######## block 1 ########
### Placed standard cells, block 1

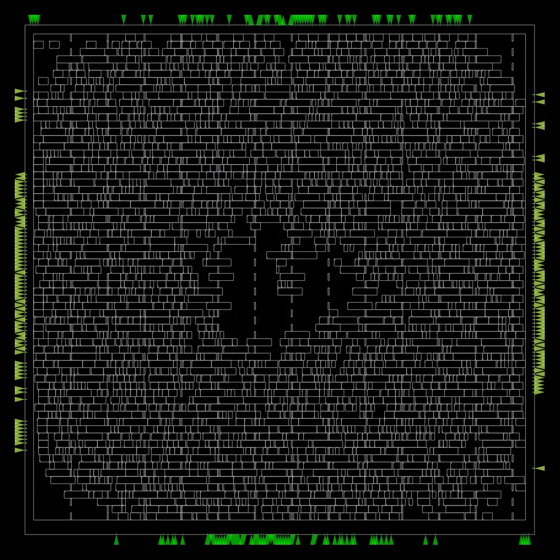

==> config.mk <==
export PLATFORM = sky130hd
export DESIGN_NAME = alu_simd_pipelined_flat
export DESIGN_NICKNAME = d
export VERILOG_FILES = /design/src/rtl/alu_simd_pipelined_if.sv /design/src/rtl/alu_simd_pipelined.sv /design/src/flat_wrapper.sv
export SDC_FILE = /design/constraint.sdc
export NUM_CORES = 1
export LEC_CHECK = 0
export CAP_MARGIN = 20
export CORE_MARGIN = 3
export CORE_UTILIZATION = 62
export CTS_CLUSTER_DIAMETER = 80
export DETAILED_ROUTE_END_ITERATION = 10
export PLACE_DENSITY = 0.88
export RECOVER_POWER = 50
export SLEW_MARGIN = 5
export SYNTH_ARGS = -nofsm -noshare
export SYNTH_HDL_FRONTEND = slang
export SYNTH_SLANG_ARGS = --single-unit
==> constraint.sdc <==
create_clock -name clk -period 20.3 [get_ports clk]
set_input_delay 3.045 -clock clk [delete_from_list [all_inputs] [get_ports clk]]
set_output_delay 3.045 -clock clk [all_outputs]
set_load 0.005 [all_outputs]
==> src/rtl/alu_simd_pipelined_if.sv <==
// Bundle/result handshake interface for alu_simd_pipelined.
// The master drives the operand bundle and out_ready.
// The slave (the ALU) drives in_ready and the result side.
interface alu_simd_pipelined_if #(
  parameter int WIDTH = 48,
  parameter int LANES = 4
);
  logic               in_valid;
  logic               in_ready;
  logic [WIDTH-1:0]   W;
  logic [WIDTH-1:0]   X;
  logic [WIDTH-1:0]   Y;
  logic [WIDTH-1:0]   Z;
  logic [1:0]         op;
  logic [1:0]         simd_mode;
  logic               z_inv;
  logic               wxy_inv;
  logic               s_inv;
  logic               acc_en;
  logic [LANES-1:0]   cin;
  logic               out_valid;
  logic               out_ready;
  logic [WIDTH-1:0]   S;
  logic [2*LANES-1:0] cout;

  modport master (
    output in_valid, W, X, Y, Z, op, simd_mode, z_inv, wxy_inv, s_inv, acc_en, cin, out_ready,
    input  in_ready, out_valid, S, cout
  );

  modport slave (
    input  in_valid, W, X, Y, Z, op, simd_mode, z_inv, wxy_inv, s_inv, acc_en, cin, out_ready,
    output in_ready, out_valid, S, cout
  );
endinterface

==> src/rtl/alu_simd_pipelined.sv <==
// Two-stage pipelined SIMD ALU.
// The datapath is split into four segments that are grouped into 1, 2 or 4 lanes.
// Stage 1 forms W+X+Y+cin per lane. Stage 2 adds Zc, applies the op mux and the inversions.
// Accumulate mode feeds the S register back in place of Z.
// Optional feature: define ALU_SIMD_SATURATE_EN to force an overflowing sum lane to all-ones.
module alu_simd_pipelined #(
  parameter int WIDTH = 48
) (
  input logic                 clk,
  input logic                 rst_n,
  alu_simd_pipelined_if.slave bus
);
  localparam int LANES = 4;
  localparam int SEG   = WIDTH / LANES;

  typedef enum logic [1:0] {
    OP_SUM = 2'b00,
    OP_XOR = 2'b01,
    OP_AND = 2'b10,
    OP_OR  = 2'b11
  } op_e;

  // Stage-1 payload. The lane layout travels as a decoded base-segment mask.
  typedef struct packed {
    logic [WIDTH-1:0]      t;
    logic [LANES-1:0][1:0] c1;
    logic [WIDTH-1:0]      x;
    logic [WIDTH-1:0]      y;
    logic [WIDTH-1:0]      z;
    op_e                   op;
    logic [LANES-1:0]      base;
    logic                  z_inv;
    logic                  wxy_inv;
    logic                  s_inv;
    logic                  acc_en;
  } s1_t;

  // Segments where a lane starts. The reserved mode 11 behaves as a single lane.
  function automatic logic [LANES-1:0] lane_base(input logic [1:0] mode);
    case (mode)
      2'b01:   return 4'b0101;
      2'b10:   return 4'b1111;
      default: return 4'b0001;
    endcase
  endfunction

  logic                 v1_q;
  s1_t                  s1_q, s1_d;
  logic                 out_valid_q;
  logic [WIDTH-1:0]     s_q, s_d;
  logic [2*LANES-1:0]   cout_q, cout_d;
  logic                 adv;
  logic                 accept;

  assign adv           = !out_valid_q || bus.out_ready;
  assign bus.in_ready  = !v1_q || adv;
  assign accept        = bus.in_valid && bus.in_ready;
  assign bus.out_valid = out_valid_q;
  assign bus.S         = s_q;
  assign bus.cout      = cout_q;

  // Stage 1: three-operand add per lane, segment ripple restarted at each lane base.
  always_comb begin
    logic [1:0]     c_a;
    logic [SEG+1:0] sum_a;
    // NOTE: every variable written here gets a default first, so no path can infer a latch.
    s1_d         = '0;
    c_a          = '0;
    sum_a        = '0;
    s1_d.base    = lane_base(bus.simd_mode);
    s1_d.x       = bus.X;
    s1_d.y       = bus.Y;
    s1_d.z       = bus.Z;
    s1_d.op      = op_e'(bus.op);
    s1_d.z_inv   = bus.z_inv;
    s1_d.wxy_inv = bus.wxy_inv;
    s1_d.s_inv   = bus.s_inv;
    s1_d.acc_en  = bus.acc_en;
    for (int k = 0; k < LANES; k++) begin
      if (s1_d.base[k]) c_a = {1'b0, bus.cin[k]};
      sum_a = (SEG+2)'(bus.W[k*SEG +: SEG]) + (SEG+2)'(bus.X[k*SEG +: SEG])
            + (SEG+2)'(bus.Y[k*SEG +: SEG]) + (SEG+2)'(c_a);
      s1_d.t[k*SEG +: SEG] = sum_a[SEG-1:0];
      c_a        = sum_a[SEG+1:SEG];
      s1_d.c1[k] = c_a;
    end
  end

  // Stage 2: add Zc per lane, select the op result, and build the per-lane carry counts.
  always_comb begin
    logic [WIDTH-1:0]      zc;
    logic [WIDTH-1:0]      tp;
    logic [WIDTH-1:0]      sum;
    logic [WIDTH-1:0]      mux;
    logic                  c_b;
    logic [SEG:0]          sum_b;
    logic [LANES-1:0]      top;
    logic [LANES-1:0][1:0] cnt;
    top   = {1'b1, s1_q.base[LANES-1:1]};
    zc    = (s1_q.acc_en ? s_q : s1_q.z) ^ {WIDTH{s1_q.z_inv}};
    tp    = s1_q.t ^ {WIDTH{s1_q.wxy_inv}};
    c_b   = 1'b0;
    sum   = '0;
    sum_b = '0;
    cnt   = '0;
    for (int k = 0; k < LANES; k++) begin
      if (s1_q.base[k]) c_b = 1'b0;
      sum_b = (SEG+1)'(tp[k*SEG +: SEG]) + (SEG+1)'(zc[k*SEG +: SEG]) + (SEG+1)'(c_b);
      sum[k*SEG +: SEG] = sum_b[SEG-1:0];
      c_b    = sum_b[SEG];
      cnt[k] = s1_q.c1[k] + {1'b0, c_b};
    end
`ifdef ALU_SIMD_SATURATE_EN
    begin
      logic sat;
      // Walk down from each lane's top segment so the whole lane shares its overflow flag.
      sat = 1'b0;
      for (int k = LANES-1; k >= 0; k--) begin
        if (top[k]) sat = (cnt[k] != 2'b00);
        if (sat) sum[k*SEG +: SEG] = '1;
      end
    end
`else
    // Wrap-around: each lane keeps its modulo result and overflow shows only on cout.
`endif
    mux = sum;
    case (s1_q.op)
      OP_SUM:  mux = sum;
      OP_XOR:  mux = s1_q.x ^ zc ^ s1_q.y;
      OP_AND:  mux = s1_q.x & zc;
      default: mux = s1_q.x | zc;
    endcase
    s_d    = mux ^ {WIDTH{s1_q.s_inv}};
    cout_d = '0;
    for (int k = 0; k < LANES; k++) begin
      if (top[k] && s1_q.op == OP_SUM) cout_d[2*k +: 2] = cnt[k];
    end
  end

  // Stage-1 register: load on transfer, drain when the bundle moves into stage 2.
  always_ff @(posedge clk or negedge rst_n) begin
    // NOTE: the datapath registers are reset too, because S feeds back as an operand and the
    // outputs must read zero right after reset.
    if (!rst_n) begin
      v1_q <= 1'b0;
      s1_q <= '0;
    end else if (accept) begin
      // NOTE: state registers use non-blocking assignments so every flop samples pre-edge values.
      v1_q <= 1'b1;
      s1_q <= s1_d;
    end else if (adv) begin
      v1_q <= 1'b0;
    end
  end

  // Output register: S, cout and out_valid advance together and hold while stalled.
  always_ff @(posedge clk or negedge rst_n) begin
    if (!rst_n) begin
      out_valid_q <= 1'b0;
      s_q         <= '0;
      cout_q      <= '0;
    end else if (adv) begin
      out_valid_q <= v1_q;
      if (v1_q) begin
        s_q    <= s_d;
        cout_q <= cout_d;
      end
    end
  end
endmodule
==> src/flat_wrapper.sv <==
// flat-port wrapper written by rule: the top's interface ports become plain ports
module alu_simd_pipelined_flat 
#(
  parameter int WIDTH = 48
)
  (clk, rst_n, bus_in_valid, bus_W, bus_X, bus_Y, bus_Z, bus_op, bus_simd_mode, bus_z_inv, bus_wxy_inv, bus_s_inv, bus_acc_en, bus_cin, bus_out_ready, bus_in_ready, bus_out_valid, bus_S, bus_cout);
  alu_simd_pipelined_if #(.WIDTH(WIDTH)) bus_i ();
  input logic clk;
  input logic rst_n;
  input wire logic [$bits(bus_i.in_valid)-1:0] bus_in_valid;
  input wire logic [$bits(bus_i.W)-1:0] bus_W;
  input wire logic [$bits(bus_i.X)-1:0] bus_X;
  input wire logic [$bits(bus_i.Y)-1:0] bus_Y;
  input wire logic [$bits(bus_i.Z)-1:0] bus_Z;
  input wire logic [$bits(bus_i.op)-1:0] bus_op;
  input wire logic [$bits(bus_i.simd_mode)-1:0] bus_simd_mode;
  input wire logic [$bits(bus_i.z_inv)-1:0] bus_z_inv;
  input wire logic [$bits(bus_i.wxy_inv)-1:0] bus_wxy_inv;
  input wire logic [$bits(bus_i.s_inv)-1:0] bus_s_inv;
  input wire logic [$bits(bus_i.acc_en)-1:0] bus_acc_en;
  input wire logic [$bits(bus_i.cin)-1:0] bus_cin;
  input wire logic [$bits(bus_i.out_ready)-1:0] bus_out_ready;
  output wire logic [$bits(bus_i.in_ready)-1:0] bus_in_ready;
  output wire logic [$bits(bus_i.out_valid)-1:0] bus_out_valid;
  output wire logic [$bits(bus_i.S)-1:0] bus_S;
  output wire logic [$bits(bus_i.cout)-1:0] bus_cout;
  assign bus_i.in_valid = bus_in_valid;
  assign bus_i.W = bus_W;
  assign bus_i.X = bus_X;
  assign bus_i.Y = bus_Y;
  assign bus_i.Z = bus_Z;
  assign bus_i.op = bus_op;
  assign bus_i.simd_mode = bus_simd_mode;
  assign bus_i.z_inv = bus_z_inv;
  assign bus_i.wxy_inv = bus_wxy_inv;
  assign bus_i.s_inv = bus_s_inv;
  assign bus_i.acc_en = bus_acc_en;
  assign bus_i.cin = bus_cin;
  assign bus_i.out_ready = bus_out_ready;
  assign bus_in_ready = bus_i.in_ready;
  assign bus_out_valid = bus_i.out_valid;
  assign bus_S = bus_i.S;
  assign bus_cout = bus_i.cout;
  alu_simd_pipelined #(.WIDTH(WIDTH)) u_core (.clk(clk), .rst_n(rst_n), .bus(bus_i));
endmodule
######## block 2 ########
[config.mk]
export PLATFORM = sky130hd
export DESIGN_NAME = uart_rx
export DESIGN_NICKNAME = d
export VERILOG_FILES = /design/src/rtl/uart_pkg.sv /design/src/rtl/uart_rx_sampler.sv /design/src/rtl/uart_rx.sv
export SDC_FILE = /design/constraint.sdc
export NUM_CORES = 1
export LEC_CHECK = 0
export CAP_MARGIN = 10
export CORE_MARGIN = 2
export CORE_UTILIZATION = 40
export DETAILED_ROUTE_END_ITERATION = 6
export PLACE_DENSITY = 0.64
export SYNTH_ARGS = -nofsm -noshare
export SYNTH_HDL_FRONTEND = slang
export SYNTH_SLANG_ARGS = --single-unit
export TNS_END_PERCENT = 50
[constraint.sdc]
create_clock -name CLK -period 8.9 [get_ports CLK]
set_clock_uncertainty 0.15 [all_clocks]
set_input_delay 1.335 -clock CLK [delete_from_list [all_inputs] [get_ports CLK]]
set_output_delay 1.335 -clock CLK [all_outputs]
set_load 0.01 [all_outputs]
[src/rtl/uart_pkg.sv]
// Shared definitions for the UART receive path: FSM state encodings,
// parity type constants and the default oversampling ratio.
package uart_pkg;

  typedef enum logic [2:0] {
    ST_IDLE   = 3'd0,
    ST_START  = 3'd1,
    ST_DATA   = 3'd2,
    ST_PARITY = 3'd3,
    ST_STOP   = 3'd4,
    ST_CHECK  = 3'd5
  } rx_state_t;

  localparam logic PAR_EVEN = 1'b0;
  localparam logic PAR_ODD  = 1'b1;

  // Oversampling ratio assumed before the first frame latches a real one
  localparam int DEFAULT_PRESCALE = 8;

  // Parity bit the transmitter should have sent, given the XOR of the data bits
  function automatic logic expected_parity(input logic data_xor, input logic par_typ);
    return (par_typ == PAR_EVEN) ? data_xor : ~data_xor;
  endfunction

endpackage

[src/rtl/uart_rx_sampler.sv]
// Mid-bit sampler: captures the synchronized line on three consecutive
// oversample ticks around the bit centre and resolves them by 2-of-3 vote,
// so a single-cycle glitch near mid-bit cannot flip the received bit.
module uart_rx_sampler #(
  parameter int PRESCALE_W = 6
) (
  input  logic                  clk,
  input  logic                  rst_n,
  input  logic                  rx_s,
  input  logic [PRESCALE_W-1:0] edge_cnt,
  input  logic [PRESCALE_W-1:0] p,
  output logic                  sampled_bit,
  output logic                  sample_done
);

  logic [PRESCALE_W-1:0] half;
  logic [2:0]            taps;

  assign half = p >> 1;

  // Capture the line one tick before, at, and one tick after the bit centre
  always_ff @(posedge clk or negedge rst_n) begin
    if (!rst_n) begin
      taps <= 3'b111;
    end else begin
      if (edge_cnt == half - PRESCALE_W'(1)) taps[0] <= rx_s;
      if (edge_cnt == half)                  taps[1] <= rx_s;
      if (edge_cnt == half + PRESCALE_W'(1)) taps[2] <= rx_s;
    end
  end

  assign sampled_bit = (taps[0] & taps[1]) | (taps[0] & taps[2]) | (taps[1] & taps[2]);
  assign sample_done = (edge_cnt == half + PRESCALE_W'(2));

endmodule

[src/rtl/uart_rx.sv]
// UART receiver: synchronizes the serial line, tracks bit timing with an
// oversample counter, deserializes LSB-first data, checks parity and stop,
// and reports each frame with single-cycle result pulses.
module uart_rx
  import uart_pkg::*;
#(
  parameter int WIDTH      = 8,
  parameter int PRESCALE_W = 6
) (
  input  logic                  CLK,
  input  logic                  RST,
  input  logic                  RX_IN,
  input  logic [PRESCALE_W-1:0] PRESCALE,
  input  logic                  PAR_ENABLE,
  input  logic                  PAR_TYP,
  output logic [WIDTH-1:0]      P_DATA,
  output logic                  DATA_VALID,
  output logic                  PAR_ERR,
  output logic                  STP_ERR
);

  localparam int              BIT_W    = (WIDTH > 1) ? $clog2(WIDTH) : 1;
  localparam logic [BIT_W-1:0] LAST_BIT = BIT_W'(WIDTH - 1);

  rx_state_t             state;
  logic [1:0]            sync_q;
  logic                  rx_s;
  logic [PRESCALE_W-1:0] p_in;
  logic [PRESCALE_W-1:0] p_reg;
  logic [PRESCALE_W-1:0] edge_cnt;
  logic [BIT_W-1:0]      bit_cnt;
  logic [WIDTH-1:0]      data_reg;
  logic                  par_en_reg;
  logic                  par_typ_reg;
  logic                  par_bad;
  logic                  stp_bad;
  logic                  bit_end;
  logic                  sampled_bit;
  logic                  sample_done;

  // Odd prescale values are rounded down so the bit centre is well defined
  assign p_in    = PRESCALE & ~PRESCALE_W'(1);
  assign rx_s    = sync_q[1];
  assign bit_end = (edge_cnt == p_reg - PRESCALE_W'(1));
  assign stp_bad = ~sampled_bit;

  // Two-flop synchronizer; resets to the idle-high line level
  always_ff @(posedge CLK or negedge RST) begin
    if (!RST) begin
      sync_q <= 2'b11;
    end else begin
      sync_q <= {sync_q[0], RX_IN};
    end
  end

  uart_rx_sampler #(
    .PRESCALE_W (PRESCALE_W)
  ) u_sampler (
    .clk         (CLK),
    .rst_n       (RST),
    .rx_s        (rx_s),
    .edge_cnt    (edge_cnt),
    .p           (p_reg),
    .sampled_bit (sampled_bit),
    .sample_done (sample_done)
  );

  // Frame FSM with counters, deserializer, checks and registered result pulses
  always_ff @(posedge CLK or negedge RST) begin
    if (!RST) begin
      state       <= ST_IDLE;
      p_reg       <= PRESCALE_W'(DEFAULT_PRESCALE);
      edge_cnt    <= '0;
      bit_cnt     <= '0;
      data_reg    <= '0;
      par_en_reg  <= 1'b0;
      par_typ_reg <= 1'b0;
      par_bad     <= 1'b0;
      P_DATA      <= '0;
      DATA_VALID  <= 1'b0;
      PAR_ERR     <= 1'b0;
      STP_ERR     <= 1'b0;
    end else begin
      DATA_VALID <= 1'b0;
      PAR_ERR    <= 1'b0;
      STP_ERR    <= 1'b0;
      case (state)
        ST_IDLE: begin
          edge_cnt <= '0;
          bit_cnt  <= '0;
          if (!rx_s) begin
            state       <= ST_START;
            p_reg       <= p_in;
            par_en_reg  <= PAR_ENABLE;
            par_typ_reg <= PAR_TYP;
            par_bad     <= 1'b0;
          end
        end
        ST_START: begin
          if (sample_done && sampled_bit) begin
            state    <= ST_IDLE;
            edge_cnt <= '0;
          end else if (bit_end) begin
            state    <= ST_DATA;
            edge_cnt <= '0;
            bit_cnt  <= '0;
          end else begin
            edge_cnt <= edge_cnt + PRESCALE_W'(1);
          end
        end
        ST_DATA: begin
          if (sample_done) begin
            data_reg <= {sampled_bit, data_reg[WIDTH-1:1]};
          end
          if (bit_end) begin
            edge_cnt <= '0;
            if (bit_cnt == LAST_BIT) begin
              bit_cnt <= '0;
              state   <= par_en_reg ? ST_PARITY : ST_STOP;
            end else begin
              bit_cnt <= bit_cnt + BIT_W'(1);
            end
          end else begin
            edge_cnt <= edge_cnt + PRESCALE_W'(1);
          end
        end
        ST_PARITY: begin
          if (sample_done && (sampled_bit != expected_parity(^data_reg, par_typ_reg))) begin
            par_bad <= 1'b1;
          end
          if (bit_end) begin
            edge_cnt <= '0;
            state    <= ST_STOP;
          end else begin
            edge_cnt <= edge_cnt + PRESCALE_W'(1);
          end
        end
        ST_STOP: begin
          if (sample_done) begin
            state    <= ST_CHECK;
            edge_cnt <= '0;
            PAR_ERR  <= par_bad;
            STP_ERR  <= stp_bad;
            if (!par_bad && !stp_bad) begin
              DATA_VALID <= 1'b1;
              P_DATA     <= data_reg;
            end
          end else begin
            edge_cnt <= edge_cnt + PRESCALE_W'(1);
          end
        end
        ST_CHECK: begin
          edge_cnt <= '0;
          bit_cnt  <= '0;
          if (!rx_s) begin
            state       <= ST_START;
            p_reg       <= p_in;
            par_en_reg  <= PAR_ENABLE;
            par_typ_reg <= PAR_TYP;
            par_bad     <= 1'b0;
          end else begin
            state <= ST_IDLE;
          end
        end
        default: begin
          state    <= ST_IDLE;
          edge_cnt <= '0;
        end
      endcase
    end
  end

endmodule

######## block 3 ########
===== config.mk =====
export PLATFORM = sky130hd
export DESIGN_NAME = seq_stream_ctrl
export DESIGN_NICKNAME = d
export VERILOG_FILES = /design/src/rtl/seq_stream_ctrl.sv
export SDC_FILE = /design/constraint.sdc
export NUM_CORES = 1
export LEC_CHECK = 0
export CELL_PAD_IN_SITES_DETAIL_PLACEMENT = 0
export CELL_PAD_IN_SITES_GLOBAL_PLACEMENT = 1
export CORE_AREA = 2 2 89 91
export CTS_CLUSTER_DIAMETER = 50
export DETAILED_ROUTE_END_ITERATION = 8
export DIE_AREA = 0 0 91 93
export GPL_TIMING_DRIVEN = 0
export MAX_ROUTING_LAYER = met4
export PLACE_DENSITY_LB_ADDON = 0.3
export SLEW_MARGIN = 20
export SYNTH_ARGS = -nofsm -noshare
export SYNTH_HDL_FRONTEND = slang
export SYNTH_SLANG_ARGS = --single-unit

===== constraint.sdc =====
create_clock -name i_clk -period 2.6 [get_ports i_clk]
set_input_delay 0.39 -clock i_clk [delete_from_list [all_inputs] [get_ports i_clk]]
set_output_delay 0.39 -clock i_clk [all_outputs]
set_load 0.05 [all_outputs]

===== src/rtl/seq_stream_ctrl.sv =====
// Test sequencer for a serial sequence detector: clears it, shifts a pattern in MSB-first,
// and collects hit count / first-hit position from the detector's match output.
module seq_stream_ctrl #(
    parameter int WORD_W  = 16,
    parameter int LEN_W   = 5,
    parameter int CNT_W   = 8,
    parameter int DET_LAT = 0
) (
    input  logic              i_clk,
    input  logic              i_reset,
    input  logic              i_start,
    input  logic [WORD_W-1:0] i_word_in,
    input  logic [LEN_W-1:0]  i_len_in,
    output logic              o_det_in,
    output logic              o_det_reset,
    input  logic              i_det_out,
    output logic              o_busy,
    output logic              o_done,
    output logic              o_err,
    output logic [CNT_W-1:0]  o_hit_count,
    output logic              o_hit_any,
    output logic [LEN_W-1:0]  o_first_hit_pos
);

    typedef enum logic [2:0] {S_IDLE, S_CLR, S_SHIFT, S_FLUSH, S_DONE} state_t;

    state_t             r_state, w_state_nxt;
    logic [WORD_W-1:0]  r_shift, w_shift_nxt;
    logic [LEN_W-1:0]   r_len, r_k, w_k_nxt, r_k_d;
    logic               r_slot_d;
    logic               w_len_ok, w_accept, w_reject, w_slot;
    logic [LEN_W-1:0]   w_slot_k;

    assign w_len_ok = (i_len_in != '0) && (i_len_in <= LEN_W'(WORD_W));
    assign w_accept = (r_state == S_IDLE) && i_start && w_len_ok;
    assign w_reject = (r_state == S_IDLE) && i_start && !w_len_ok;

    // With a Moore detector the match for bit k shows up one cycle late, so the slot is delayed too.
    assign w_slot   = (DET_LAT == 0) ? (r_state == S_SHIFT) : r_slot_d;
    assign w_slot_k = (DET_LAT == 0) ? r_k : r_k_d;

    always_ff @(posedge i_clk) begin
        if (i_reset) r_state <= S_IDLE;
        else         r_state <= w_state_nxt;
    end

    always_comb begin
        w_state_nxt = r_state;
        w_shift_nxt = r_shift;
        w_k_nxt     = r_k;
        case (r_state)
            S_IDLE: begin
                if (w_accept) begin
                    w_state_nxt = S_CLR;
                    w_shift_nxt = i_word_in << (LEN_W'(WORD_W) - i_len_in);
                    w_k_nxt     = '0;
                end
            end
            S_CLR: begin
                w_state_nxt = S_SHIFT;
                w_k_nxt     = LEN_W'(1);
            end
            S_SHIFT: begin
                w_shift_nxt = r_shift << 1;
                if (r_k == r_len) w_state_nxt = (DET_LAT == 1) ? S_FLUSH : S_DONE;
                else              w_k_nxt     = r_k + LEN_W'(1);
            end
            S_FLUSH: w_state_nxt = S_DONE;
            S_DONE:  w_state_nxt = S_IDLE;
            default: w_state_nxt = S_IDLE;
        endcase
    end

    always_ff @(posedge i_clk) begin
        if (i_reset) begin
            r_shift     <= '0;
            r_len       <= '0;
            r_k         <= '0;
            r_k_d       <= '0;
            r_slot_d    <= 1'b0;
            o_det_in    <= 1'b0;
            o_det_reset <= 1'b0;
            o_busy      <= 1'b0;
            o_done      <= 1'b0;
            o_err       <= 1'b0;
        end else begin
            r_shift     <= w_shift_nxt;
            r_k         <= w_k_nxt;
            r_k_d       <= r_k;
            r_slot_d    <= (r_state == S_SHIFT);
            if (w_accept) r_len <= i_len_in;
            // Outputs are decoded from the next state so they are clean flops aligned with the state.
            o_det_in    <= (w_state_nxt == S_SHIFT) ? w_shift_nxt[WORD_W-1] : 1'b0;
            o_det_reset <= (w_state_nxt == S_CLR);
            o_busy      <= (w_state_nxt == S_CLR) || (w_state_nxt == S_SHIFT) ||
                           (w_state_nxt == S_FLUSH);
            o_done      <= (w_state_nxt == S_DONE);
            o_err       <= w_reject;
        end
    end

    always_ff @(posedge i_clk) begin
        if (i_reset || w_accept) begin
            o_hit_count     <= '0;
            o_hit_any       <= 1'b0;
            o_first_hit_pos <= '0;
        end else if (w_slot && i_det_out) begin
            if (o_hit_count != '1) o_hit_count <= o_hit_count + CNT_W'(1);
            o_hit_any <= 1'b1;
            if (!o_hit_any) o_first_hit_pos <= w_slot_k;
        end
    end

endmodule


######## block 4 ########
File: src/rtl/ladybird_lsu_pkg.sv
// rtl/ladybird_lsu_pkg.sv - shared types and helpers for the ladybird load/store unit
package ladybird_lsu_pkg;

  // Access size, taken from funct3[1:0]
  typedef enum logic [1:0] {
    LSU_B = 2'd0,
    LSU_H = 2'd1,
    LSU_W = 2'd2,
    LSU_D = 2'd3
  } lsu_size_t;

  // One outstanding request, as it waits in the tag FIFO for its response
  typedef struct packed {
    logic [2:0] funct3;
    logic [2:0] offset;
    logic [4:0] rd;
    logic       store;
    logic       error;
  } lsu_entry_t;

  // True when the access cannot be issued: unaligned address or a size/sign
  // combination that does not exist for this XLEN
  function automatic logic lsu_misaligned(input logic [2:0] funct3,
                                          input logic [2:0] addr_lo,
                                          input logic       xlen64);
    logic bad;
    bad = (funct3 == 3'b111) ||
          (!xlen64 && ((funct3 == 3'b011) || (funct3 == 3'b110)));
    case (funct3[1:0])
      LSU_B:   bad = bad;
      LSU_H:   bad = bad | addr_lo[0];
      LSU_W:   bad = bad | (|addr_lo[1:0]);
      default: bad = bad | (|addr_lo);
    endcase
    return bad;
  endfunction

endpackage

File: src/rtl/ladybird_lsu_tag_fifo.sv
// rtl/ladybird_lsu_tag_fifo.sv - in-order FIFO of outstanding request tags
module ladybird_lsu_tag_fifo #(
  parameter int  DEPTH = 2,
  parameter type T     = logic,
  localparam int CW    = $clog2(DEPTH + 1),
  localparam int PW    = (DEPTH > 1) ? $clog2(DEPTH) : 1
) (
  input  logic clk,
  input  logic anrst,
  input  logic push,
  input  T     din,
  input  logic pop,
  output T     head,
  output logic full,
  output logic empty
);

  T                mem_q [DEPTH];
  logic [PW-1:0]   wr_ptr;
  logic [PW-1:0]   rd_ptr;
  logic [CW-1:0]   count;

  function automatic logic [PW-1:0] ptr_inc(input logic [PW-1:0] p);
    return (p == PW'(DEPTH - 1)) ? '0 : p + 1'b1;
  endfunction

  assign full  = (count == CW'(DEPTH));
  assign empty = (count == '0);
  assign head  = mem_q[rd_ptr];

  // Entry storage; no reset needed since count gates every read
  always_ff @(posedge clk) begin
    if (push) mem_q[wr_ptr] <= din;
  end

  // Pointers and occupancy; push+pop together leaves count unchanged
  always_ff @(posedge clk or negedge anrst) begin
    if (!anrst) begin
      wr_ptr <= '0;
      rd_ptr <= '0;
      count  <= '0;
    end else begin
      if (push) wr_ptr <= ptr_inc(wr_ptr);
      if (pop)  rd_ptr <= ptr_inc(rd_ptr);
      case ({push, pop})
        2'b10:   count <= count + CW'(1);
        2'b01:   count <= count - CW'(1);
        default: count <= count;
      endcase
    end
  end

endmodule

File: src/rtl/ladybird_lsu.sv
// rtl/ladybird_lsu.sv - load/store unit between execute stage and ladybird_mmu
module ladybird_lsu
  import ladybird_lsu_pkg::*;
#(
  parameter int XLEN  = 32,
  parameter int DEPTH = 2
) (
  input  logic              clk,
  input  logic              anrst,
  input  logic              req_valid,
  output logic              req_ready,
  input  logic [XLEN-1:0]   req_addr,
  input  logic [2:0]        req_funct3,
  input  logic              req_store,
  input  logic [XLEN-1:0]   req_wdata,
  input  logic [4:0]        req_rd,
  output logic              mem_valid,
  input  logic              mem_ready,
  output logic [XLEN-1:0]   mem_addr,
  output logic [XLEN-1:0]   mem_wdata,
  output logic [XLEN/8-1:0] mem_wstrb,
  input  logic              mem_rvalid,
  input  logic [XLEN-1:0]   mem_rdata,
  output logic              mem_rready,
  output logic              rsp_valid,
  input  logic              rsp_ready,
  output logic [XLEN-1:0]   rsp_data,
  output logic [4:0]        rsp_rd,
  output logic              rsp_store,
  output logic              rsp_error
);

  localparam int NB = XLEN / 8;
  localparam int OW = $clog2(NB);

  logic            misaligned;
  logic            fifo_full;
  logic            fifo_empty;
  logic            push;
  logic            pop;
  lsu_entry_t      push_entry;
  lsu_entry_t      head;
  logic [OW-1:0]   req_off;
  logic [3:0]      req_bytes;
  logic [XLEN-1:0] shifted;
  logic [XLEN-1:0] keep;
  logic            sbit;
  logic [XLEN-1:0] load_data;

  assign req_off    = req_addr[OW-1:0];
  assign req_bytes  = 4'd1 << req_funct3[1:0];
  assign misaligned = lsu_misaligned(req_funct3, req_addr[2:0], 1'(XLEN == 64));

  // Misaligned requests skip the memory and go straight into the FIFO as errors
  assign mem_valid  = req_valid & ~fifo_full & ~misaligned;
  assign req_ready  = ~fifo_full & (misaligned | mem_ready);
  assign push       = req_valid & req_ready;
  assign mem_addr   = {req_addr[XLEN-1:OW], OW'(0)};
  assign push_entry = '{funct3: req_funct3, offset: 3'(req_off), rd: req_rd,
                        store: req_store, error: misaligned};

  // Replicate store data across lanes and strobe only the addressed bytes
  always_comb begin
    mem_wdata = '0;
    mem_wstrb = '0;
    for (int i = 0; i < NB; i++) begin
      mem_wdata[8*i +: 8] = req_wdata[8*(i & (int'(req_bytes) - 1)) +: 8];
      if (req_store && (i >= int'(req_off)) && (i < int'(req_off) + int'(req_bytes)))
        mem_wstrb[i] = 1'b1;
    end
  end

  ladybird_lsu_tag_fifo #(
    .DEPTH (DEPTH),
    .T     (lsu_entry_t)
  ) u_fifo (
    .clk   (clk),
    .anrst (anrst),
    .push  (push),
    .din   (push_entry),
    .pop   (pop),
    .head  (head),
    .full  (fifo_full),
    .empty (fifo_empty)
  );

  assign shifted = mem_rdata >> {head.offset, 3'b000};

  // Keep the accessed bytes, then sign- or zero-fill the rest
  always_comb begin
    keep = '1;
    sbit = 1'b0;
    case (head.funct3[1:0])
      LSU_B:   begin keep = XLEN'(8'hFF);          sbit = shifted[7];  end
      LSU_H:   begin keep = XLEN'(16'hFFFF);       sbit = shifted[15]; end
      LSU_W:   begin keep = XLEN'(32'hFFFF_FFFF);  sbit = shifted[31]; end
      default: begin keep = '1;                    sbit = 1'b0;        end
    endcase
    load_data = (shifted & keep) | ((sbit & ~head.funct3[2]) ? ~keep : '0);
  end

  // Error entries answer immediately at the head; others wait for the memory beat
  assign rsp_valid  = ~fifo_empty & (head.error | mem_rvalid);
  assign mem_rready = ~fifo_empty & ~head.error & rsp_ready;
  assign pop        = rsp_valid & rsp_ready;
  assign rsp_data   = (head.error | head.store) ? '0 : load_data;
  assign rsp_rd     = head.rd;
  assign rsp_store  = head.store;
  assign rsp_error  = head.error;

  // A memory beat with nothing outstanding means the mmu broke protocol
  assert property (@(posedge clk) disable iff (!anrst) !(mem_rvalid && fifo_empty));

endmodule

File: config.mk
export PLATFORM = sky130hd
export DESIGN_NAME = ladybird_lsu
export DESIGN_NICKNAME = d
export VERILOG_FILES = /design/src/rtl/ladybird_lsu_pkg.sv /design/src/rtl/ladybird_lsu_tag_fifo.sv /design/src/rtl/ladybird_lsu.sv
export SDC_FILE = /design/constraint.sdc
export NUM_CORES = 1
export LEC_CHECK = 0
export ABC_AREA = 1
export CORE_ASPECT_RATIO = 0.5
export CORE_MARGIN = 5
export CORE_UTILIZATION = 35
export CTS_BUF_LIST = sky130_fd_sc_hd__clkbuf_2 sky130_fd_sc_hd__clkbuf_4 sky130_fd_sc_hd__clkbuf_8
export DETAILED_ROUTE_END_ITERATION = 12
export GPL_TIMING_DRIVEN = 0
export PLACE_DENSITY = 0.91
export RECOVER_POWER = 25
export SYNTH_ARGS = -nofsm -noshare
export SYNTH_HDL_FRONTEND = slang
export SYNTH_SLANG_ARGS = --single-unit
File: constraint.sdc
create_clock -name clk -period 3.6 [get_ports clk]
set_clock_uncertainty 0.15 [all_clocks]
set_input_delay 0.9 -clock clk [delete_from_list [all_inputs] [get_ports clk]]
set_output_delay 0.9 -clock clk [all_outputs]
set_load 0.01 [all_outputs]

==> notes/layouts.md <==
Pictures saved along the way, in no particular order.

Zoomed window.
Plate I
Window x 81 to 111, y 81 to 111 um. Cells in grey, sequential cells in the stronger grey; small squares are vias.
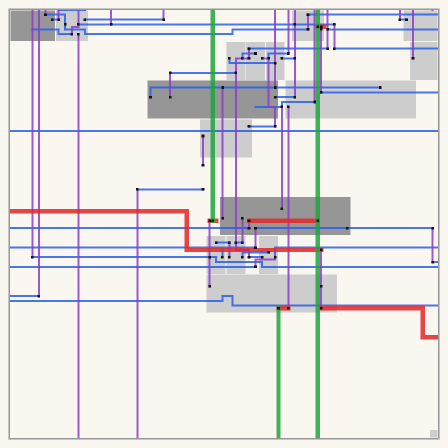
Plate II
Window x 26 to 56, y 26 to 56 um. Cells in grey, sequential cells in the stronger grey; small squares are vias.
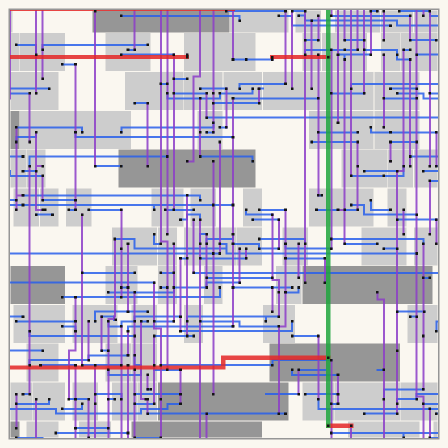
Plate III
Window x 55 to 85, y 22 to 52 um. Cells in grey, sequential cells in the stronger grey; small squares are vias.
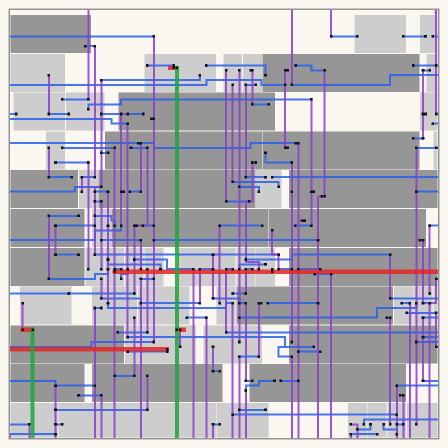
Plate IV
Window x 30 to 60, y 32 to 62 um. Cells in grey, sequential cells in the stronger grey; small squares are vias.
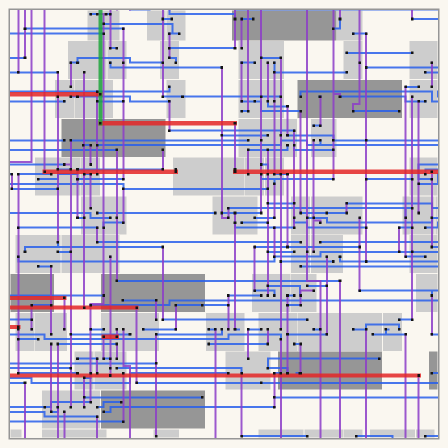
For block 4, see Plate III.
For block 2, see Plate II.
For block 3, see Plate IV.
For block 1, see Plate I.

### Signal wires by layer, block 3

(4 px per um) Two of the layers only.
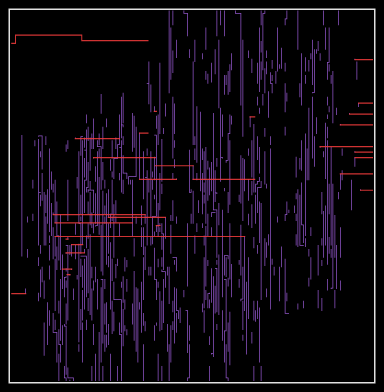
Purple shows M2, wire length 3530 um. Red shows M3, wire length 275 um.

==> impl_metrics.csv, block 3 <==
group,metric,value,unit
outcome,status,"completed",
route,routedWlPerCell,15.41,um
die,ios,44,
cts,htreeDepth,2,
place,hpwlAfterDp,5.696,mm
route,vias_per_cell,5.432,
run,warnings,27,
global_route,grt_max_degree,15,
power,peakVddDrop,0.3101,mV
cts,cts_tree,"done",
yosys,top_cell,"dfxtp_1",
power,p_leak,1.390,nW
worst_setup_path,crit_chain,"clkdlybuf4s50_1 -> buf_6 -> clkinvlp_4 -> ha_1 -> buf_6 -> mux2i_2 -> mux4_2 -> a211oi_2 -> a31oi_1 -> a211oi_1",
global_route,grt_pass1_wl,12.32,mm
finish,lay_top_count,"dfxtp_1",
finish,bufAreaShareNonClock,15.97,%
yosys,yosysTopAreaCell,"dfxtp_1",
route,vias,2602,
global_route,grtUsageMet3,2.901,%
hold_path,hold_start,"i_len_in[2]",
## block 3: logic make-up after synthesis
group	Yosys count	share of synthesized area, %
multiplexers	42	18.37
AND-OR/OR-AND	75	19.02
AND/OR/NAND/NOR	111	17.90
flip-flops	48	32.89
buffers and inverters	28	5.183
XOR/XNOR	17	5.354
adder cells (fa/ha/maj)	3	1.285
## block 3: state kept, by name, indices dropped and copies added, names as in the netlist
register / flops
r_k: 5
r_state: 3
o_det_reset: 1
o_hit_any: 1
o_hit_count: 8
o_det_in: 1
o_err: 1
o_busy: 1
r_shift: 16
r_len: 5
o_first_hit_pos: 5
o_done: 1
## block 3: metrics by stage
step / power (mW) / TNS [ps] / hold slack (ps) / worst slack (ps) / std cells
2_1_floorplan: 1.138 / 0 / 447.8 / 221.5 / 324
3_3_place_gp: 1.269 / -17840 / 457.2 / -589.7 / 466
3_5_place_dp: 1.274 / -18750 / 461.3 / -604.9 / 466
4_1_cts: 1.748 / 0 / 409.1 / 57.75 / 479
5_1_grt: 1.835 / -1.847 / 441.4 / -1.119 / 479
6_report: 1.742 / 0 / 424.4 / 71.13 / 479
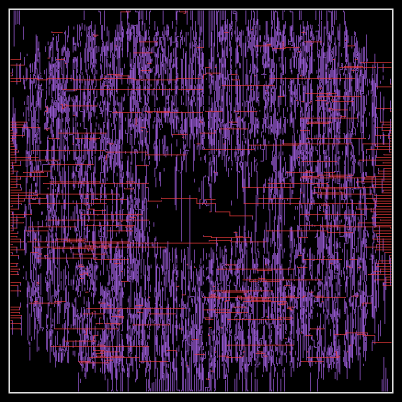
*Signal wires by layer, block 1*
(2 px per um) Two of the layers only.
Red shows M3, wire length 4010 um. Purple shows M2, wire length 28.4 mm.
Vias: 18576
all-layer global routing usage: 31.54%

Notes on 'Placed standard cells' of block 1 above:
core footprint: 33620 um^2
# Taps: 448
fin util: 75.19%
Seq cells: 266
# fillers: 2371

==> impl_metrics.csv, block 1 <==
group,metric,value,unit
yosys,logic_family,"adder cells",
yosys,edf_count,0,
yosys,aoi_share,15.18,%
final_timing,worst_hold_slack,467.9,ps
power,powerComb,1.89,mW
final_timing,setup-violations-final,0,
worst_setup_path,crit_arrival,14390,ps
power,p_switching,1.381,mW
global_route,grt_pass1_wl,93.67,mm
outcome,status,"finished with violations",
power,p_seq_share,24.2,%
finish,lay_top_cells,"nand2_1, ha_1, dfrtp_1",
outcome,violations,"max-capacitance violations, max-slew violations",
die,ios,266,
power,netSwitchingFraction,41.76,%
final_timing,fin_skew,14.54,ps
final_timing,finalSetupTns,0,ps
route,vias_per_cell,5.899,
worst_setup_path,critPathMaxFanout,3,
yosys,numSynthFlops,266,
yosys,yosysTopAreaCell,"dfrtp_1",
finish,layout.nets,3180,
power,pg_clk,0.620,mW
power,p_int,1.925,mW
final_timing,drv_slew,201,
run,drv_cap,2,
worst_setup_path,worst-path-buf-inv,7,
finish,syn2layout_area_growth,19.06,%
yosys,synth.yosys.seq_area_share,31.35,%
final_timing,period_needed,13980,ps
die,rows,67,
power,clockPowerShare,18.7,%
power,peakVddDrop,0.07589,mV
hold_path,hold_class,"flop to flop",
cts,root_buffer,"clkbuf_16",
power,p_total,3.306,mW
yosys,synth-main-ff-cell,"dfrtp_1",
die,die_h,191.0,um
yosys,synthAdderAreaFrac,18.10,%
yosys,synthCells,2479,
worst_setup_path,cp-start-kind,"primary input",
cts,cts-buffers-inserted,31,
power,maxPowerGroup,"combinational logic",
final_timing,slew_headroom,-343.9,%
cts,postCtsSetupBuffers,0,
final_timing,setup_ws,6324,ps
cts,insertion_delay,560,ps
yosys,yosysTopAreaCellShare,31.35,%
block 1: cell type report:
type                       instances  share of cell area, %
clock inverter                    14                 0.9900
inverter                         154                  2.287
timing repair buffer             278                  10.90
multi-input combinational       1947                  53.72
sequential                       266                  26.37
clock buffer                      41                  3.495
antenna                            1               0.009900
tap                              448                  2.218
block 1: flip-flops by register name, summed over array words and instances (netlist names):
signal	cells
u_core.bus.S	48
u_core.bus.cout	8
u_core.bus.out_valid	1
u_core.s1_q	208
u_core.v1_q	1
block 1: final timing paths:
kind                       cells after the start            endpoint          startpoint  slack [ps]
max                                           53    u_core.s1_q[209]            bus_X[1]        6320
min                                            2  u_core.bus.cout[7]  u_core.bus.cout[7]         470
max reg2reg                                   45  u_core.bus.cout[7]      u_core.s1_q[0]        8790
min reg2reg                                    2  u_core.bus.cout[7]  u_core.bus.cout[7]         470
max in group asynchronous                      1      u_core.s1_q[1]               rst_n       11140
min in group asynchronous                      1    u_core.s1_q[120]               rst_n        4960
block 1: layer usage:
layer | global-route usage (%) | up-vias | routed length [um]
met2 | 54.94 | 694 | 28390
met5 | 0 | - | 0
met3 | 4.823 | 170 | 4005
met4 | 12.98 | 0 | 2543
li1 | - | 8736 | -
met1 | 39.19 | 8976 | 23630
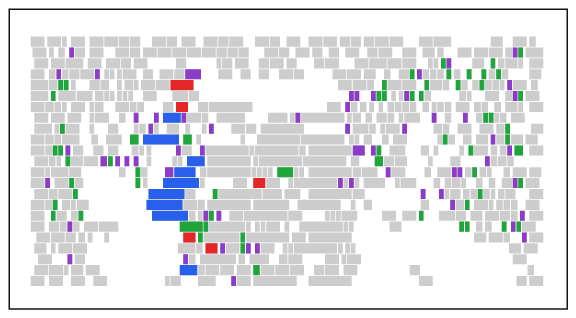
*Gate families picked out, block 4*
(4 px per um)
Red shows xor and xnor cells, cells 5, most used xor2_1. Purple shows inv cells, cells 59, most used inv_1. Green shows nor cells, cells 61, most used nor2_1. Blue shows fa/ha/maj cells, cells 9, most used ha_4.
fin cells: 749
multi-input combinational area share: 30.24%
Top cell excl fill/tap: clkdlybuf4s50_1

==> impl_metrics.csv, block 4 <==
group,metric,value,unit
outcome,status,"completed",
hold_path,hold_class,"flop to flop",
yosys,yosys_cells,434,
global_route,grt_max_degree,17,
route,vias_per_cell,4.809,
route,routedWlPerCell,15.05,um
yosys,synth.yosys.seq_area_share,28.14,%
route,top_layer,"met4",
power,p_total,2.783,mW
finish,n_all_buffers,256,
hold_path,whs_path_depth,2,
place,gp_congestion,0.8905,
global_route,grtUsageMet3,5.074,%
route,drc,0,
die,ios,222,
place,hpwlAfterDp,8.830,mm
finish,logic_area,1570,um^2
die,die_area,10370,um^2
[block 4: metrics by stage]
step | utilization, % | setup WS, ps | hold slack (ps) | area [um^2] | setup TNS (ps)
after floorplan | - | 207.4 | 334.6 | 2920 | 0
after global placement | 61.58 | -1111 | 352.1 | 4962 | -38050
after detailed placement | 61.58 | -1195 | 374.5 | 4962 | -41340
after CTS | 62.73 | -138.2 | 397.4 | 5055 | -164.9
after global routing | 64.44 | -110.9 | 462.5 | 5192 | -255.3
final | 64.44 | 9.119 | 402.8 | 5192 | 0
[block 4: repair_timing]
item                       4_1_cts  5_1_grt
buffers inserted                 3        5
gates resized                   75       76
pin swaps                        1        8
setup endpoints to repair       54       40
[block 4: kinds of logic (layout without fill, tap and decap cells)]
family	after synthesis	in the layout	synth area share, %
and+or+nand+nor	176	176	25.48
xor gates and xnor gates	5	5	1.501
DFF	28	28	28.14
other	1	2	0.1286
adders and majority gates	9	9	3.861
AOI/OAI and AO/OA	98	98	18.88
buffers and inverters	117	319	22.01
[block 4: tightest hold or removal path: stages, from the launching register on]
cell and delay [ps]:
dfrtp_1 380, a21oi_1 60, nor2_1 80
### Routed metal per tile, block 2

(3 px per um) The die is cut into 16 by 16 equal tiles; dark purple is low, yellow is high, scaled to the fullest tile. Values are wire area over tile area, all layers added.
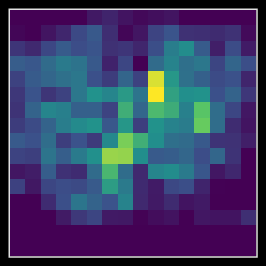
8.2% of the tiles are over half the peak. The fullest tile reaches 0.47. The emptiest ninth of the die: bottom right.

==> impl_metrics.csv, block 2 <==
group,metric,value,unit
power,clockPowerShare,20.0,%
worst_setup_path,cp-start-kind,"flop",
route,route.met3.wl,166,um
global_route,grt_max_degree,45,
final_timing,setup-violations-final,0,
finish,fin_cells,315,
cts,post_cts_resized,0,
cts,clk_pin_slew,80,ps
final_timing,period_needed,3051,ps
cts,cts-buffers-inserted,5,
power,netSwitchingFraction,38.13,%
finish,antenna_cells,0,
final_timing,max_freq,327.7,MHz
die,ios,22,
finish,lay_top_cells,"dfrtp_1, mux2_2, xnor2_1",
global_route,grt_use_met1,19.32,%
worst_setup_path,worst-path-buf-inv,1,
place,io_buffer_count,20,
die,die_w,82.10,um
cts,root_buffer,"clkbuf_8",
route,ant_nets,0,
final_timing,slew_headroom,34.02,%
power,comb_power_share,40.7,%
outcome,status,"completed",
yosys,synthCells,222,
route,top_layer,"met4",
yosys,aoi_share,10.41,%
final_timing,hold_violations,0,
yosys,yosysTopAreaCell,"dfrtp_1",
route,vias,1621,
==> block 2: final timing paths <==
kind	endpoint	start	depth (start not counted)
worst max-delay path	P_DATA[6]	p_reg[3]	7
worst min-delay path	sync_q[1]	sync_q[0]	0
worst max register to register	P_DATA[6]	p_reg[3]	7
worst min register to register	sync_q[1]	sync_q[0]	0
max in group asynchronous	state[1]	RST	1
min in group asynchronous	edge_cnt[2]	RST	1
==> block 2: cell type report <==
| cell class | count | area [um^2] |
|---|---|---|
| clock buffer | 6 | 82.58 |
| inverter | 8 | 30.03 |
| sequential | 44 | 1109 |
| clock inverter | 2 | 38.79 |
| multi-input combinational | 160 | 1256 |
| fill | 546 | 3115 |
| tap | 75 | 93.84 |
| timing repair buffer | 20 | 195.2 |
==> block 2: cells in the mapped netlist, drive strengths merged (2+ instances only) <==
cell,n
a211o,2
a21oi,4
a221oi,2
a31oi,2
and2,2
buf,4
clkbuf,6
dfrtp,38
dfstp,6
ha,8
inv,8
mux2,25
mux2i,2
nand2,8
nand2b,2
nand3,7
nand3b,2
nand4,2
nor2,17
nor2b,6
nor3,6
o21ai,12
o21ba,2
o22ai,2
xnor2,22
xor2,11

######## block 5 ########
### Signal wires by layer, block 5

(4 px per um) Two of the layers only.
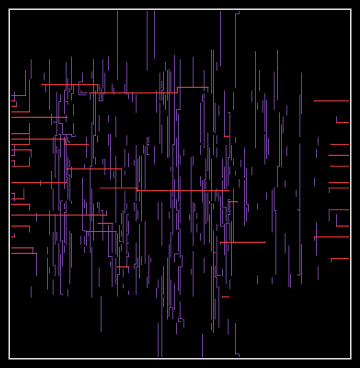

$ cat src/rtl/eleven_bit_serial_subtractor.sv
// Bit-serial 11-bit subtractor, LSB first, one bit per clock.
// Start/Busy/Done handshake; borrow, overflow and zero flags.
module eleven_bit_serial_subtractor #(
   parameter int WIDTH = 11
) (
   input  logic             CLK,
   input  logic             RST,
   input  logic             Start,
   input  logic [WIDTH-1:0] SRC1,
   input  logic [WIDTH-1:0] SRC2,
   output logic             Busy,
   output logic             Done,
   output logic [WIDTH-1:0] Output,
   output logic             Borrow,
   output logic             Overflow,
   output logic             Zero
);

   localparam int CW = $clog2(WIDTH);
   localparam logic [CW-1:0] LAST = CW'(WIDTH - 1);

   typedef enum logic [1:0] {
      IDLE,
      SHIFT,
      DONE
   } state_t;

   state_t           state;
   logic [WIDTH-1:0] a;
   logic [WIDTH-1:0] b;
   logic [WIDTH-1:0] sr;
   logic [CW-1:0]    cnt;
   logic             br;
   logic             sa;
   logic             sb;

   logic             d;
   logic             brn;
   logic [WIDTH-1:0] nxt;

   always_comb begin
      d   = a[0] ^ b[0] ^ br;
      brn = (~a[0] & b[0]) | (~(a[0] ^ b[0]) & br);
      nxt = {d, sr[WIDTH-1:1]};
   end

   always_ff @(posedge CLK or posedge RST) begin
      if (RST) begin
         state    <= IDLE;
         a        <= '0;
         b        <= '0;
         sr       <= '0;
         cnt      <= '0;
         br       <= 1'b0;
         sa       <= 1'b0;
         sb       <= 1'b0;
         Busy     <= 1'b0;
         Done     <= 1'b0;
         Output   <= '0;
         Borrow   <= 1'b0;
         Overflow <= 1'b0;
         Zero     <= 1'b0;
      end else begin
         unique case (state)
            IDLE: begin
               if (Start) begin
                  a     <= SRC1;
                  b     <= SRC2;
                  sa    <= SRC1[WIDTH-1];
                  sb    <= SRC2[WIDTH-1];
                  sr    <= '0;
                  br    <= 1'b0;
                  cnt   <= '0;
                  Busy  <= 1'b1;
                  state <= SHIFT;
               end
            end
            SHIFT: begin
               sr  <= nxt;
               a   <= a >> 1;
               b   <= b >> 1;
               br  <= brn;
               cnt <= cnt + 1'b1;
               // last bit: publish result and flags together
               if (cnt == LAST) begin
                  Output   <= nxt;
                  Borrow   <= brn;
                  Overflow <= (sa != sb) && (d != sa);
                  Zero     <= (nxt == '0);
                  Done     <= 1'b1;
                  state    <= DONE;
               end
            end
            DONE: begin
               Done  <= 1'b0;
               Busy  <= 1'b0;
               state <= IDLE;
            end
            default: state <= IDLE;
         endcase
      end
   end

endmodule

$ cat config.mk
export PLATFORM = sky130hd
export DESIGN_NAME = eleven_bit_serial_subtractor
export DESIGN_NICKNAME = d
export VERILOG_FILES = /design/src/rtl/eleven_bit_serial_subtractor.sv
export SDC_FILE = /design/constraint.sdc
export NUM_CORES = 1
export LEC_CHECK = 0
export CAP_MARGIN = 30
export CORE_AREA = 3 3 82 84
export DETAILED_ROUTE_END_ITERATION = 10
export DIE_AREA = 0 0 85 87
export PLACE_DENSITY = 0.71
export SETUP_SLACK_MARGIN = 0.5
export SLEW_MARGIN = 40
export SYNTH_ARGS = -nofsm -noshare
export SYNTH_HDL_FRONTEND = slang
export SYNTH_SLANG_ARGS = --single-unit
$ cat constraint.sdc
create_clock -name CLK -period 5.5 [get_ports CLK]
set_clock_uncertainty 0.05 [all_clocks]
set_input_delay 1.1 -clock CLK [delete_from_list [all_inputs] [get_ports CLK]]
set_output_delay 1.1 -clock CLK [all_outputs]
set_load 0.05 [all_outputs]
######## block 6 ########
## src/rtl/cpu_step_ctrl.sv

```systemverilog
// Execution controller for the single-cycle core: single-step, fixed-rate run and halt,
// plus a saturating executed-instruction counter. Define BREAKPOINT_EN to add PC breakpoints.
module cpu_step_ctrl #(
    parameter int CLK_HZ = 50_000_000,
    parameter int RUN_HZ = 10,
    parameter int CNT_W  = 32,
    parameter int ADDR_W = 32
) (
    input  logic              clk,
    input  logic              reset,
    input  logic              step_pulse,
    input  logic              run_pulse,
    input  logic              halt_in,
`ifdef BREAKPOINT_EN
    input  logic [ADDR_W-1:0] pc,
    input  logic [ADDR_W-1:0] bp_addr,
    input  logic              bp_valid,
    output logic              bp_hit,
`endif
    output logic              cpu_en,
    output logic              running,
    output logic              halted,
    output logic [CNT_W-1:0]  instr_count
);

    localparam int DIV   = CLK_HZ / RUN_HZ;
    localparam int DIV_W = (DIV > 1) ? $clog2(DIV) : 1;
    localparam logic [DIV_W-1:0] DIV_LAST = DIV_W'(DIV - 1);

    if (DIV < 2 || ADDR_W < 1) begin : g_param_check
        $error("cpu_step_ctrl: CLK_HZ/RUN_HZ must be >= 2 and ADDR_W >= 1");
    end

    typedef enum logic [1:0] {
        PAUSED = 2'd0,
        STEP   = 2'd1,
        RUN    = 2'd2,
        HALTED = 2'd3
    } state_e;

    state_e           state_q;
    logic [DIV_W-1:0] div_q;
    logic             cpu_en_q;
    logic             running_q;
    logic             halted_q;
    logic [CNT_W-1:0] count_q;
    logic [CNT_W-1:0] count_d;
    logic             run_due;
`ifdef BREAKPOINT_EN
    logic             bp_hit_q;
    logic             bp_match;

    assign bp_match = bp_valid && (pc == bp_addr);
`endif

    // The count advances once per issued enable and sticks at all-ones.
    always_comb begin
        count_d = count_q;
        if (cpu_en_q && (count_q != {CNT_W{1'b1}})) begin
            count_d = count_q + 1'b1;
        end
    end

    assign run_due = (div_q == DIV_LAST);

    // NOTE: all state lives in this one clocked block and uses non-blocking assignments,
    // so every branch reads the pre-edge values and the assignment order cannot race.
    always_ff @(posedge clk) begin
        if (reset) begin
            state_q   <= PAUSED;
            div_q     <= '0;
            cpu_en_q  <= 1'b0;
            running_q <= 1'b0;
            halted_q  <= 1'b0;
            count_q   <= '0;
`ifdef BREAKPOINT_EN
            bp_hit_q  <= 1'b0;
`endif
        end else begin
            cpu_en_q <= 1'b0;
            count_q  <= count_d;
`ifdef BREAKPOINT_EN
            bp_hit_q <= 1'b0;
`endif
            if (halt_in && (state_q != HALTED)) begin
                state_q   <= HALTED;
                div_q     <= '0;
                running_q <= 1'b0;
                halted_q  <= 1'b1;
            end else begin
                unique case (state_q)
                    PAUSED: begin
                        if (run_pulse) begin
                            state_q   <= RUN;
                            div_q     <= '0;
                            running_q <= 1'b1;
                        end else if (step_pulse) begin
                            state_q  <= STEP;
                            cpu_en_q <= 1'b1;
                        end
                    end
                    STEP: begin
                        state_q <= PAUSED;
                    end
                    RUN: begin
                        if (run_pulse) begin
                            state_q   <= PAUSED;
                            div_q     <= '0;
                            running_q <= 1'b0;
                        end else if (run_due) begin
                            div_q <= '0;
`ifdef BREAKPOINT_EN
                            if (bp_match) begin
                                state_q   <= PAUSED;
                                running_q <= 1'b0;
                                bp_hit_q  <= 1'b1;
                            end else begin
                                cpu_en_q <= 1'b1;
                            end
`else
                            cpu_en_q <= 1'b1;
`endif
                        end else begin
                            div_q <= div_q + 1'b1;
                        end
                    end
                    HALTED: begin
                        // Only reset leaves HALTED.
                        state_q <= HALTED;
                    end
                    default: begin
                        state_q <= PAUSED;
                    end
                endcase
            end
        end
    end

    assign cpu_en      = cpu_en_q;
    assign running     = running_q;
    assign halted      = halted_q;
    assign instr_count = count_q;
`ifdef BREAKPOINT_EN
    assign bp_hit      = bp_hit_q;
`endif

endmodule

```

## config.mk

```make
export PLATFORM = sky130hd
export DESIGN_NAME = cpu_step_ctrl
export DESIGN_NICKNAME = d
export VERILOG_FILES = /design/src/rtl/cpu_step_ctrl.sv
export SDC_FILE = /design/constraint.sdc
export NUM_CORES = 1
export LEC_CHECK = 0
export CORE_MARGIN = 5
export CORE_UTILIZATION = 35
export DETAILED_ROUTE_END_ITERATION = 12
export DONT_BUFFER_PORTS = 1
export PLACE_DENSITY_LB_ADDON = 0.15
export SETUP_SLACK_MARGIN = 0.1
export SLEW_MARGIN = 0
export SYNTH_ARGS = -nofsm -noshare
export SYNTH_HDL_FRONTEND = slang
export SYNTH_SLANG_ARGS = --single-unit
```

## constraint.sdc

```tcl
create_clock -name clk -period 3.1 [get_ports clk]
set_clock_uncertainty 0.05 [all_clocks]
set_input_delay 0.62 -clock clk [delete_from_list [all_inputs] [get_ports clk]]
set_output_delay 0.62 -clock clk [all_outputs]
set_load 0.01 [all_outputs]
```

######## block 7 ########
## config.mk

```make
export PLATFORM = sky130hd
export DESIGN_NAME = aes_ctr_core_flat
export DESIGN_NICKNAME = d
export VERILOG_FILES = /design/src/rtl/aes_ctr_core_pkg.sv /design/src/rtl/aes_ctr_core_if.sv /design/src/rtl/aes_ctr_fsm.sv /design/src/rtl/aes_ctr_core.sv /design/src/flat_wrapper.sv
export SDC_FILE = /design/constraint.sdc
export NUM_CORES = 1
export LEC_CHECK = 0
export ABC_CLOCK_PERIOD_IN_PS = 4700
export CAP_MARGIN = 10
export CORE_UTILIZATION = 46
export DETAILED_ROUTE_END_ITERATION = 8
export GPL_ROUTABILITY_DRIVEN = 0
export MAX_ROUTING_LAYER = met4
export PLACE_DENSITY_LB_ADDON = 0.15
export SYNTH_ARGS = -nofsm -noshare
export SYNTH_HDL_FRONTEND = slang
export SYNTH_SLANG_ARGS = --single-unit
export TNS_END_PERCENT = 5
```

## constraint.sdc

```tcl
create_clock -name clk_i -period 4.7 [get_ports clk_i]
set_clock_uncertainty 0.1 [all_clocks]
set_input_delay 1.41 -clock clk_i [delete_from_list [all_inputs] [get_ports clk_i]]
set_output_delay 1.41 -clock clk_i [all_outputs]
set_load 0.005 [all_outputs]
```

## src/rtl/aes_ctr_core_pkg.sv

```systemverilog
// Shared parameters, FSM state encoding and byte-order helper for the AES CTR counter.
package aes_ctr_core_pkg;

    localparam int unsigned CtrWidth      = 128;
    localparam int unsigned SliceSizeCtr  = 16;
    localparam int unsigned NumSlicesCtr  = CtrWidth / SliceSizeCtr;
    localparam int unsigned SliceIdxWidth = $clog2(NumSlicesCtr);
    localparam int unsigned IvWeWidth     = 4;
    localparam int unsigned SlicesPerWord = NumSlicesCtr / IvWeWidth;

    typedef enum logic [1:0] {
        CTR_IDLE  = 2'b00,
        CTR_INCR  = 2'b01,
        CTR_ERROR = 2'b10
    } aes_ctr_e;

    // Port order (byte 0 = MSB at bits [7:0]) <-> integer order; pure wiring.
    function automatic logic [CtrWidth-1:0] aes_ctr_bswap(input logic [CtrWidth-1:0] x);
        logic [CtrWidth-1:0] y;
        for (int unsigned b = 0; b < CtrWidth / 8; b++) begin
            y[8*b +: 8] = x[CtrWidth - 8 - 8*b +: 8];
        end
        return y;
    endfunction

endpackage

```

## src/rtl/aes_ctr_core_if.sv

```systemverilog
// Software-facing IV load / increment handshake and counter output bundle.
interface aes_ctr_core_if;

    logic [aes_ctr_core_pkg::CtrWidth-1:0]     iv;
    logic [aes_ctr_core_pkg::IvWeWidth-1:0]    iv_we;
    logic                                      incr_req;
    logic                                      incr_ack;
    logic [aes_ctr_core_pkg::CtrWidth-1:0]     ctr;
    logic [aes_ctr_core_pkg::NumSlicesCtr-1:0] ctr_we;

    modport master (
        output iv, iv_we, incr_req,
        input  incr_ack, ctr, ctr_we
    );

    modport slave (
        input  iv, iv_we, incr_req,
        output incr_ack, ctr, ctr_we
    );

endinterface

```

## src/rtl/aes_ctr_fsm.sv

```systemverilog
// Slice-serial +1 engine: walks all counter slices LSB first, propagating the carry.
module aes_ctr_fsm
    import aes_ctr_core_pkg::*;
(
    input  logic                     clk_i,
    input  logic                     rst_ni,
    input  logic                     incr_i,
    output logic                     ready_o,
    input  logic                     incr_err_i,
    output logic                     alert_o,
    output logic [SliceIdxWidth-1:0] ctr_slice_idx_o,
    input  logic [SliceSizeCtr-1:0]  ctr_slice_i,
    output logic [SliceSizeCtr-1:0]  ctr_slice_c_o,
    output logic                     ctr_we_o
);

    localparam int unsigned SumWidth = SliceSizeCtr + 1;
    localparam logic [SliceIdxWidth-1:0] LastIdx = SliceIdxWidth'(NumSlicesCtr - 1);

    aes_ctr_e                 state_q, state_d;
    logic [SliceIdxWidth-1:0] idx_q, idx_d;
    logic                     carry_q, carry_d;
    logic                     ready_q, ready_d;
    logic                     alert_q, alert_d;
    logic                     we_q, we_d;
    logic [SumWidth-1:0]      sum;

    always_ff @(posedge clk_i or negedge rst_ni) begin
        if (!rst_ni) begin
            state_q <= CTR_IDLE;
            idx_q   <= '0;
            carry_q <= 1'b0;
            ready_q <= 1'b1;
            alert_q <= 1'b0;
            we_q    <= 1'b0;
        end else begin
            state_q <= state_d;
            idx_q   <= idx_d;
            carry_q <= carry_d;
            ready_q <= ready_d;
            alert_q <= alert_d;
            we_q    <= we_d;
        end
    end

    // Flag outputs are derived from the next state so they are registered with it.
    always_comb begin
        state_d = state_q;
        idx_d   = idx_q;
        carry_d = carry_q;
        sum     = SumWidth'(ctr_slice_i) + SumWidth'(carry_q);

        unique case (state_q)
            CTR_IDLE: begin
                if (incr_i) begin
                    state_d = CTR_INCR;
                    idx_d   = '0;
                    carry_d = 1'b1;
                end
            end
            CTR_INCR: begin
                carry_d = sum[SliceSizeCtr];
                idx_d   = idx_q + SliceIdxWidth'(1);
                if (idx_q == LastIdx) begin
                    state_d = CTR_IDLE;
                end
            end
            CTR_ERROR: state_d = CTR_ERROR;
            default:   state_d = CTR_ERROR;
        endcase

        if (incr_err_i) begin
            state_d = CTR_ERROR;
        end

        ready_d = (state_d == CTR_IDLE);
        we_d    = (state_d == CTR_INCR);
        alert_d = (state_d == CTR_ERROR);
    end

    assign ready_o         = ready_q;
    assign alert_o         = alert_q;
    assign ctr_we_o        = we_q;
    assign ctr_slice_idx_o = idx_q;
    assign ctr_slice_c_o   = sum[SliceSizeCtr-1:0];

endmodule

```

## src/rtl/aes_ctr_core.sv

```systemverilog
// AES CTR counter datapath: IV load, slice mux/write-back around aes_ctr_fsm,
// request/ack handshake and sticky fatal alert.
module aes_ctr_core
    import aes_ctr_core_pkg::*;
(
    input  logic           clk_i,
    input  logic           rst_ni,
    aes_ctr_core_if.slave  ctr_if,
    input  logic           err_i,
    output logic           alert_o
);

    logic [NumSlicesCtr-1:0][SliceSizeCtr-1:0] ctr_q, ctr_d;
    logic [NumSlicesCtr-1:0]                   ctr_we_q, ctr_we_d;
    logic                                      busy_q, busy_d;
    logic                                      ack_q, ack_d;
    logic                                      alert_q, alert_d;

    logic [CtrWidth-1:0]      iv_int;
    logic                     fsm_incr, fsm_ready, fsm_incr_err, fsm_alert, fsm_we;
    logic [SliceIdxWidth-1:0] fsm_idx;
    logic [SliceSizeCtr-1:0]  fsm_slice_rd, fsm_slice_wr;
    logic                     load_en, wr_en, last_slice;

    assign iv_int       = aes_ctr_bswap(ctr_if.iv);
    assign fsm_slice_rd = ctr_q[fsm_idx];

    // An IV write in the same cycle takes priority; the request simply waits.
    assign fsm_incr = ctr_if.incr_req & fsm_ready & ~ack_q & ~(|ctr_if.iv_we)
                    & ~alert_q & ~err_i;

    // A slice write the core never asked for is treated as a fatal integrity fault.
    assign fsm_incr_err = err_i | (fsm_we & ~busy_q);

    assign load_en    = fsm_ready & ~alert_q & ~err_i;
    assign wr_en      = fsm_we & busy_q & ~alert_q & ~err_i;
    assign last_slice = (fsm_idx == SliceIdxWidth'(NumSlicesCtr - 1));

    aes_ctr_fsm u_aes_ctr_fsm (
        .clk_i           (clk_i),
        .rst_ni          (rst_ni),
        .incr_i          (fsm_incr),
        .ready_o         (fsm_ready),
        .incr_err_i      (fsm_incr_err),
        .alert_o         (fsm_alert),
        .ctr_slice_idx_o (fsm_idx),
        .ctr_slice_i     (fsm_slice_rd),
        .ctr_slice_c_o   (fsm_slice_wr),
        .ctr_we_o        (fsm_we)
    );

    always_comb begin
        ctr_d = ctr_q;
        for (int unsigned i = 0; i < NumSlicesCtr; i++) begin
            if (load_en && ctr_if.iv_we[IvWeWidth - 1 - i / SlicesPerWord]) begin
                ctr_d[i] = iv_int[i * SliceSizeCtr +: SliceSizeCtr];
            end
        end
        if (wr_en) begin
            ctr_d[fsm_idx] = fsm_slice_wr;
        end

        ctr_we_d = wr_en ? (NumSlicesCtr'(1) << fsm_idx) : '0;
        ack_d    = wr_en & last_slice;

        busy_d = busy_q;
        if (fsm_incr) begin
            busy_d = 1'b1;
        end else if ((wr_en & last_slice) | alert_q | err_i) begin
            busy_d = 1'b0;
        end

        alert_d = alert_q | err_i | fsm_alert;
    end

    always_ff @(posedge clk_i or negedge rst_ni) begin
        if (!rst_ni) begin
            ctr_q    <= '0;
            ctr_we_q <= '0;
            busy_q   <= 1'b0;
            ack_q    <= 1'b0;
            alert_q  <= 1'b0;
        end else begin
            ctr_q    <= ctr_d;
            ctr_we_q <= ctr_we_d;
            busy_q   <= busy_d;
            ack_q    <= ack_d;
            alert_q  <= alert_d;
        end
    end

    assign ctr_if.ctr      = aes_ctr_bswap(ctr_q);
    assign ctr_if.ctr_we   = ctr_we_q;
    assign ctr_if.incr_ack = ack_q;
    assign alert_o         = alert_q;

endmodule
```

## src/flat_wrapper.sv

```systemverilog
// flat-port wrapper written by rule: the top's interface ports become plain ports
module aes_ctr_core_flat import aes_ctr_core_pkg::*;
  (clk_i, rst_ni, err_i, alert_o, ctr_if_iv, ctr_if_iv_we, ctr_if_incr_req, ctr_if_incr_ack, ctr_if_ctr, ctr_if_ctr_we);
  aes_ctr_core_if ctr_if_i ();
  input  logic clk_i;
  input  logic rst_ni;
  input  logic err_i;
  output logic alert_o;
  input wire logic [$bits(ctr_if_i.iv)-1:0] ctr_if_iv;
  input wire logic [$bits(ctr_if_i.iv_we)-1:0] ctr_if_iv_we;
  input wire logic [$bits(ctr_if_i.incr_req)-1:0] ctr_if_incr_req;
  output wire logic [$bits(ctr_if_i.incr_ack)-1:0] ctr_if_incr_ack;
  output wire logic [$bits(ctr_if_i.ctr)-1:0] ctr_if_ctr;
  output wire logic [$bits(ctr_if_i.ctr_we)-1:0] ctr_if_ctr_we;
  assign ctr_if_i.iv = ctr_if_iv;
  assign ctr_if_i.iv_we = ctr_if_iv_we;
  assign ctr_if_i.incr_req = ctr_if_incr_req;
  assign ctr_if_incr_ack = ctr_if_i.incr_ack;
  assign ctr_if_ctr = ctr_if_i.ctr;
  assign ctr_if_ctr_we = ctr_if_i.ctr_we;
  aes_ctr_core u_core (.clk_i(clk_i), .rst_ni(rst_ni), .ctr_if(ctr_if_i), .err_i(err_i), .alert_o(alert_o));
endmodule
```

### Signal wires by layer, block 6

(4 px per um) Two of the layers only.
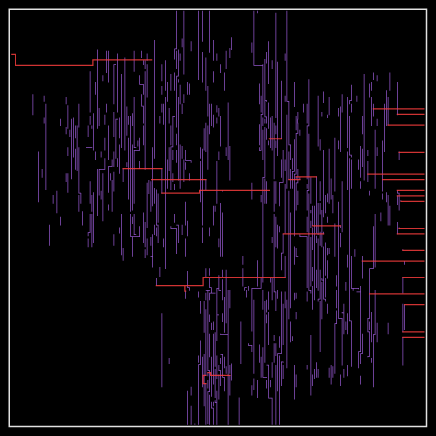
Purple shows M2, wire length 3570 um. Red shows M3, wire length 309 um.
Wirelength per Cell: 15.50 um
all-layer global routing usage: 14.04%
WL final: 7.562 mm

### Routed metal per tile, block 6

(3 px per um) The die is cut into 21 by 21 equal tiles; dark purple is low, yellow is high, scaled to the fullest tile. Values are wire area over tile area, all layers added.
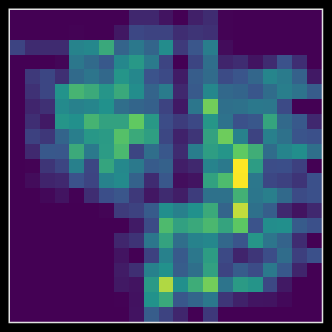
14% of the tiles are over half the peak. The fullest tile reaches 0.47. The densest ninth of the die: right middle.

==> impl_metrics.csv, block 6 <==
group,metric,value,unit
route,wl_met1,3.622,mm
place,place_worst_setup_slack,474.9,ps
cts,root_buffer,"clkbuf_8",
yosys,logic_family,"simple AND/OR/NAND/NOR gates",
worst_setup_path,critPathMaxFanout,13,
finish,clock_buffers,10,
die,initial_core_util,35.58,%
final_timing,slew_headroom,52.58,%
finish,layout.nets,383,
finish,final_cell_area,3398,um^2
finish,drive_above_1_share,9.737,%
global_route,grt_use_met2,23.00,%
finish,fin_cells,488,
outcome,status,"completed",
cts,postCtsSetupBuffers,0,
die,rows,34,
finish,logic_area,1793,um^2
finish,lay_top_cells,"nor2_1, dfxtp_1, nand2_1",
global_route,busiest_layer,"met2",
yosys,aoi_share,10.86,%
global_route,grt_overflow_total,0,
cts,htreeDepth,3,
worst_setup_path,cp-start-kind,"flop",
yosys,simple_gate_share,34.52,%
final_timing,period_used_share,85.14,%
-- block 6: worst paths after layout --
kind	start	endpoint	depth (start not counted)
min reg2reg	div_q[22]	div_q[22]	2
max reg2reg	instr_count[0]	instr_count[11]	6
max	instr_count[0]	instr_count[11]	6
min	reset	instr_count[13]	1
-- block 6: cells by family (layout without fill, tap and decap cells) --
group | count (synthesis) | in the layout
flip-flops | 60 | 60
AND/OR/NAND/NOR | 199 | 199
adder cells (fa/ha/maj) | 2 | 2
multiplexers | 10 | 10
buffers and inverters | 20 | 30
AND-OR/OR-AND | 51 | 51
XOR/XNOR | 28 | 28
-- block 6: worst max-delay path: stages, from the launching register on --
cell and delay [ps]:
dfxtp_1 470, ha_1 260, nand3_1 170, or4_1 690
nor3_4 440, nor3_1 130, mux2_4 310
-- block 6: state kept, by name, indices dropped and copies added, names as in the netlist --
register,flops
cpu_en,1
halted,1
instr_count,32
div_q,23
state_q,2
running,1
-- block 6: report_power, final --
group | switching, mW | internal [mW] | total (mW)
clock network | 0.310 | 0.384 | 0.694
registers | 0.00869 | 0.776 | 0.785
logic | 0.0254 | 0.0156 | 0.0410
### Routed metal per tile, block 7

(2 px per um) The die is cut into 27 by 27 equal tiles; dark purple is low, yellow is high, scaled to the fullest tile. Values are wire area over tile area, all layers added.
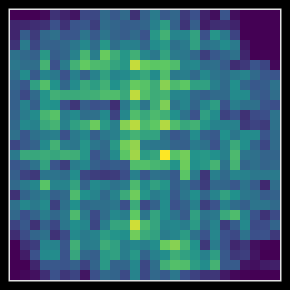
The fullest tile reaches 0.63. The emptiest ninth of the die: top right. The mean over all tiles is 0.24. 24% of the tiles are over half the peak. 4.7% of the tiles are nearly empty.
Vias: 7215
Wirelength per Cell: 21.80 um
WL final: 27.52 mm
all-layer global routing usage: 31.83%

==> impl_metrics.csv, block 7 <==
group,metric,value,unit
power,p_switching,0.6589,mW
worst_setup_path,crit_chain,"mux2_2 -> a221oi_1 -> o21ai_0 -> ha_1 -> ha_1 -> inv_1 -> a211oi_4 -> nand3_2 -> nor2_1 -> xnor2_1 -> o21ai_0",
final_timing,finalSetupTns,0,ps
global_route,busiest_layer,"met2",
route,drc,0,
finish,seq_cells,147,
cts,postCtsSetupBuffers,0,
finish,clk_share,4.947,%
cts,holdBufCountCts,0,
route,vias_per_cell,5.717,
yosys,synthesis.nets,918,
worst_setup_path,r2r_end,"u_core.ctr_if.ctr[84]",
yosys,ys_async_sr_fraction,100.0,%
cts,clk_pin_slew,60,ps
yosys,numSynthFlops,147,
cts,clk_path_buf_depth,2,
finish,clock_buffers,19,
outcome,status,"completed",
cts,cts.sinks,147,
worst_setup_path,critPathMaxFanout,23,
route,ant_nets,0,
cts,insertion_delay,430,ps
worst_setup_path,crit_family,"flip-flops",
die,ios,274,
finish,flop_area,3681,um^2
die,coreArea,17300,um^2
route,wl_met2,12.54,mm
route,wl_met1,12.36,mm
worst_setup_path,cp-end-kind,"flop",
finish,logic_gates,559,
worst_setup_path,worst-path-buf-inv,1,
worst_setup_path,worstSetupPathType,"flop to flop",
yosys,simple_gate_share,12.89,%
worst_setup_path,crit_cells,11,
final_timing,period_used_share,79.03,%
yosys,syn_area,8132,um^2
run,drv_cap,0,
global_route,grt_pass1_vias,7005,
yosys,syn_avg_cell_area,10.51,um^2
power,p_total,2.904,mW
finish,antenna_cells,0,
-- block 7: synthesized netlist by cell type (2+ instances only) --
library cell | instances | area, um^2
a211oi_1 | 39 | 292.8
a21oi_1 | 62 | 310.3
a221oi_1 | 7 | 61.31
a22oi_1 | 6 | 45.04
a31oi_1 | 2 | 12.51
and2_1 | 4 | 25.02
and3_1 | 16 | 100.1
buf_1 | 7 | 26.28
buf_2 | 3 | 15.01
buf_4 | 9 | 67.56
clkbuf_1 | 40 | 150.1
dfrtp_1 | 146 | 3654
ha_1 | 8 | 100.1
inv_1 | 6 | 22.52
mux2_2 | 41 | 461.7
mux2i_1 | 83 | 830.8
mux4_2 | 17 | 382.9
nand2_1 | 73 | 274.0
nand2b_1 | 7 | 43.79
nand3_1 | 5 | 25.02
nand4_1 | 2 | 12.51
nor2_1 | 35 | 131.4
nor2b_1 | 42 | 262.8
nor3_1 | 5 | 25.02
nor3_2 | 3 | 30.03
o21ai_0 | 56 | 280.3
o21ai_1 | 12 | 60.06
o22ai_1 | 5 | 31.28
xnor2_1 | 6 | 52.55
xor2_1 | 3 | 26.28
xor2_2 | 4 | 65.06
### Placed standard cells, block 5

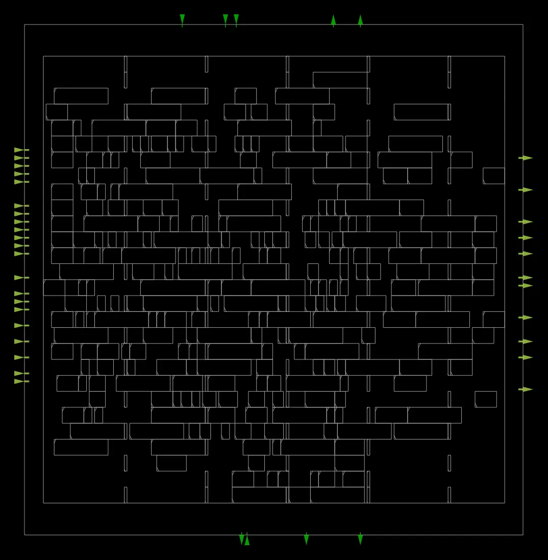
standard-cell row count: 28
fin cells: 344
fin util: 51.42%
# Taps: 75

## Picture notes: 'Signal wires by layer' of block 5
Purple shows M2, wire length 2180 um. Red shows M3, wire length 300 um.

==> impl_metrics.csv, block 5 <==
group,metric,value,unit
outcome,status,"completed",
route,vias_per_cell,5.032,
final_timing,period_needed,2670,ps
finish,bufAreaShareNonClock,13.73,%
final_timing,period_used_share,48.55,%
finish,lay_top_count,"nand2_1",
worst_setup_path,timing.critical_path.to,"Borrow",
power,p_int,1.161,mW
finish,clock_buffers,14,
die,die_area,7395,um^2
hold_path,whs_path_depth,1,
yosys,numSynthFlops,57,
power,power_density,620.5,nW/um^2
die,ios,41,
cts,insertion_delay,330,ps
place,hpwlAfterDp,3.134,mm
cts,root_buffer,"clkbuf_8",
cts,cts-buffers-inserted,9,
cts,post_cts_resized,0,
worst_setup_path,critical-path-slowest-cell,"clkdlybuf4s50_1",
hold_path,holdPathEnd,"Done",
yosys,synthCells,223,
die,die_w,85,um
hold_path,hold_start,"Done",
final_timing,worst_hold_slack,427.8,ps
run,drv_cap,0,
yosys,synth.yosys.seq_area_share,59.01,%
global_route,grt_overflow_total,0,
final_timing,hold_violations,0,
cts,holdBufCountCts,0,
finish,layout.nets,293,
place,dpl_cell_area,2873,um^2
worst_setup_path,worstSetupPathType,"flop to primary output",
global_route,grt_usage,13.96,%
finish,clk_share,6.743,%
worst_setup_path,crit_chain,"clkdlybuf4s50_1",
route,routedWlPerCell,13.75,um
finish,lay_top_cells,"nand2_1, dfrtp_1, clkdlybuf4s50_1",
[block 5: power by group through the flow]
stage	Combinational (mW)	Sequential [mW]	Clock (mW)
global placement	0.756	0.740	0
detailed placement	0.778	0.749	0
global route	0.838	0.772	0.436
floorplan	0.377	0.909	0
finish	0.767	0.741	0.402
CTS	0.778	0.743	0.413
[block 5: cells in the mapped netlist (2+ instances only)]
master / instances
nand2_1: 62
dfrtp_1: 57
a22oi_1: 17
nand3_1: 13
clkbuf_1: 10
mux2_4: 7
inv_1: 6
mux2_2: 6
o21ai_0: 6
a21oi_1: 4
nor3_1: 4
o22ai_1: 4
nor2_1: 3
a22o_1: 2
fa_1: 2
ha_1: 2
nand2b_1: 2
nor4_1: 2
[block 5: metal layers]
layer	up-vias	routed length, um	track usage (%)
met5	-	0	0
met1	831	2182	17.87
met3	8	300	4.920
met2	49	2183	21.89
li1	843	-	-
met4	0	61	5.180
[block 5: logic make-up after synthesis]
kind of cell | Yosys count | share of synthesized area (%)
mux | 14 | 7.557
flops | 57 | 59.01
compound gates | 35 | 9.731
buf+inv | 19 | 3.468
simple gates | 94 | 17.55
fa+ha+maj | 4 | 2.691

######## block 8 ########
### config.mk
export PLATFORM = sky130hd
export DESIGN_NAME = data_extender
export DESIGN_NICKNAME = d
export VERILOG_FILES = /design/src/rtl/data_extender.sv
export SDC_FILE = /design/constraint.sdc
export NUM_CORES = 1
export LEC_CHECK = 0
export CAP_MARGIN = 15
export CORE_MARGIN = 2
export CORE_UTILIZATION = 45
export DETAILED_ROUTE_END_ITERATION = 8
export PLACE_DENSITY = 0.78
export SYNTH_ARGS = -nofsm -noshare
export SYNTH_HDL_FRONTEND = slang
export SYNTH_SLANG_ARGS = --single-unit
### constraint.sdc
create_clock -name clk -period 3 [get_ports clk]
set_clock_uncertainty 0.2 [all_clocks]
set_input_delay 0.6 -clock clk [delete_from_list [all_inputs] [get_ports clk]]
set_output_delay 0.6 -clock clk [all_outputs]
set_load 0.03 [all_outputs]
### src/rtl/data_extender.sv
// Width-expansion stage: re-aligns narrow words into a wide word, behind a
// registered 2-entry skid buffer with a debug transfer counter.
module data_extender #(
  parameter string EXTENSION_MODE    = "MSB",
  parameter bit    SIGNED_EXT        = 1'b1,
  parameter int    DATA_IN_BITWIDTH  = 16,
  parameter int    DATA_OUT_BITWIDTH = 32,
  parameter int    COUNT_BITWIDTH    = 16
) (
  input  logic                         clk,
  input  logic                         reset,
  input  logic                         in_valid,
  output logic                         in_ready,
  input  logic [DATA_IN_BITWIDTH-1:0]  data_in,
  output logic                         out_valid,
  input  logic                         out_ready,
  output logic [DATA_OUT_BITWIDTH-1:0] data_out,
  input  logic                         count_clear,
  output logic [COUNT_BITWIDTH-1:0]    xfer_count
);

  // state | meaning
  // EMPTY | no word buffered
  // ONE   | head holds a word, skid free
  // FULL  | head and skid both hold words; input stalled
  typedef enum logic [1:0] {EMPTY = 2'd0, ONE = 2'd1, FULL = 2'd2} state_t;

  localparam int D = DATA_OUT_BITWIDTH - DATA_IN_BITWIDTH;

  state_t                         state;
  logic [DATA_OUT_BITWIDTH-1:0]   head;
  logic [DATA_OUT_BITWIDTH-1:0]   skid;
  logic [DATA_OUT_BITWIDTH-1:0]   conv;
  logic [COUNT_BITWIDTH-1:0]      count;
  logic                           push;
  logic                           pop;

  generate
    if (EXTENSION_MODE != "MSB" && EXTENSION_MODE != "LSB") begin : g_bad_mode
      $error("data_extender: EXTENSION_MODE must be \"MSB\" or \"LSB\"");
    end
    if (DATA_IN_BITWIDTH < 1 || D < 0) begin : g_bad_width
      $error("data_extender: need 1 <= DATA_IN_BITWIDTH <= DATA_OUT_BITWIDTH");
    end

    if (D <= 0) begin : g_pass
      assign conv = data_in[DATA_OUT_BITWIDTH-1:0];
    end else if (EXTENSION_MODE == "LSB") begin : g_lsb
      assign conv = {data_in, {D{1'b0}}};
    end else if (SIGNED_EXT) begin : g_sext
      assign conv = {{D{data_in[DATA_IN_BITWIDTH-1]}}, data_in};
    end else begin : g_zext
      assign conv = {{D{1'b0}}, data_in};
    end
  endgenerate

  // Gating with reset keeps handshakes out of reset cycles while the
  // port still depends only on registered state, never on out_ready.
  assign in_ready   = (state != FULL) && !reset;
  assign out_valid  = (state != EMPTY);
  assign data_out   = head;
  assign xfer_count = count;
  assign push       = in_valid & in_ready;
  assign pop        = out_valid & out_ready;

  always_ff @(posedge clk) begin
    if (reset) begin
      state <= EMPTY;
      head  <= '0;
      skid  <= '0;
      count <= '0;
    end else begin
      case (state)
        EMPTY: begin
          if (push) begin
            head  <= conv;
            state <= ONE;
          end
        end
        ONE: begin
          if (push && !pop) begin
            skid  <= conv;
            state <= FULL;
          end else if (pop && !push) begin
            state <= EMPTY;
          end else if (push && pop) begin
            head <= conv;
          end
        end
        FULL: begin
          if (pop) begin
            head  <= skid;
            state <= ONE;
          end
        end
        default: state <= EMPTY;
      endcase

      if (count_clear)
        count <= '0;
      else if (pop)
        count <= count + COUNT_BITWIDTH'(1);
    end
  end

endmodule
######## block 9 ########
==> config.mk <==
export PLATFORM = sky130hd
export DESIGN_NAME = prog_loader
export DESIGN_NICKNAME = d
export VERILOG_FILES = /design/src/rtl/cpu_pkg.sv /design/src/rtl/prog_buf.sv /design/src/rtl/prog_loader.sv
export SDC_FILE = /design/constraint.sdc
export NUM_CORES = 1
export LEC_CHECK = 0
export CORE_UTILIZATION = 30
export DETAILED_ROUTE_END_ITERATION = 7
export GPL_TIMING_DRIVEN = 0
export PLACE_DENSITY = 0.55
export SYNTH_ARGS = -nofsm -noshare
export SYNTH_HDL_FRONTEND = slang
export SYNTH_SLANG_ARGS = --single-unit
==> constraint.sdc <==
create_clock -name clk -period 3.9 [get_ports clk]
set_clock_uncertainty 0.2 [all_clocks]
set_input_delay 0.39 -clock clk [delete_from_list [all_inputs] [get_ports clk]]
set_output_delay 0.39 -clock clk [all_outputs]
set_load 0.02 [all_outputs]
==> src/rtl/cpu_pkg.sv <==
// Shared definitions for the CPU program loader: widths, opcodes, field helpers,
// loader state encoding and error codes.
package cpu_pkg;

  localparam int INST_W      = 20;
  localparam int DEPTH       = 32;
  localparam int ADDR_W      = 5;
  localparam int RUN_TIMEOUT = 1023;
  localparam int TMO_W       = 10;

  typedef enum logic [1:0] {
    OP_ADD  = 2'd0,
    OP_SUB  = 2'd1,
    OP_MUL  = 2'd2,
    OP_HALT = 2'd3
  } opcode_e;

  typedef enum logic [2:0] {
    ST_IDLE,
    ST_RECV,
    ST_RESET_CPU,
    ST_STREAM,
    ST_RUN,
    ST_DONE,
    ST_ERR
  } ld_state_e;

  typedef enum logic [1:0] {
    ERR_NONE     = 2'd0,
    ERR_FORMAT   = 2'd1,
    ERR_OVERFLOW = 2'd2,
    ERR_TIMEOUT  = 2'd3
  } ld_err_e;

  function automatic logic [1:0] inst_op(input logic [INST_W-1:0] inst);
    return inst[19:18];
  endfunction

  function automatic logic [5:0] inst_src1(input logic [INST_W-1:0] inst);
    return inst[17:12];
  endfunction

  function automatic logic [5:0] inst_src2(input logic [INST_W-1:0] inst);
    return inst[11:6];
  endfunction

  function automatic logic [5:0] inst_dst(input logic [INST_W-1:0] inst);
    return inst[5:0];
  endfunction

endpackage

==> src/rtl/prog_buf.sv <==
// Program buffer: DEPTH x INST_W, one write port and one synchronous read port
// with a single cycle of read latency.
module prog_buf
  import cpu_pkg::*;
(
  input  logic              clk,
  input  logic              we_i,
  input  logic [ADDR_W-1:0] waddr_i,
  input  logic [INST_W-1:0] wdata_i,
  input  logic [ADDR_W-1:0] raddr_i,
  output logic [INST_W-1:0] rdata_o
);

  logic [INST_W-1:0] mem_q [DEPTH];
  logic [INST_W-1:0] rdata_q;

  always_ff @(posedge clk) begin
    if (we_i) begin
      mem_q[waddr_i] <= wdata_i;
    end
    rdata_q <= mem_q[raddr_i];
  end

  assign rdata_o = rdata_q;

endmodule

==> src/rtl/prog_loader.sv <==
// Host-side program loader: assembles 3-byte instruction frames into a buffer,
// resets the CPU, streams the program into its instruction memory, then supervises the run.
module prog_loader
  import cpu_pkg::*;
(
  input  logic              clk,
  input  logic              rst,
  input  logic              load_start,
  input  logic [7:0]        byte_in,
  input  logic              byte_valid,
  output logic              byte_ready,
  output logic              cpu_rst_n,
  output logic              cpu_ld_mode,
  output logic [INST_W-1:0] cpu_inst,
  input  logic              cpu_halted,
  output logic              busy,
  output logic              done,
  output logic [1:0]        err,
  output logic [ADDR_W:0]   inst_count
);

  localparam logic [ADDR_W:0]  CNT_LAST = (ADDR_W+1)'(DEPTH - 1);
  localparam logic [TMO_W-1:0] TMO_LAST = TMO_W'(RUN_TIMEOUT - 1);

  ld_state_e         state_q, state_d;
  ld_err_e           err_q, err_d;
  logic [1:0]        phase_q, phase_d;
  logic [15:0]       asm_q, asm_d;
  logic [ADDR_W:0]   inst_cnt_q, inst_cnt_d;
  logic [ADDR_W:0]   strm_q, strm_d;
  logic [TMO_W-1:0]  tmo_q, tmo_d;
  logic              rc_q, rc_d;
  logic              done_q, done_d;

  logic              buf_we;
  logic [ADDR_W-1:0] buf_raddr;
  logic [INST_W-1:0] buf_rdata;

  prog_buf u_buf (
    .clk     (clk),
    .we_i    (buf_we),
    .waddr_i (inst_cnt_q[ADDR_W-1:0]),
    .wdata_i ({byte_in[3:0], asm_q}),
    .raddr_i (buf_raddr),
    .rdata_o (buf_rdata)
  );

  always_ff @(posedge clk) begin
    if (rst) begin
      state_q    <= ST_IDLE;
      err_q      <= ERR_NONE;
      phase_q    <= '0;
      asm_q      <= '0;
      inst_cnt_q <= '0;
      strm_q     <= '0;
      tmo_q      <= '0;
      rc_q       <= 1'b0;
      done_q     <= 1'b0;
    end else begin
      state_q    <= state_d;
      err_q      <= err_d;
      phase_q    <= phase_d;
      asm_q      <= asm_d;
      inst_cnt_q <= inst_cnt_d;
      strm_q     <= strm_d;
      tmo_q      <= tmo_d;
      rc_q       <= rc_d;
      done_q     <= done_d;
    end
  end

  always_comb begin
    state_d    = state_q;
    err_d      = err_q;
    phase_d    = phase_q;
    asm_d      = asm_q;
    inst_cnt_d = inst_cnt_q;
    strm_d     = strm_q;
    tmo_d      = tmo_q;
    rc_d       = rc_q;
    done_d     = 1'b0;
    buf_we     = 1'b0;
    // Address 0 outside STREAM so word 0 is already fetched on the first STREAM cycle.
    buf_raddr  = '0;

    unique case (state_q)
      ST_IDLE, ST_DONE, ST_ERR: begin
        if (load_start) begin
          state_d    = ST_RECV;
          err_d      = ERR_NONE;
          inst_cnt_d = '0;
          phase_d    = '0;
        end
      end
      ST_RECV: begin
        if (byte_valid) begin
          unique case (phase_q)
            2'd0: begin
              asm_d[7:0] = byte_in;
              phase_d    = 2'd1;
            end
            2'd1: begin
              asm_d[15:8] = byte_in;
              phase_d     = 2'd2;
            end
            default: begin
              phase_d = 2'd0;
              if (byte_in[6:4] != 3'b000) begin
                state_d = ST_ERR;
                err_d   = ERR_FORMAT;
              end else begin
                buf_we     = 1'b1;
                inst_cnt_d = inst_cnt_q + 1'b1;
                if (byte_in[7]) begin
                  state_d = ST_RESET_CPU;
                  rc_d    = 1'b0;
                end else if (inst_cnt_q == CNT_LAST) begin
                  state_d = ST_ERR;
                  err_d   = ERR_OVERFLOW;
                end
              end
            end
          endcase
        end
      end
      ST_RESET_CPU: begin
        rc_d = 1'b1;
        if (rc_q) begin
          state_d = ST_STREAM;
          strm_d  = '0;
        end
      end
      ST_STREAM: begin
        buf_raddr = strm_q[ADDR_W-1:0] + 1'b1;
        strm_d    = strm_q + 1'b1;
        if (strm_q == inst_cnt_q - 1'b1) begin
          state_d = ST_RUN;
          tmo_d   = '0;
        end
      end
      ST_RUN: begin
        if (cpu_halted) begin
          state_d = ST_DONE;
          done_d  = 1'b1;
        end else if (tmo_q == TMO_LAST) begin
          state_d = ST_ERR;
          err_d   = ERR_TIMEOUT;
        end else begin
          tmo_d = tmo_q + 1'b1;
        end
      end
      default: begin
        state_d = ST_IDLE;
      end
    endcase
  end

  assign byte_ready  = (state_q == ST_RECV);
  assign cpu_rst_n   = (state_q inside {ST_STREAM, ST_RUN, ST_DONE});
  assign cpu_ld_mode = (state_q != ST_STREAM);
  assign cpu_inst    = (state_q == ST_STREAM) ? buf_rdata : '0;
  assign busy        = !(state_q inside {ST_IDLE, ST_DONE, ST_ERR});
  assign done        = done_q;
  assign err         = err_q;
  assign inst_count  = inst_cnt_q;

endmodule

######## block 10 ########
**config.mk**
```make
export PLATFORM = sky130hd
export DESIGN_NAME = stream_bit_reorder
export DESIGN_NICKNAME = d
export VERILOG_FILES = /design/src/rtl/vga_pkg.sv /design/src/rtl/reorder_net.sv /design/src/rtl/stream_bit_reorder.sv
export SDC_FILE = /design/constraint.sdc
export NUM_CORES = 1
export LEC_CHECK = 0
export CORE_ASPECT_RATIO = 0.75
export CORE_UTILIZATION = 50
export DETAILED_ROUTE_END_ITERATION = 10
export PLACE_DENSITY = 0.8
export SYNTH_ARGS = -nofsm -noshare
export SYNTH_HDL_FRONTEND = slang
export SYNTH_SLANG_ARGS = --single-unit
```
**constraint.sdc**
```tcl
create_clock -name clk -period 4.4 [get_ports clk]
set_input_delay 1.32 -clock clk [delete_from_list [all_inputs] [get_ports clk]]
set_output_delay 1.32 -clock clk [all_outputs]
set_load 0.02 [all_outputs]
```
**src/rtl/vga_pkg.sv**
```systemverilog
// vga_pkg: shared types and constants for the VGA pixel/data path.
package vga_pkg;

    localparam int BYTE_W = 8;

    typedef enum logic [1:0] {
        RM_PASS,
        RM_BITREV,
        RM_BYTESWAP,
        RM_BITREV_BYTE
    } reorder_mode_t;

endpackage

```
**src/rtl/reorder_net.sv**
```systemverilog
// reorder_net: combinational word reorder (pass, bit reverse, byte swap, bit reverse per byte).
module reorder_net
    import vga_pkg::*;
#(
    parameter int DATA_W = 32
) (
    input  reorder_mode_t     mode,
    input  logic [DATA_W-1:0] d,
    output logic [DATA_W-1:0] x
);

    localparam int NB = DATA_W / BYTE_W;

    if (DATA_W % BYTE_W != 0 || DATA_W < BYTE_W) begin : g_bad_width
        $error("reorder_net: DATA_W must be a multiple of 8 and at least 8");
    end

    logic [DATA_W-1:0] w_rev;
    logic [DATA_W-1:0] w_swap;
    logic [DATA_W-1:0] w_rbb;

    genvar i, k, j;
    for (i = 0; i < DATA_W; i++) begin : g_rev
        assign w_rev[i] = d[DATA_W-1-i];
    end

    for (k = 0; k < NB; k++) begin : g_byte
        for (j = 0; j < BYTE_W; j++) begin : g_bit
            assign w_swap[k*BYTE_W+j] = d[(NB-1-k)*BYTE_W+j];
            assign w_rbb[k*BYTE_W+j]  = d[k*BYTE_W+BYTE_W-1-j];
        end
    end

    always_comb begin
        x = (mode == RM_PASS)     ? d     :
            (mode == RM_BITREV)   ? w_rev :
            (mode == RM_BYTESWAP) ? w_swap : w_rbb;
    end

endmodule

```
**src/rtl/stream_bit_reorder.sv**
```systemverilog
// stream_bit_reorder: 2-stage elastic valid/ready pipeline applying a per-word reorder mode,
// with a saturating accepted-word counter.
module stream_bit_reorder
    import vga_pkg::*;
#(
    parameter int DATA_W = 32,
    parameter int CNT_W  = 16
) (
    input  logic              clk,
    input  logic              reset,
    input  logic              in_valid,
    output logic              in_ready,
    input  logic [DATA_W-1:0] in_data,
    input  logic [1:0]        in_mode,
    output logic              out_valid,
    input  logic              out_ready,
    output logic [DATA_W-1:0] out_data,
    output logic [CNT_W-1:0]  word_cnt
);

    logic              r_s1_valid;
    logic [DATA_W-1:0] r_s1_data;
    reorder_mode_t     r_s1_mode;
    logic              r_s2_valid;
    logic [DATA_W-1:0] r_s2_data;
    logic [CNT_W-1:0]  r_cnt;

    logic              w_s2_adv;
    logic              w_s1_adv;
    logic [DATA_W-1:0] w_net;

    // A stage loads whenever it is empty or its content moves on, so bubbles collapse.
    assign w_s2_adv = !r_s2_valid || out_ready;
    assign w_s1_adv = !r_s1_valid || w_s2_adv;

    assign in_ready  = w_s1_adv;
    assign out_valid = r_s2_valid;
    assign out_data  = r_s2_data;
    assign word_cnt  = r_cnt;

    reorder_net #(.DATA_W(DATA_W)) u_net (
        .mode (r_s1_mode),
        .d    (r_s1_data),
        .x    (w_net)
    );

    always_ff @(posedge clk or posedge reset) begin
        if (reset) begin
            r_s1_valid <= 1'b0;
            r_s1_data  <= '0;
            r_s1_mode  <= RM_PASS;
        end else if (w_s1_adv) begin
            r_s1_valid <= in_valid;
            if (in_valid) begin
                r_s1_data <= in_data;
                r_s1_mode <= reorder_mode_t'(in_mode);
            end
        end
    end

    always_ff @(posedge clk or posedge reset) begin
        if (reset) begin
            r_s2_valid <= 1'b0;
            r_s2_data  <= '0;
        end else if (w_s2_adv) begin
            r_s2_valid <= r_s1_valid;
            if (r_s1_valid) r_s2_data <= w_net;
        end
    end

    always_ff @(posedge clk or posedge reset) begin
        if (reset) r_cnt <= '0;
        else if (in_valid && in_ready && r_cnt != {CNT_W{1'b1}}) r_cnt <= r_cnt + 1'b1;
    end

endmodule
```

==> layout pictures side by side <==
Placed standard cells.
shot_01.png
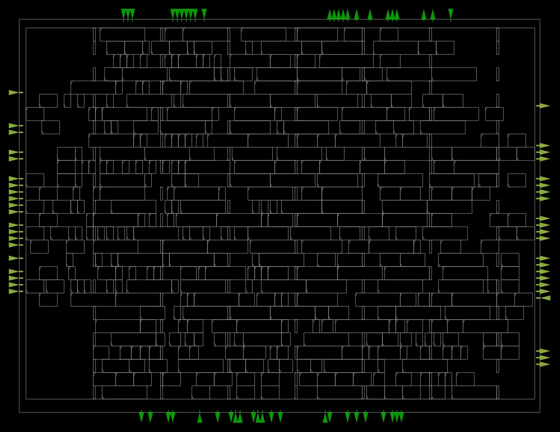
shot_02.png
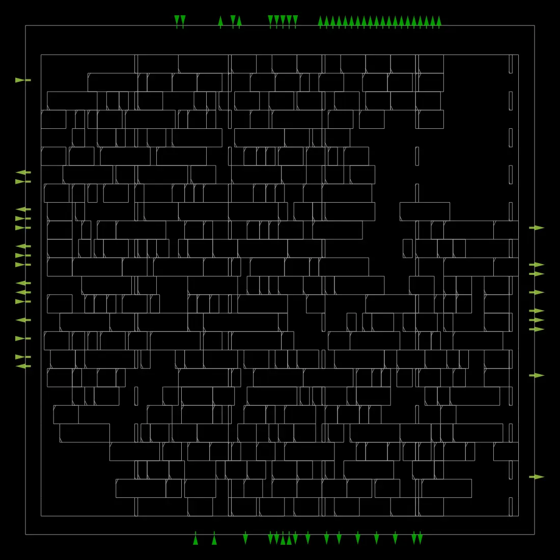
shot_03.png
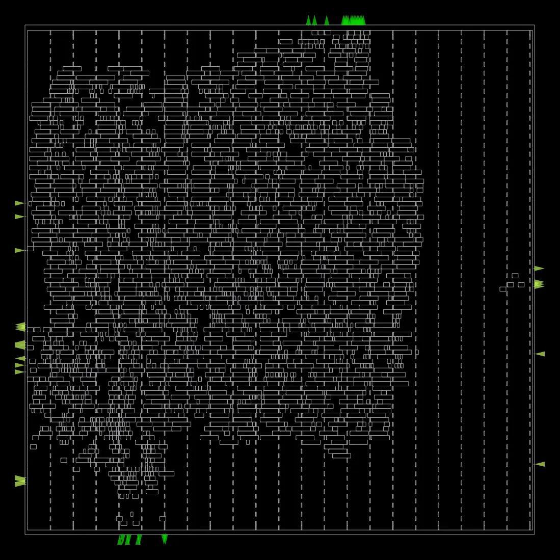
- fewest sequential cells: shot_02.png
block 8: shot_02.png
block 9: shot_03.png
block 10: shot_01.png

### Zoomed window, block 9

Window x 139 to 169, y 139 to 169 um. Cells in grey, sequential cells in the stronger grey; small squares are vias.
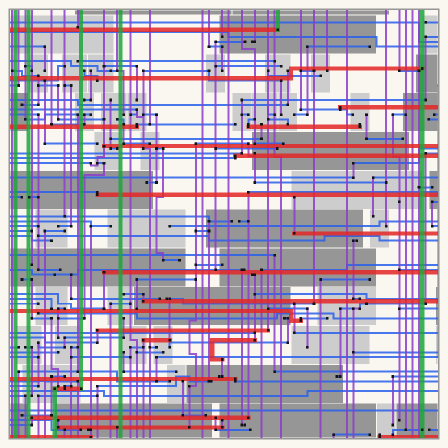
Green shows M4. Purple shows M2. Red shows M3. Blue shows M1.
Most frequent: nand2_1 (10), edfxtp_1 (10), nand3_1 (5). Netlist names of flops here include u_buf.mem_q (10). Sequential cells in the window: 10. 42 logic cells have their middle in the window.

==> impl_metrics.csv, block 9 <==
group,metric,value,unit
outcome,status,"completed",
finish,clock_buffers,99,
yosys,edf_count,640,
worst_setup_path,crit_cells,9,
yosys,yosysTopAreaCell,"edfxtp_1",
worst_setup_path,r2r_end,"u_buf.rdata_o[14]",
finish,largest_class,"sequential cells",
run,drv_cap,0,
hold_path,holdPathEnd,"done",
yosys,yosys_warnings,0,
yosys,yosysUniqueCellTypes,69,
route,drt_iter0_drc,1842,
yosys,synth-main-ff-cell,"edfxtp_1",
cts,cts.sinks,707,
finish,flop_area,20580,um^2
yosys,yosysTopAreaCellShare,68.43,%
worst_setup_path,crit_family,"simple AND/OR/NAND/NOR gates",
global_route,grt_use_met2,28.45,%
[block 9: worst register-to-register path, delay by kind of cell, from the launching register on]
family / cells / cell delay [ps]
flip-flops: 1 / 420
AND/OR/NAND/NOR: 2 / 1020
XOR/XNOR: 1 / 540
buffers and inverters: 3 / 930
AND-OR/OR-AND: 2 / 430
adder cells (fa/ha/maj): 1 / 170
[block 9: where the power goes]
part	switching [mW]	internal, mW
Combinational	0.168	0.0822
Sequential	0.0977	8.25
Clock	2.92	4.06
Total	3.19	12.4
[block 9: sequential cells by signal (all words and copies together), names as in the netlist]
| signal | flops |
|---|---|
| state_q | 3 |
| strm_q | 6 |
| tmo_q | 10 |
| u_buf.mem_q | 640 |
| rc_q | 1 |
| u_buf.rdata_o | 20 |
| asm_q | 16 |
| done | 1 |
| err | 2 |
| inst_count | 6 |
| phase_q | 2 |
[block 9: kinds of logic (layout without fill, tap and decap cells)]
family,count (synthesis),count (layout),share of synthesized area (%)
buf+inv,142,353,2.214
xor+xnor,17,17,0.5970
flops,707,707,73.21
compound gates,396,396,9.138
other cells,0,1,0
mux,136,136,5.912
simple gates,505,505,8.621
fa+ha+maj,7,7,0.3118
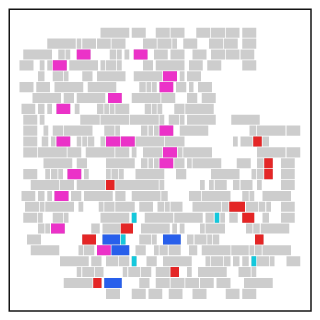
*Gate families picked out, block 8*
(4 px per um)
Blue shows fa/ha/maj cells, cells 4, most used ha_1. Cyan shows inv cells, cells 5, most used inv_1. Magenta shows mux cells, cells 17, most used mux2i_1. Red shows and/or cells, cells 11.

==> impl_metrics.csv, block 8 <==
group,metric,value,unit
power,p_leak,1.138,nW
worst_setup_path,critical-path-slowest-cell,"or3b_2",
route,vias_per_cell,4.891,
global_route,grt_pass1_vias,1605,
finish,drive_above_1_share,7.571,%
cts,cts-buffers-inserted,5,
finish,layout.nets,341,
worst_setup_path,cp-end-kind,"flop",
cts,cts.sinks,50,
place,hpwlAfterDp,3.271,mm
power,power_density,473.6,nW/um^2
finish,syn2layout_area_growth,33.77,%
finish,final_core_util,63.48,%
global_route,grt_pass1_wl,7.279,mm
yosys,syn_area,2271,um^2
yosys,yosysTopAreaCell,"dfxtp_1",
yosys,numSynthFlops,50,
route,drc,0,
place,placed_cells,376,
final_timing,max_freq,381.3,MHz
power,p_total,1.439,mW
outcome,status,"completed",
run,drv_cap,0,
place,io_buffer_count,70,
global_route,grt_usage,16.86,%
die,rows,25,
final_timing,period_needed,2623,ps
die,initial_core_util,47.45,%
cts,htreeDepth,2,
die,die_area,5631,um^2
-- block 8: flip-flops by register name, summed over array words and instances (netlist names) --
name	count
state	2
data_out	16
skid	16
xfer_count	16
-- block 8: worst paths after layout --
kind	from	endpoint	slack, ps	depth (start not counted)
worst min register to register	skid[11]	skid[11]	260	2
worst min-delay path	skid[11]	skid[11]	260	2
worst max-delay path	out_ready	data_out[30]	380	9
worst max register to register	state[0]	data_out[30]	520	9
-- block 8: cells by family after synthesis --
logic type	after synthesis	share of synthesized area (%)
XOR/XNOR	10	3.857
AND/OR/NAND/NOR	100	20.50
AND-OR/OR-AND	47	12.89
buffers and inverters	36	8.981
adder cells (fa/ha/maj)	4	2.204
multiplexers	17	7.493
flip-flops	50	44.08
-- block 8: area by class of cell --
cell class / count / area, um^2
multi-input cells: 178 / 1069
clock buffers: 6 / 72.57
fillers: 411 / 1748
clock inverters: 2 / 37.54
well taps: 67 / 83.83
repair buffers: 76 / 755.7
flip-flops and latches: 50 / 1001
inverters: 5 / 18.77
-- block 8: where the power goes --
part | switching (mW) | total, mW | internal (mW)
logic | 0.150 | 0.270 | 0.119
clock network | 0.213 | 0.462 | 0.249
registers | 0.0193 | 0.707 | 0.688
total | 0.383 | 1.44 | 1.06
### Signal wires by layer, block 10

(4 px per um) Two of the layers only.
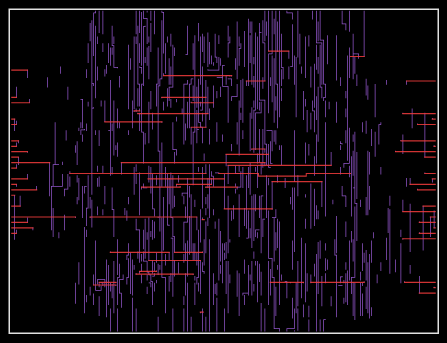
Purple shows M2, wire length 3810 um. Red shows M3, wire length 574 um.

==> impl_metrics.csv, block 10 <==
group,metric,value,unit
outcome,status,"completed",
final_timing,max_freq,250.9,MHz
yosys,synthCells,335,
place,io_buffer_count,87,
place,place_worst_setup_slack,423.5,ps
worst_setup_path,rr_worst_depth,3,
worst_setup_path,worstSetupPathType,"primary input to primary output",
route,drt_iter0_drc,173,
yosys,yosysUniqueCellTypes,33,
route,routedWlPerCell,16.56,um
power,p_total,2.808,mW
finish,layout.nets,460,
final_timing,slew_headroom,43.19,%
run,drv_cap,0,
route,wl_met1,4.326,mm
route,wirelength,8.793,mm
cts,insertion_delay,350,ps
final_timing,drv_slew,0,
worst_setup_path,cp-end-kind,"primary output",
global_route,grt_use_met2,30.00,%
place,gp_congestion,0.7793,
global_route,grt_usage,22.28,%
power,p_leak,2.330,nW
die,coreArea,7953,um^2
global_route,grt_use_met1,35.46,%
die,ios,88,
yosys,synthesis.nets,374,
power,comb_power_share,35.9,%
global_route,grt_max_degree,52,
cts,postCtsSetupBuffers,0,
power,p_int,1.893,mW
cts,clk_pin_slew,80,ps
power,p_switching,0.9149,mW
global_route,antenna_found_initial,0,
power,powerComb,1.01,mW
final_timing,setup_ws,413.6,ps
==> block 10: cell type report <==
cell class,instances,area [um^2]
multi-input combinational,228,1914
tap,105,131.4
timing repair buffer,94,923.4
clock buffer,12,135.1
sequential,84,2102
fill,612,2633
inverter,4,16.27
clock inverter,4,97.59
==> block 10: cells by family after synthesis <==
family / share of synthesized area, %
AND/OR/NAND/NOR: 16.02
flip-flops: 50.97
multiplexers: 27.09
buffers and inverters: 2.609
XOR/XNOR: 2.124
AND-OR/OR-AND: 0.8797
adder cells (fa/ha/maj): 0.3033
==> block 10: worst max-delay path by stage <==
stage | slack (ps) | cells after the start | end
floorplan | 910 | 1 | out_data[0]
global placement | 430 | 3 | in_ready
detailed placement | 420 | 3 | in_ready
CTS | 410 | 3 | in_ready
global route | 350 | 3 | in_ready
finish | 410 | 3 | in_ready
==> block 10: worst max-delay path, delay by kind of cell <==
family,cells,cell delay [ps]
buffers and inverters,2,1120
and+or+nand+nor,1,220
==> block 10: metrics by stage <==
stage | instance area [um^2] | instances
2_1_floorplan | 4124 | 335
3_3_place_gp | 5087 | 515
3_5_place_dp | 5087 | 515
4_1_cts | 5320 | 531
5_1_grt | 5320 | 531
6_report | 5320 | 531


==> layout pictures side by side <==
Zoomed window.
picture 1
Window x 52 to 82, y 52 to 82 um. Cells in grey, sequential cells in the stronger grey; small squares are vias.
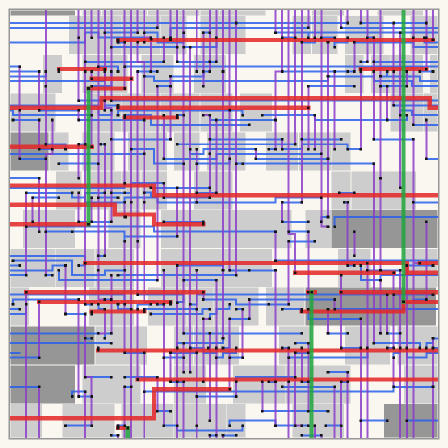
picture 2
Window x 37 to 67, y 37 to 67 um. Cells in grey, sequential cells in the stronger grey; small squares are vias.
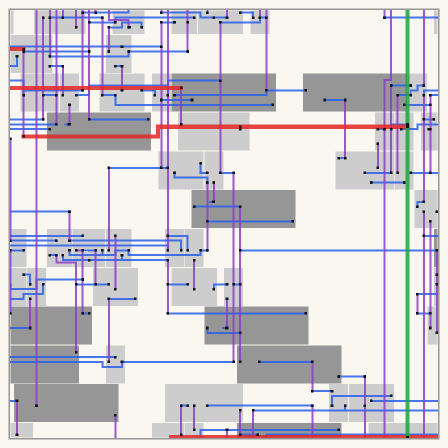
picture 3
Window x 28 to 58, y 28 to 58 um. Cells in grey, sequential cells in the stronger grey; small squares are vias.
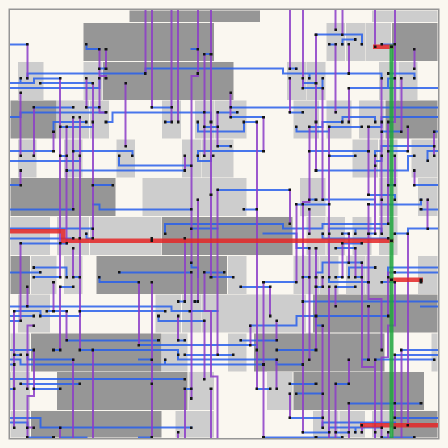
picture 4
Window x 23 to 53, y 23 to 53 um. Cells in grey, sequential cells in the stronger grey; small squares are vias.
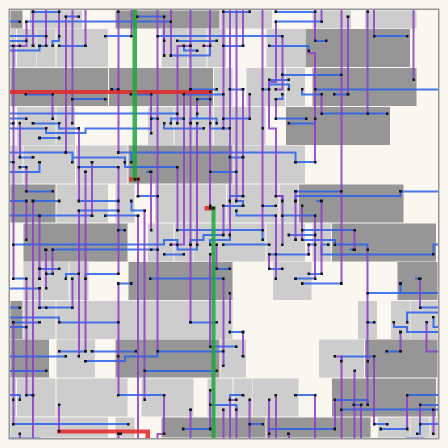
picture 5
Window x 38 to 68, y 25 to 55 um. Cells in grey, sequential cells in the stronger grey; small squares are vias.
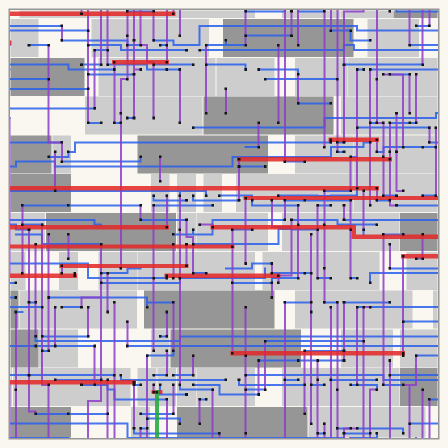
block 5: picture 3
block 8: picture 4
block 7: picture 1
block 6: picture 2
block 10: picture 5

Key to picture 5:
Blue shows M1. Green shows M4. Purple shows M2. Red shows M3.
Netlist names of flops here include r_s1_data (5), out_data (3). 47 logic cells have their middle in the window. Most frequent: mux4_2 (16), nand2_1 (12), dfrtp_1 (8). Sequential cells in the window: 8.


==> screenshots <==
Placed standard cells.
(a)
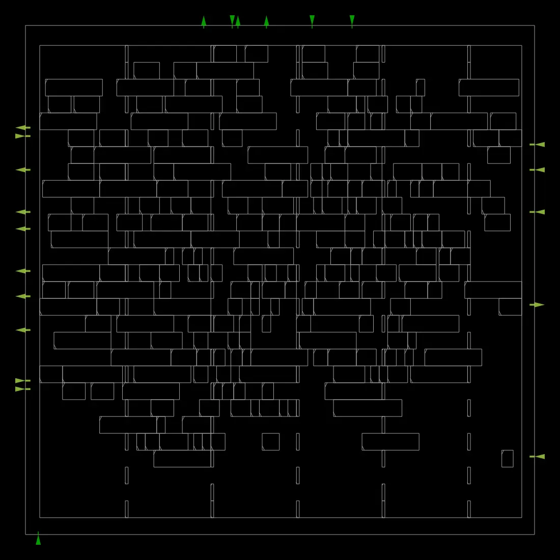
(b)
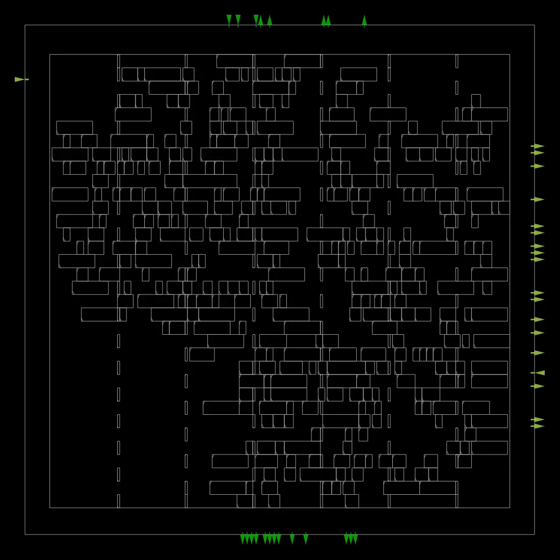
(c)
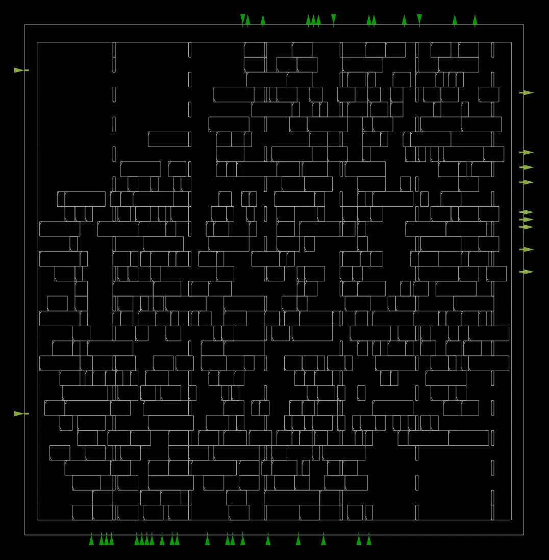
(d)
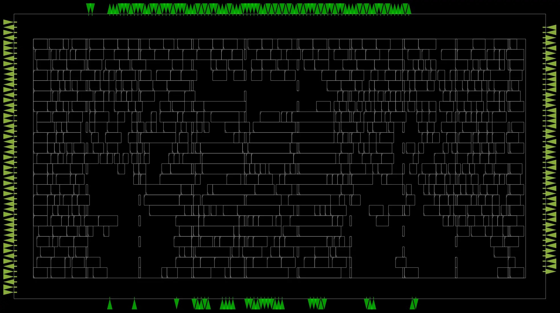
(e)
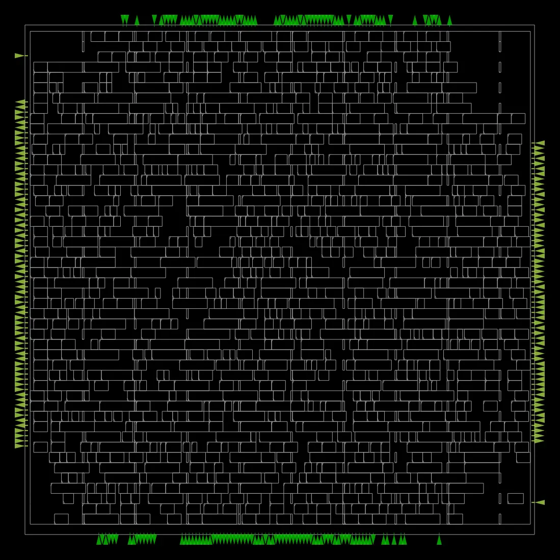
| from | picture |
|---|---|
| block 3 | (c) |
| block 7 | (e) |
| block 2 | (a) |
| block 6 | (b) |
| block 4 | (d) |
- lowest utilization: (b)
- fewest sequential cells: (d)

Power figures rest on the tool's default switching activity, not on a simulated workload.
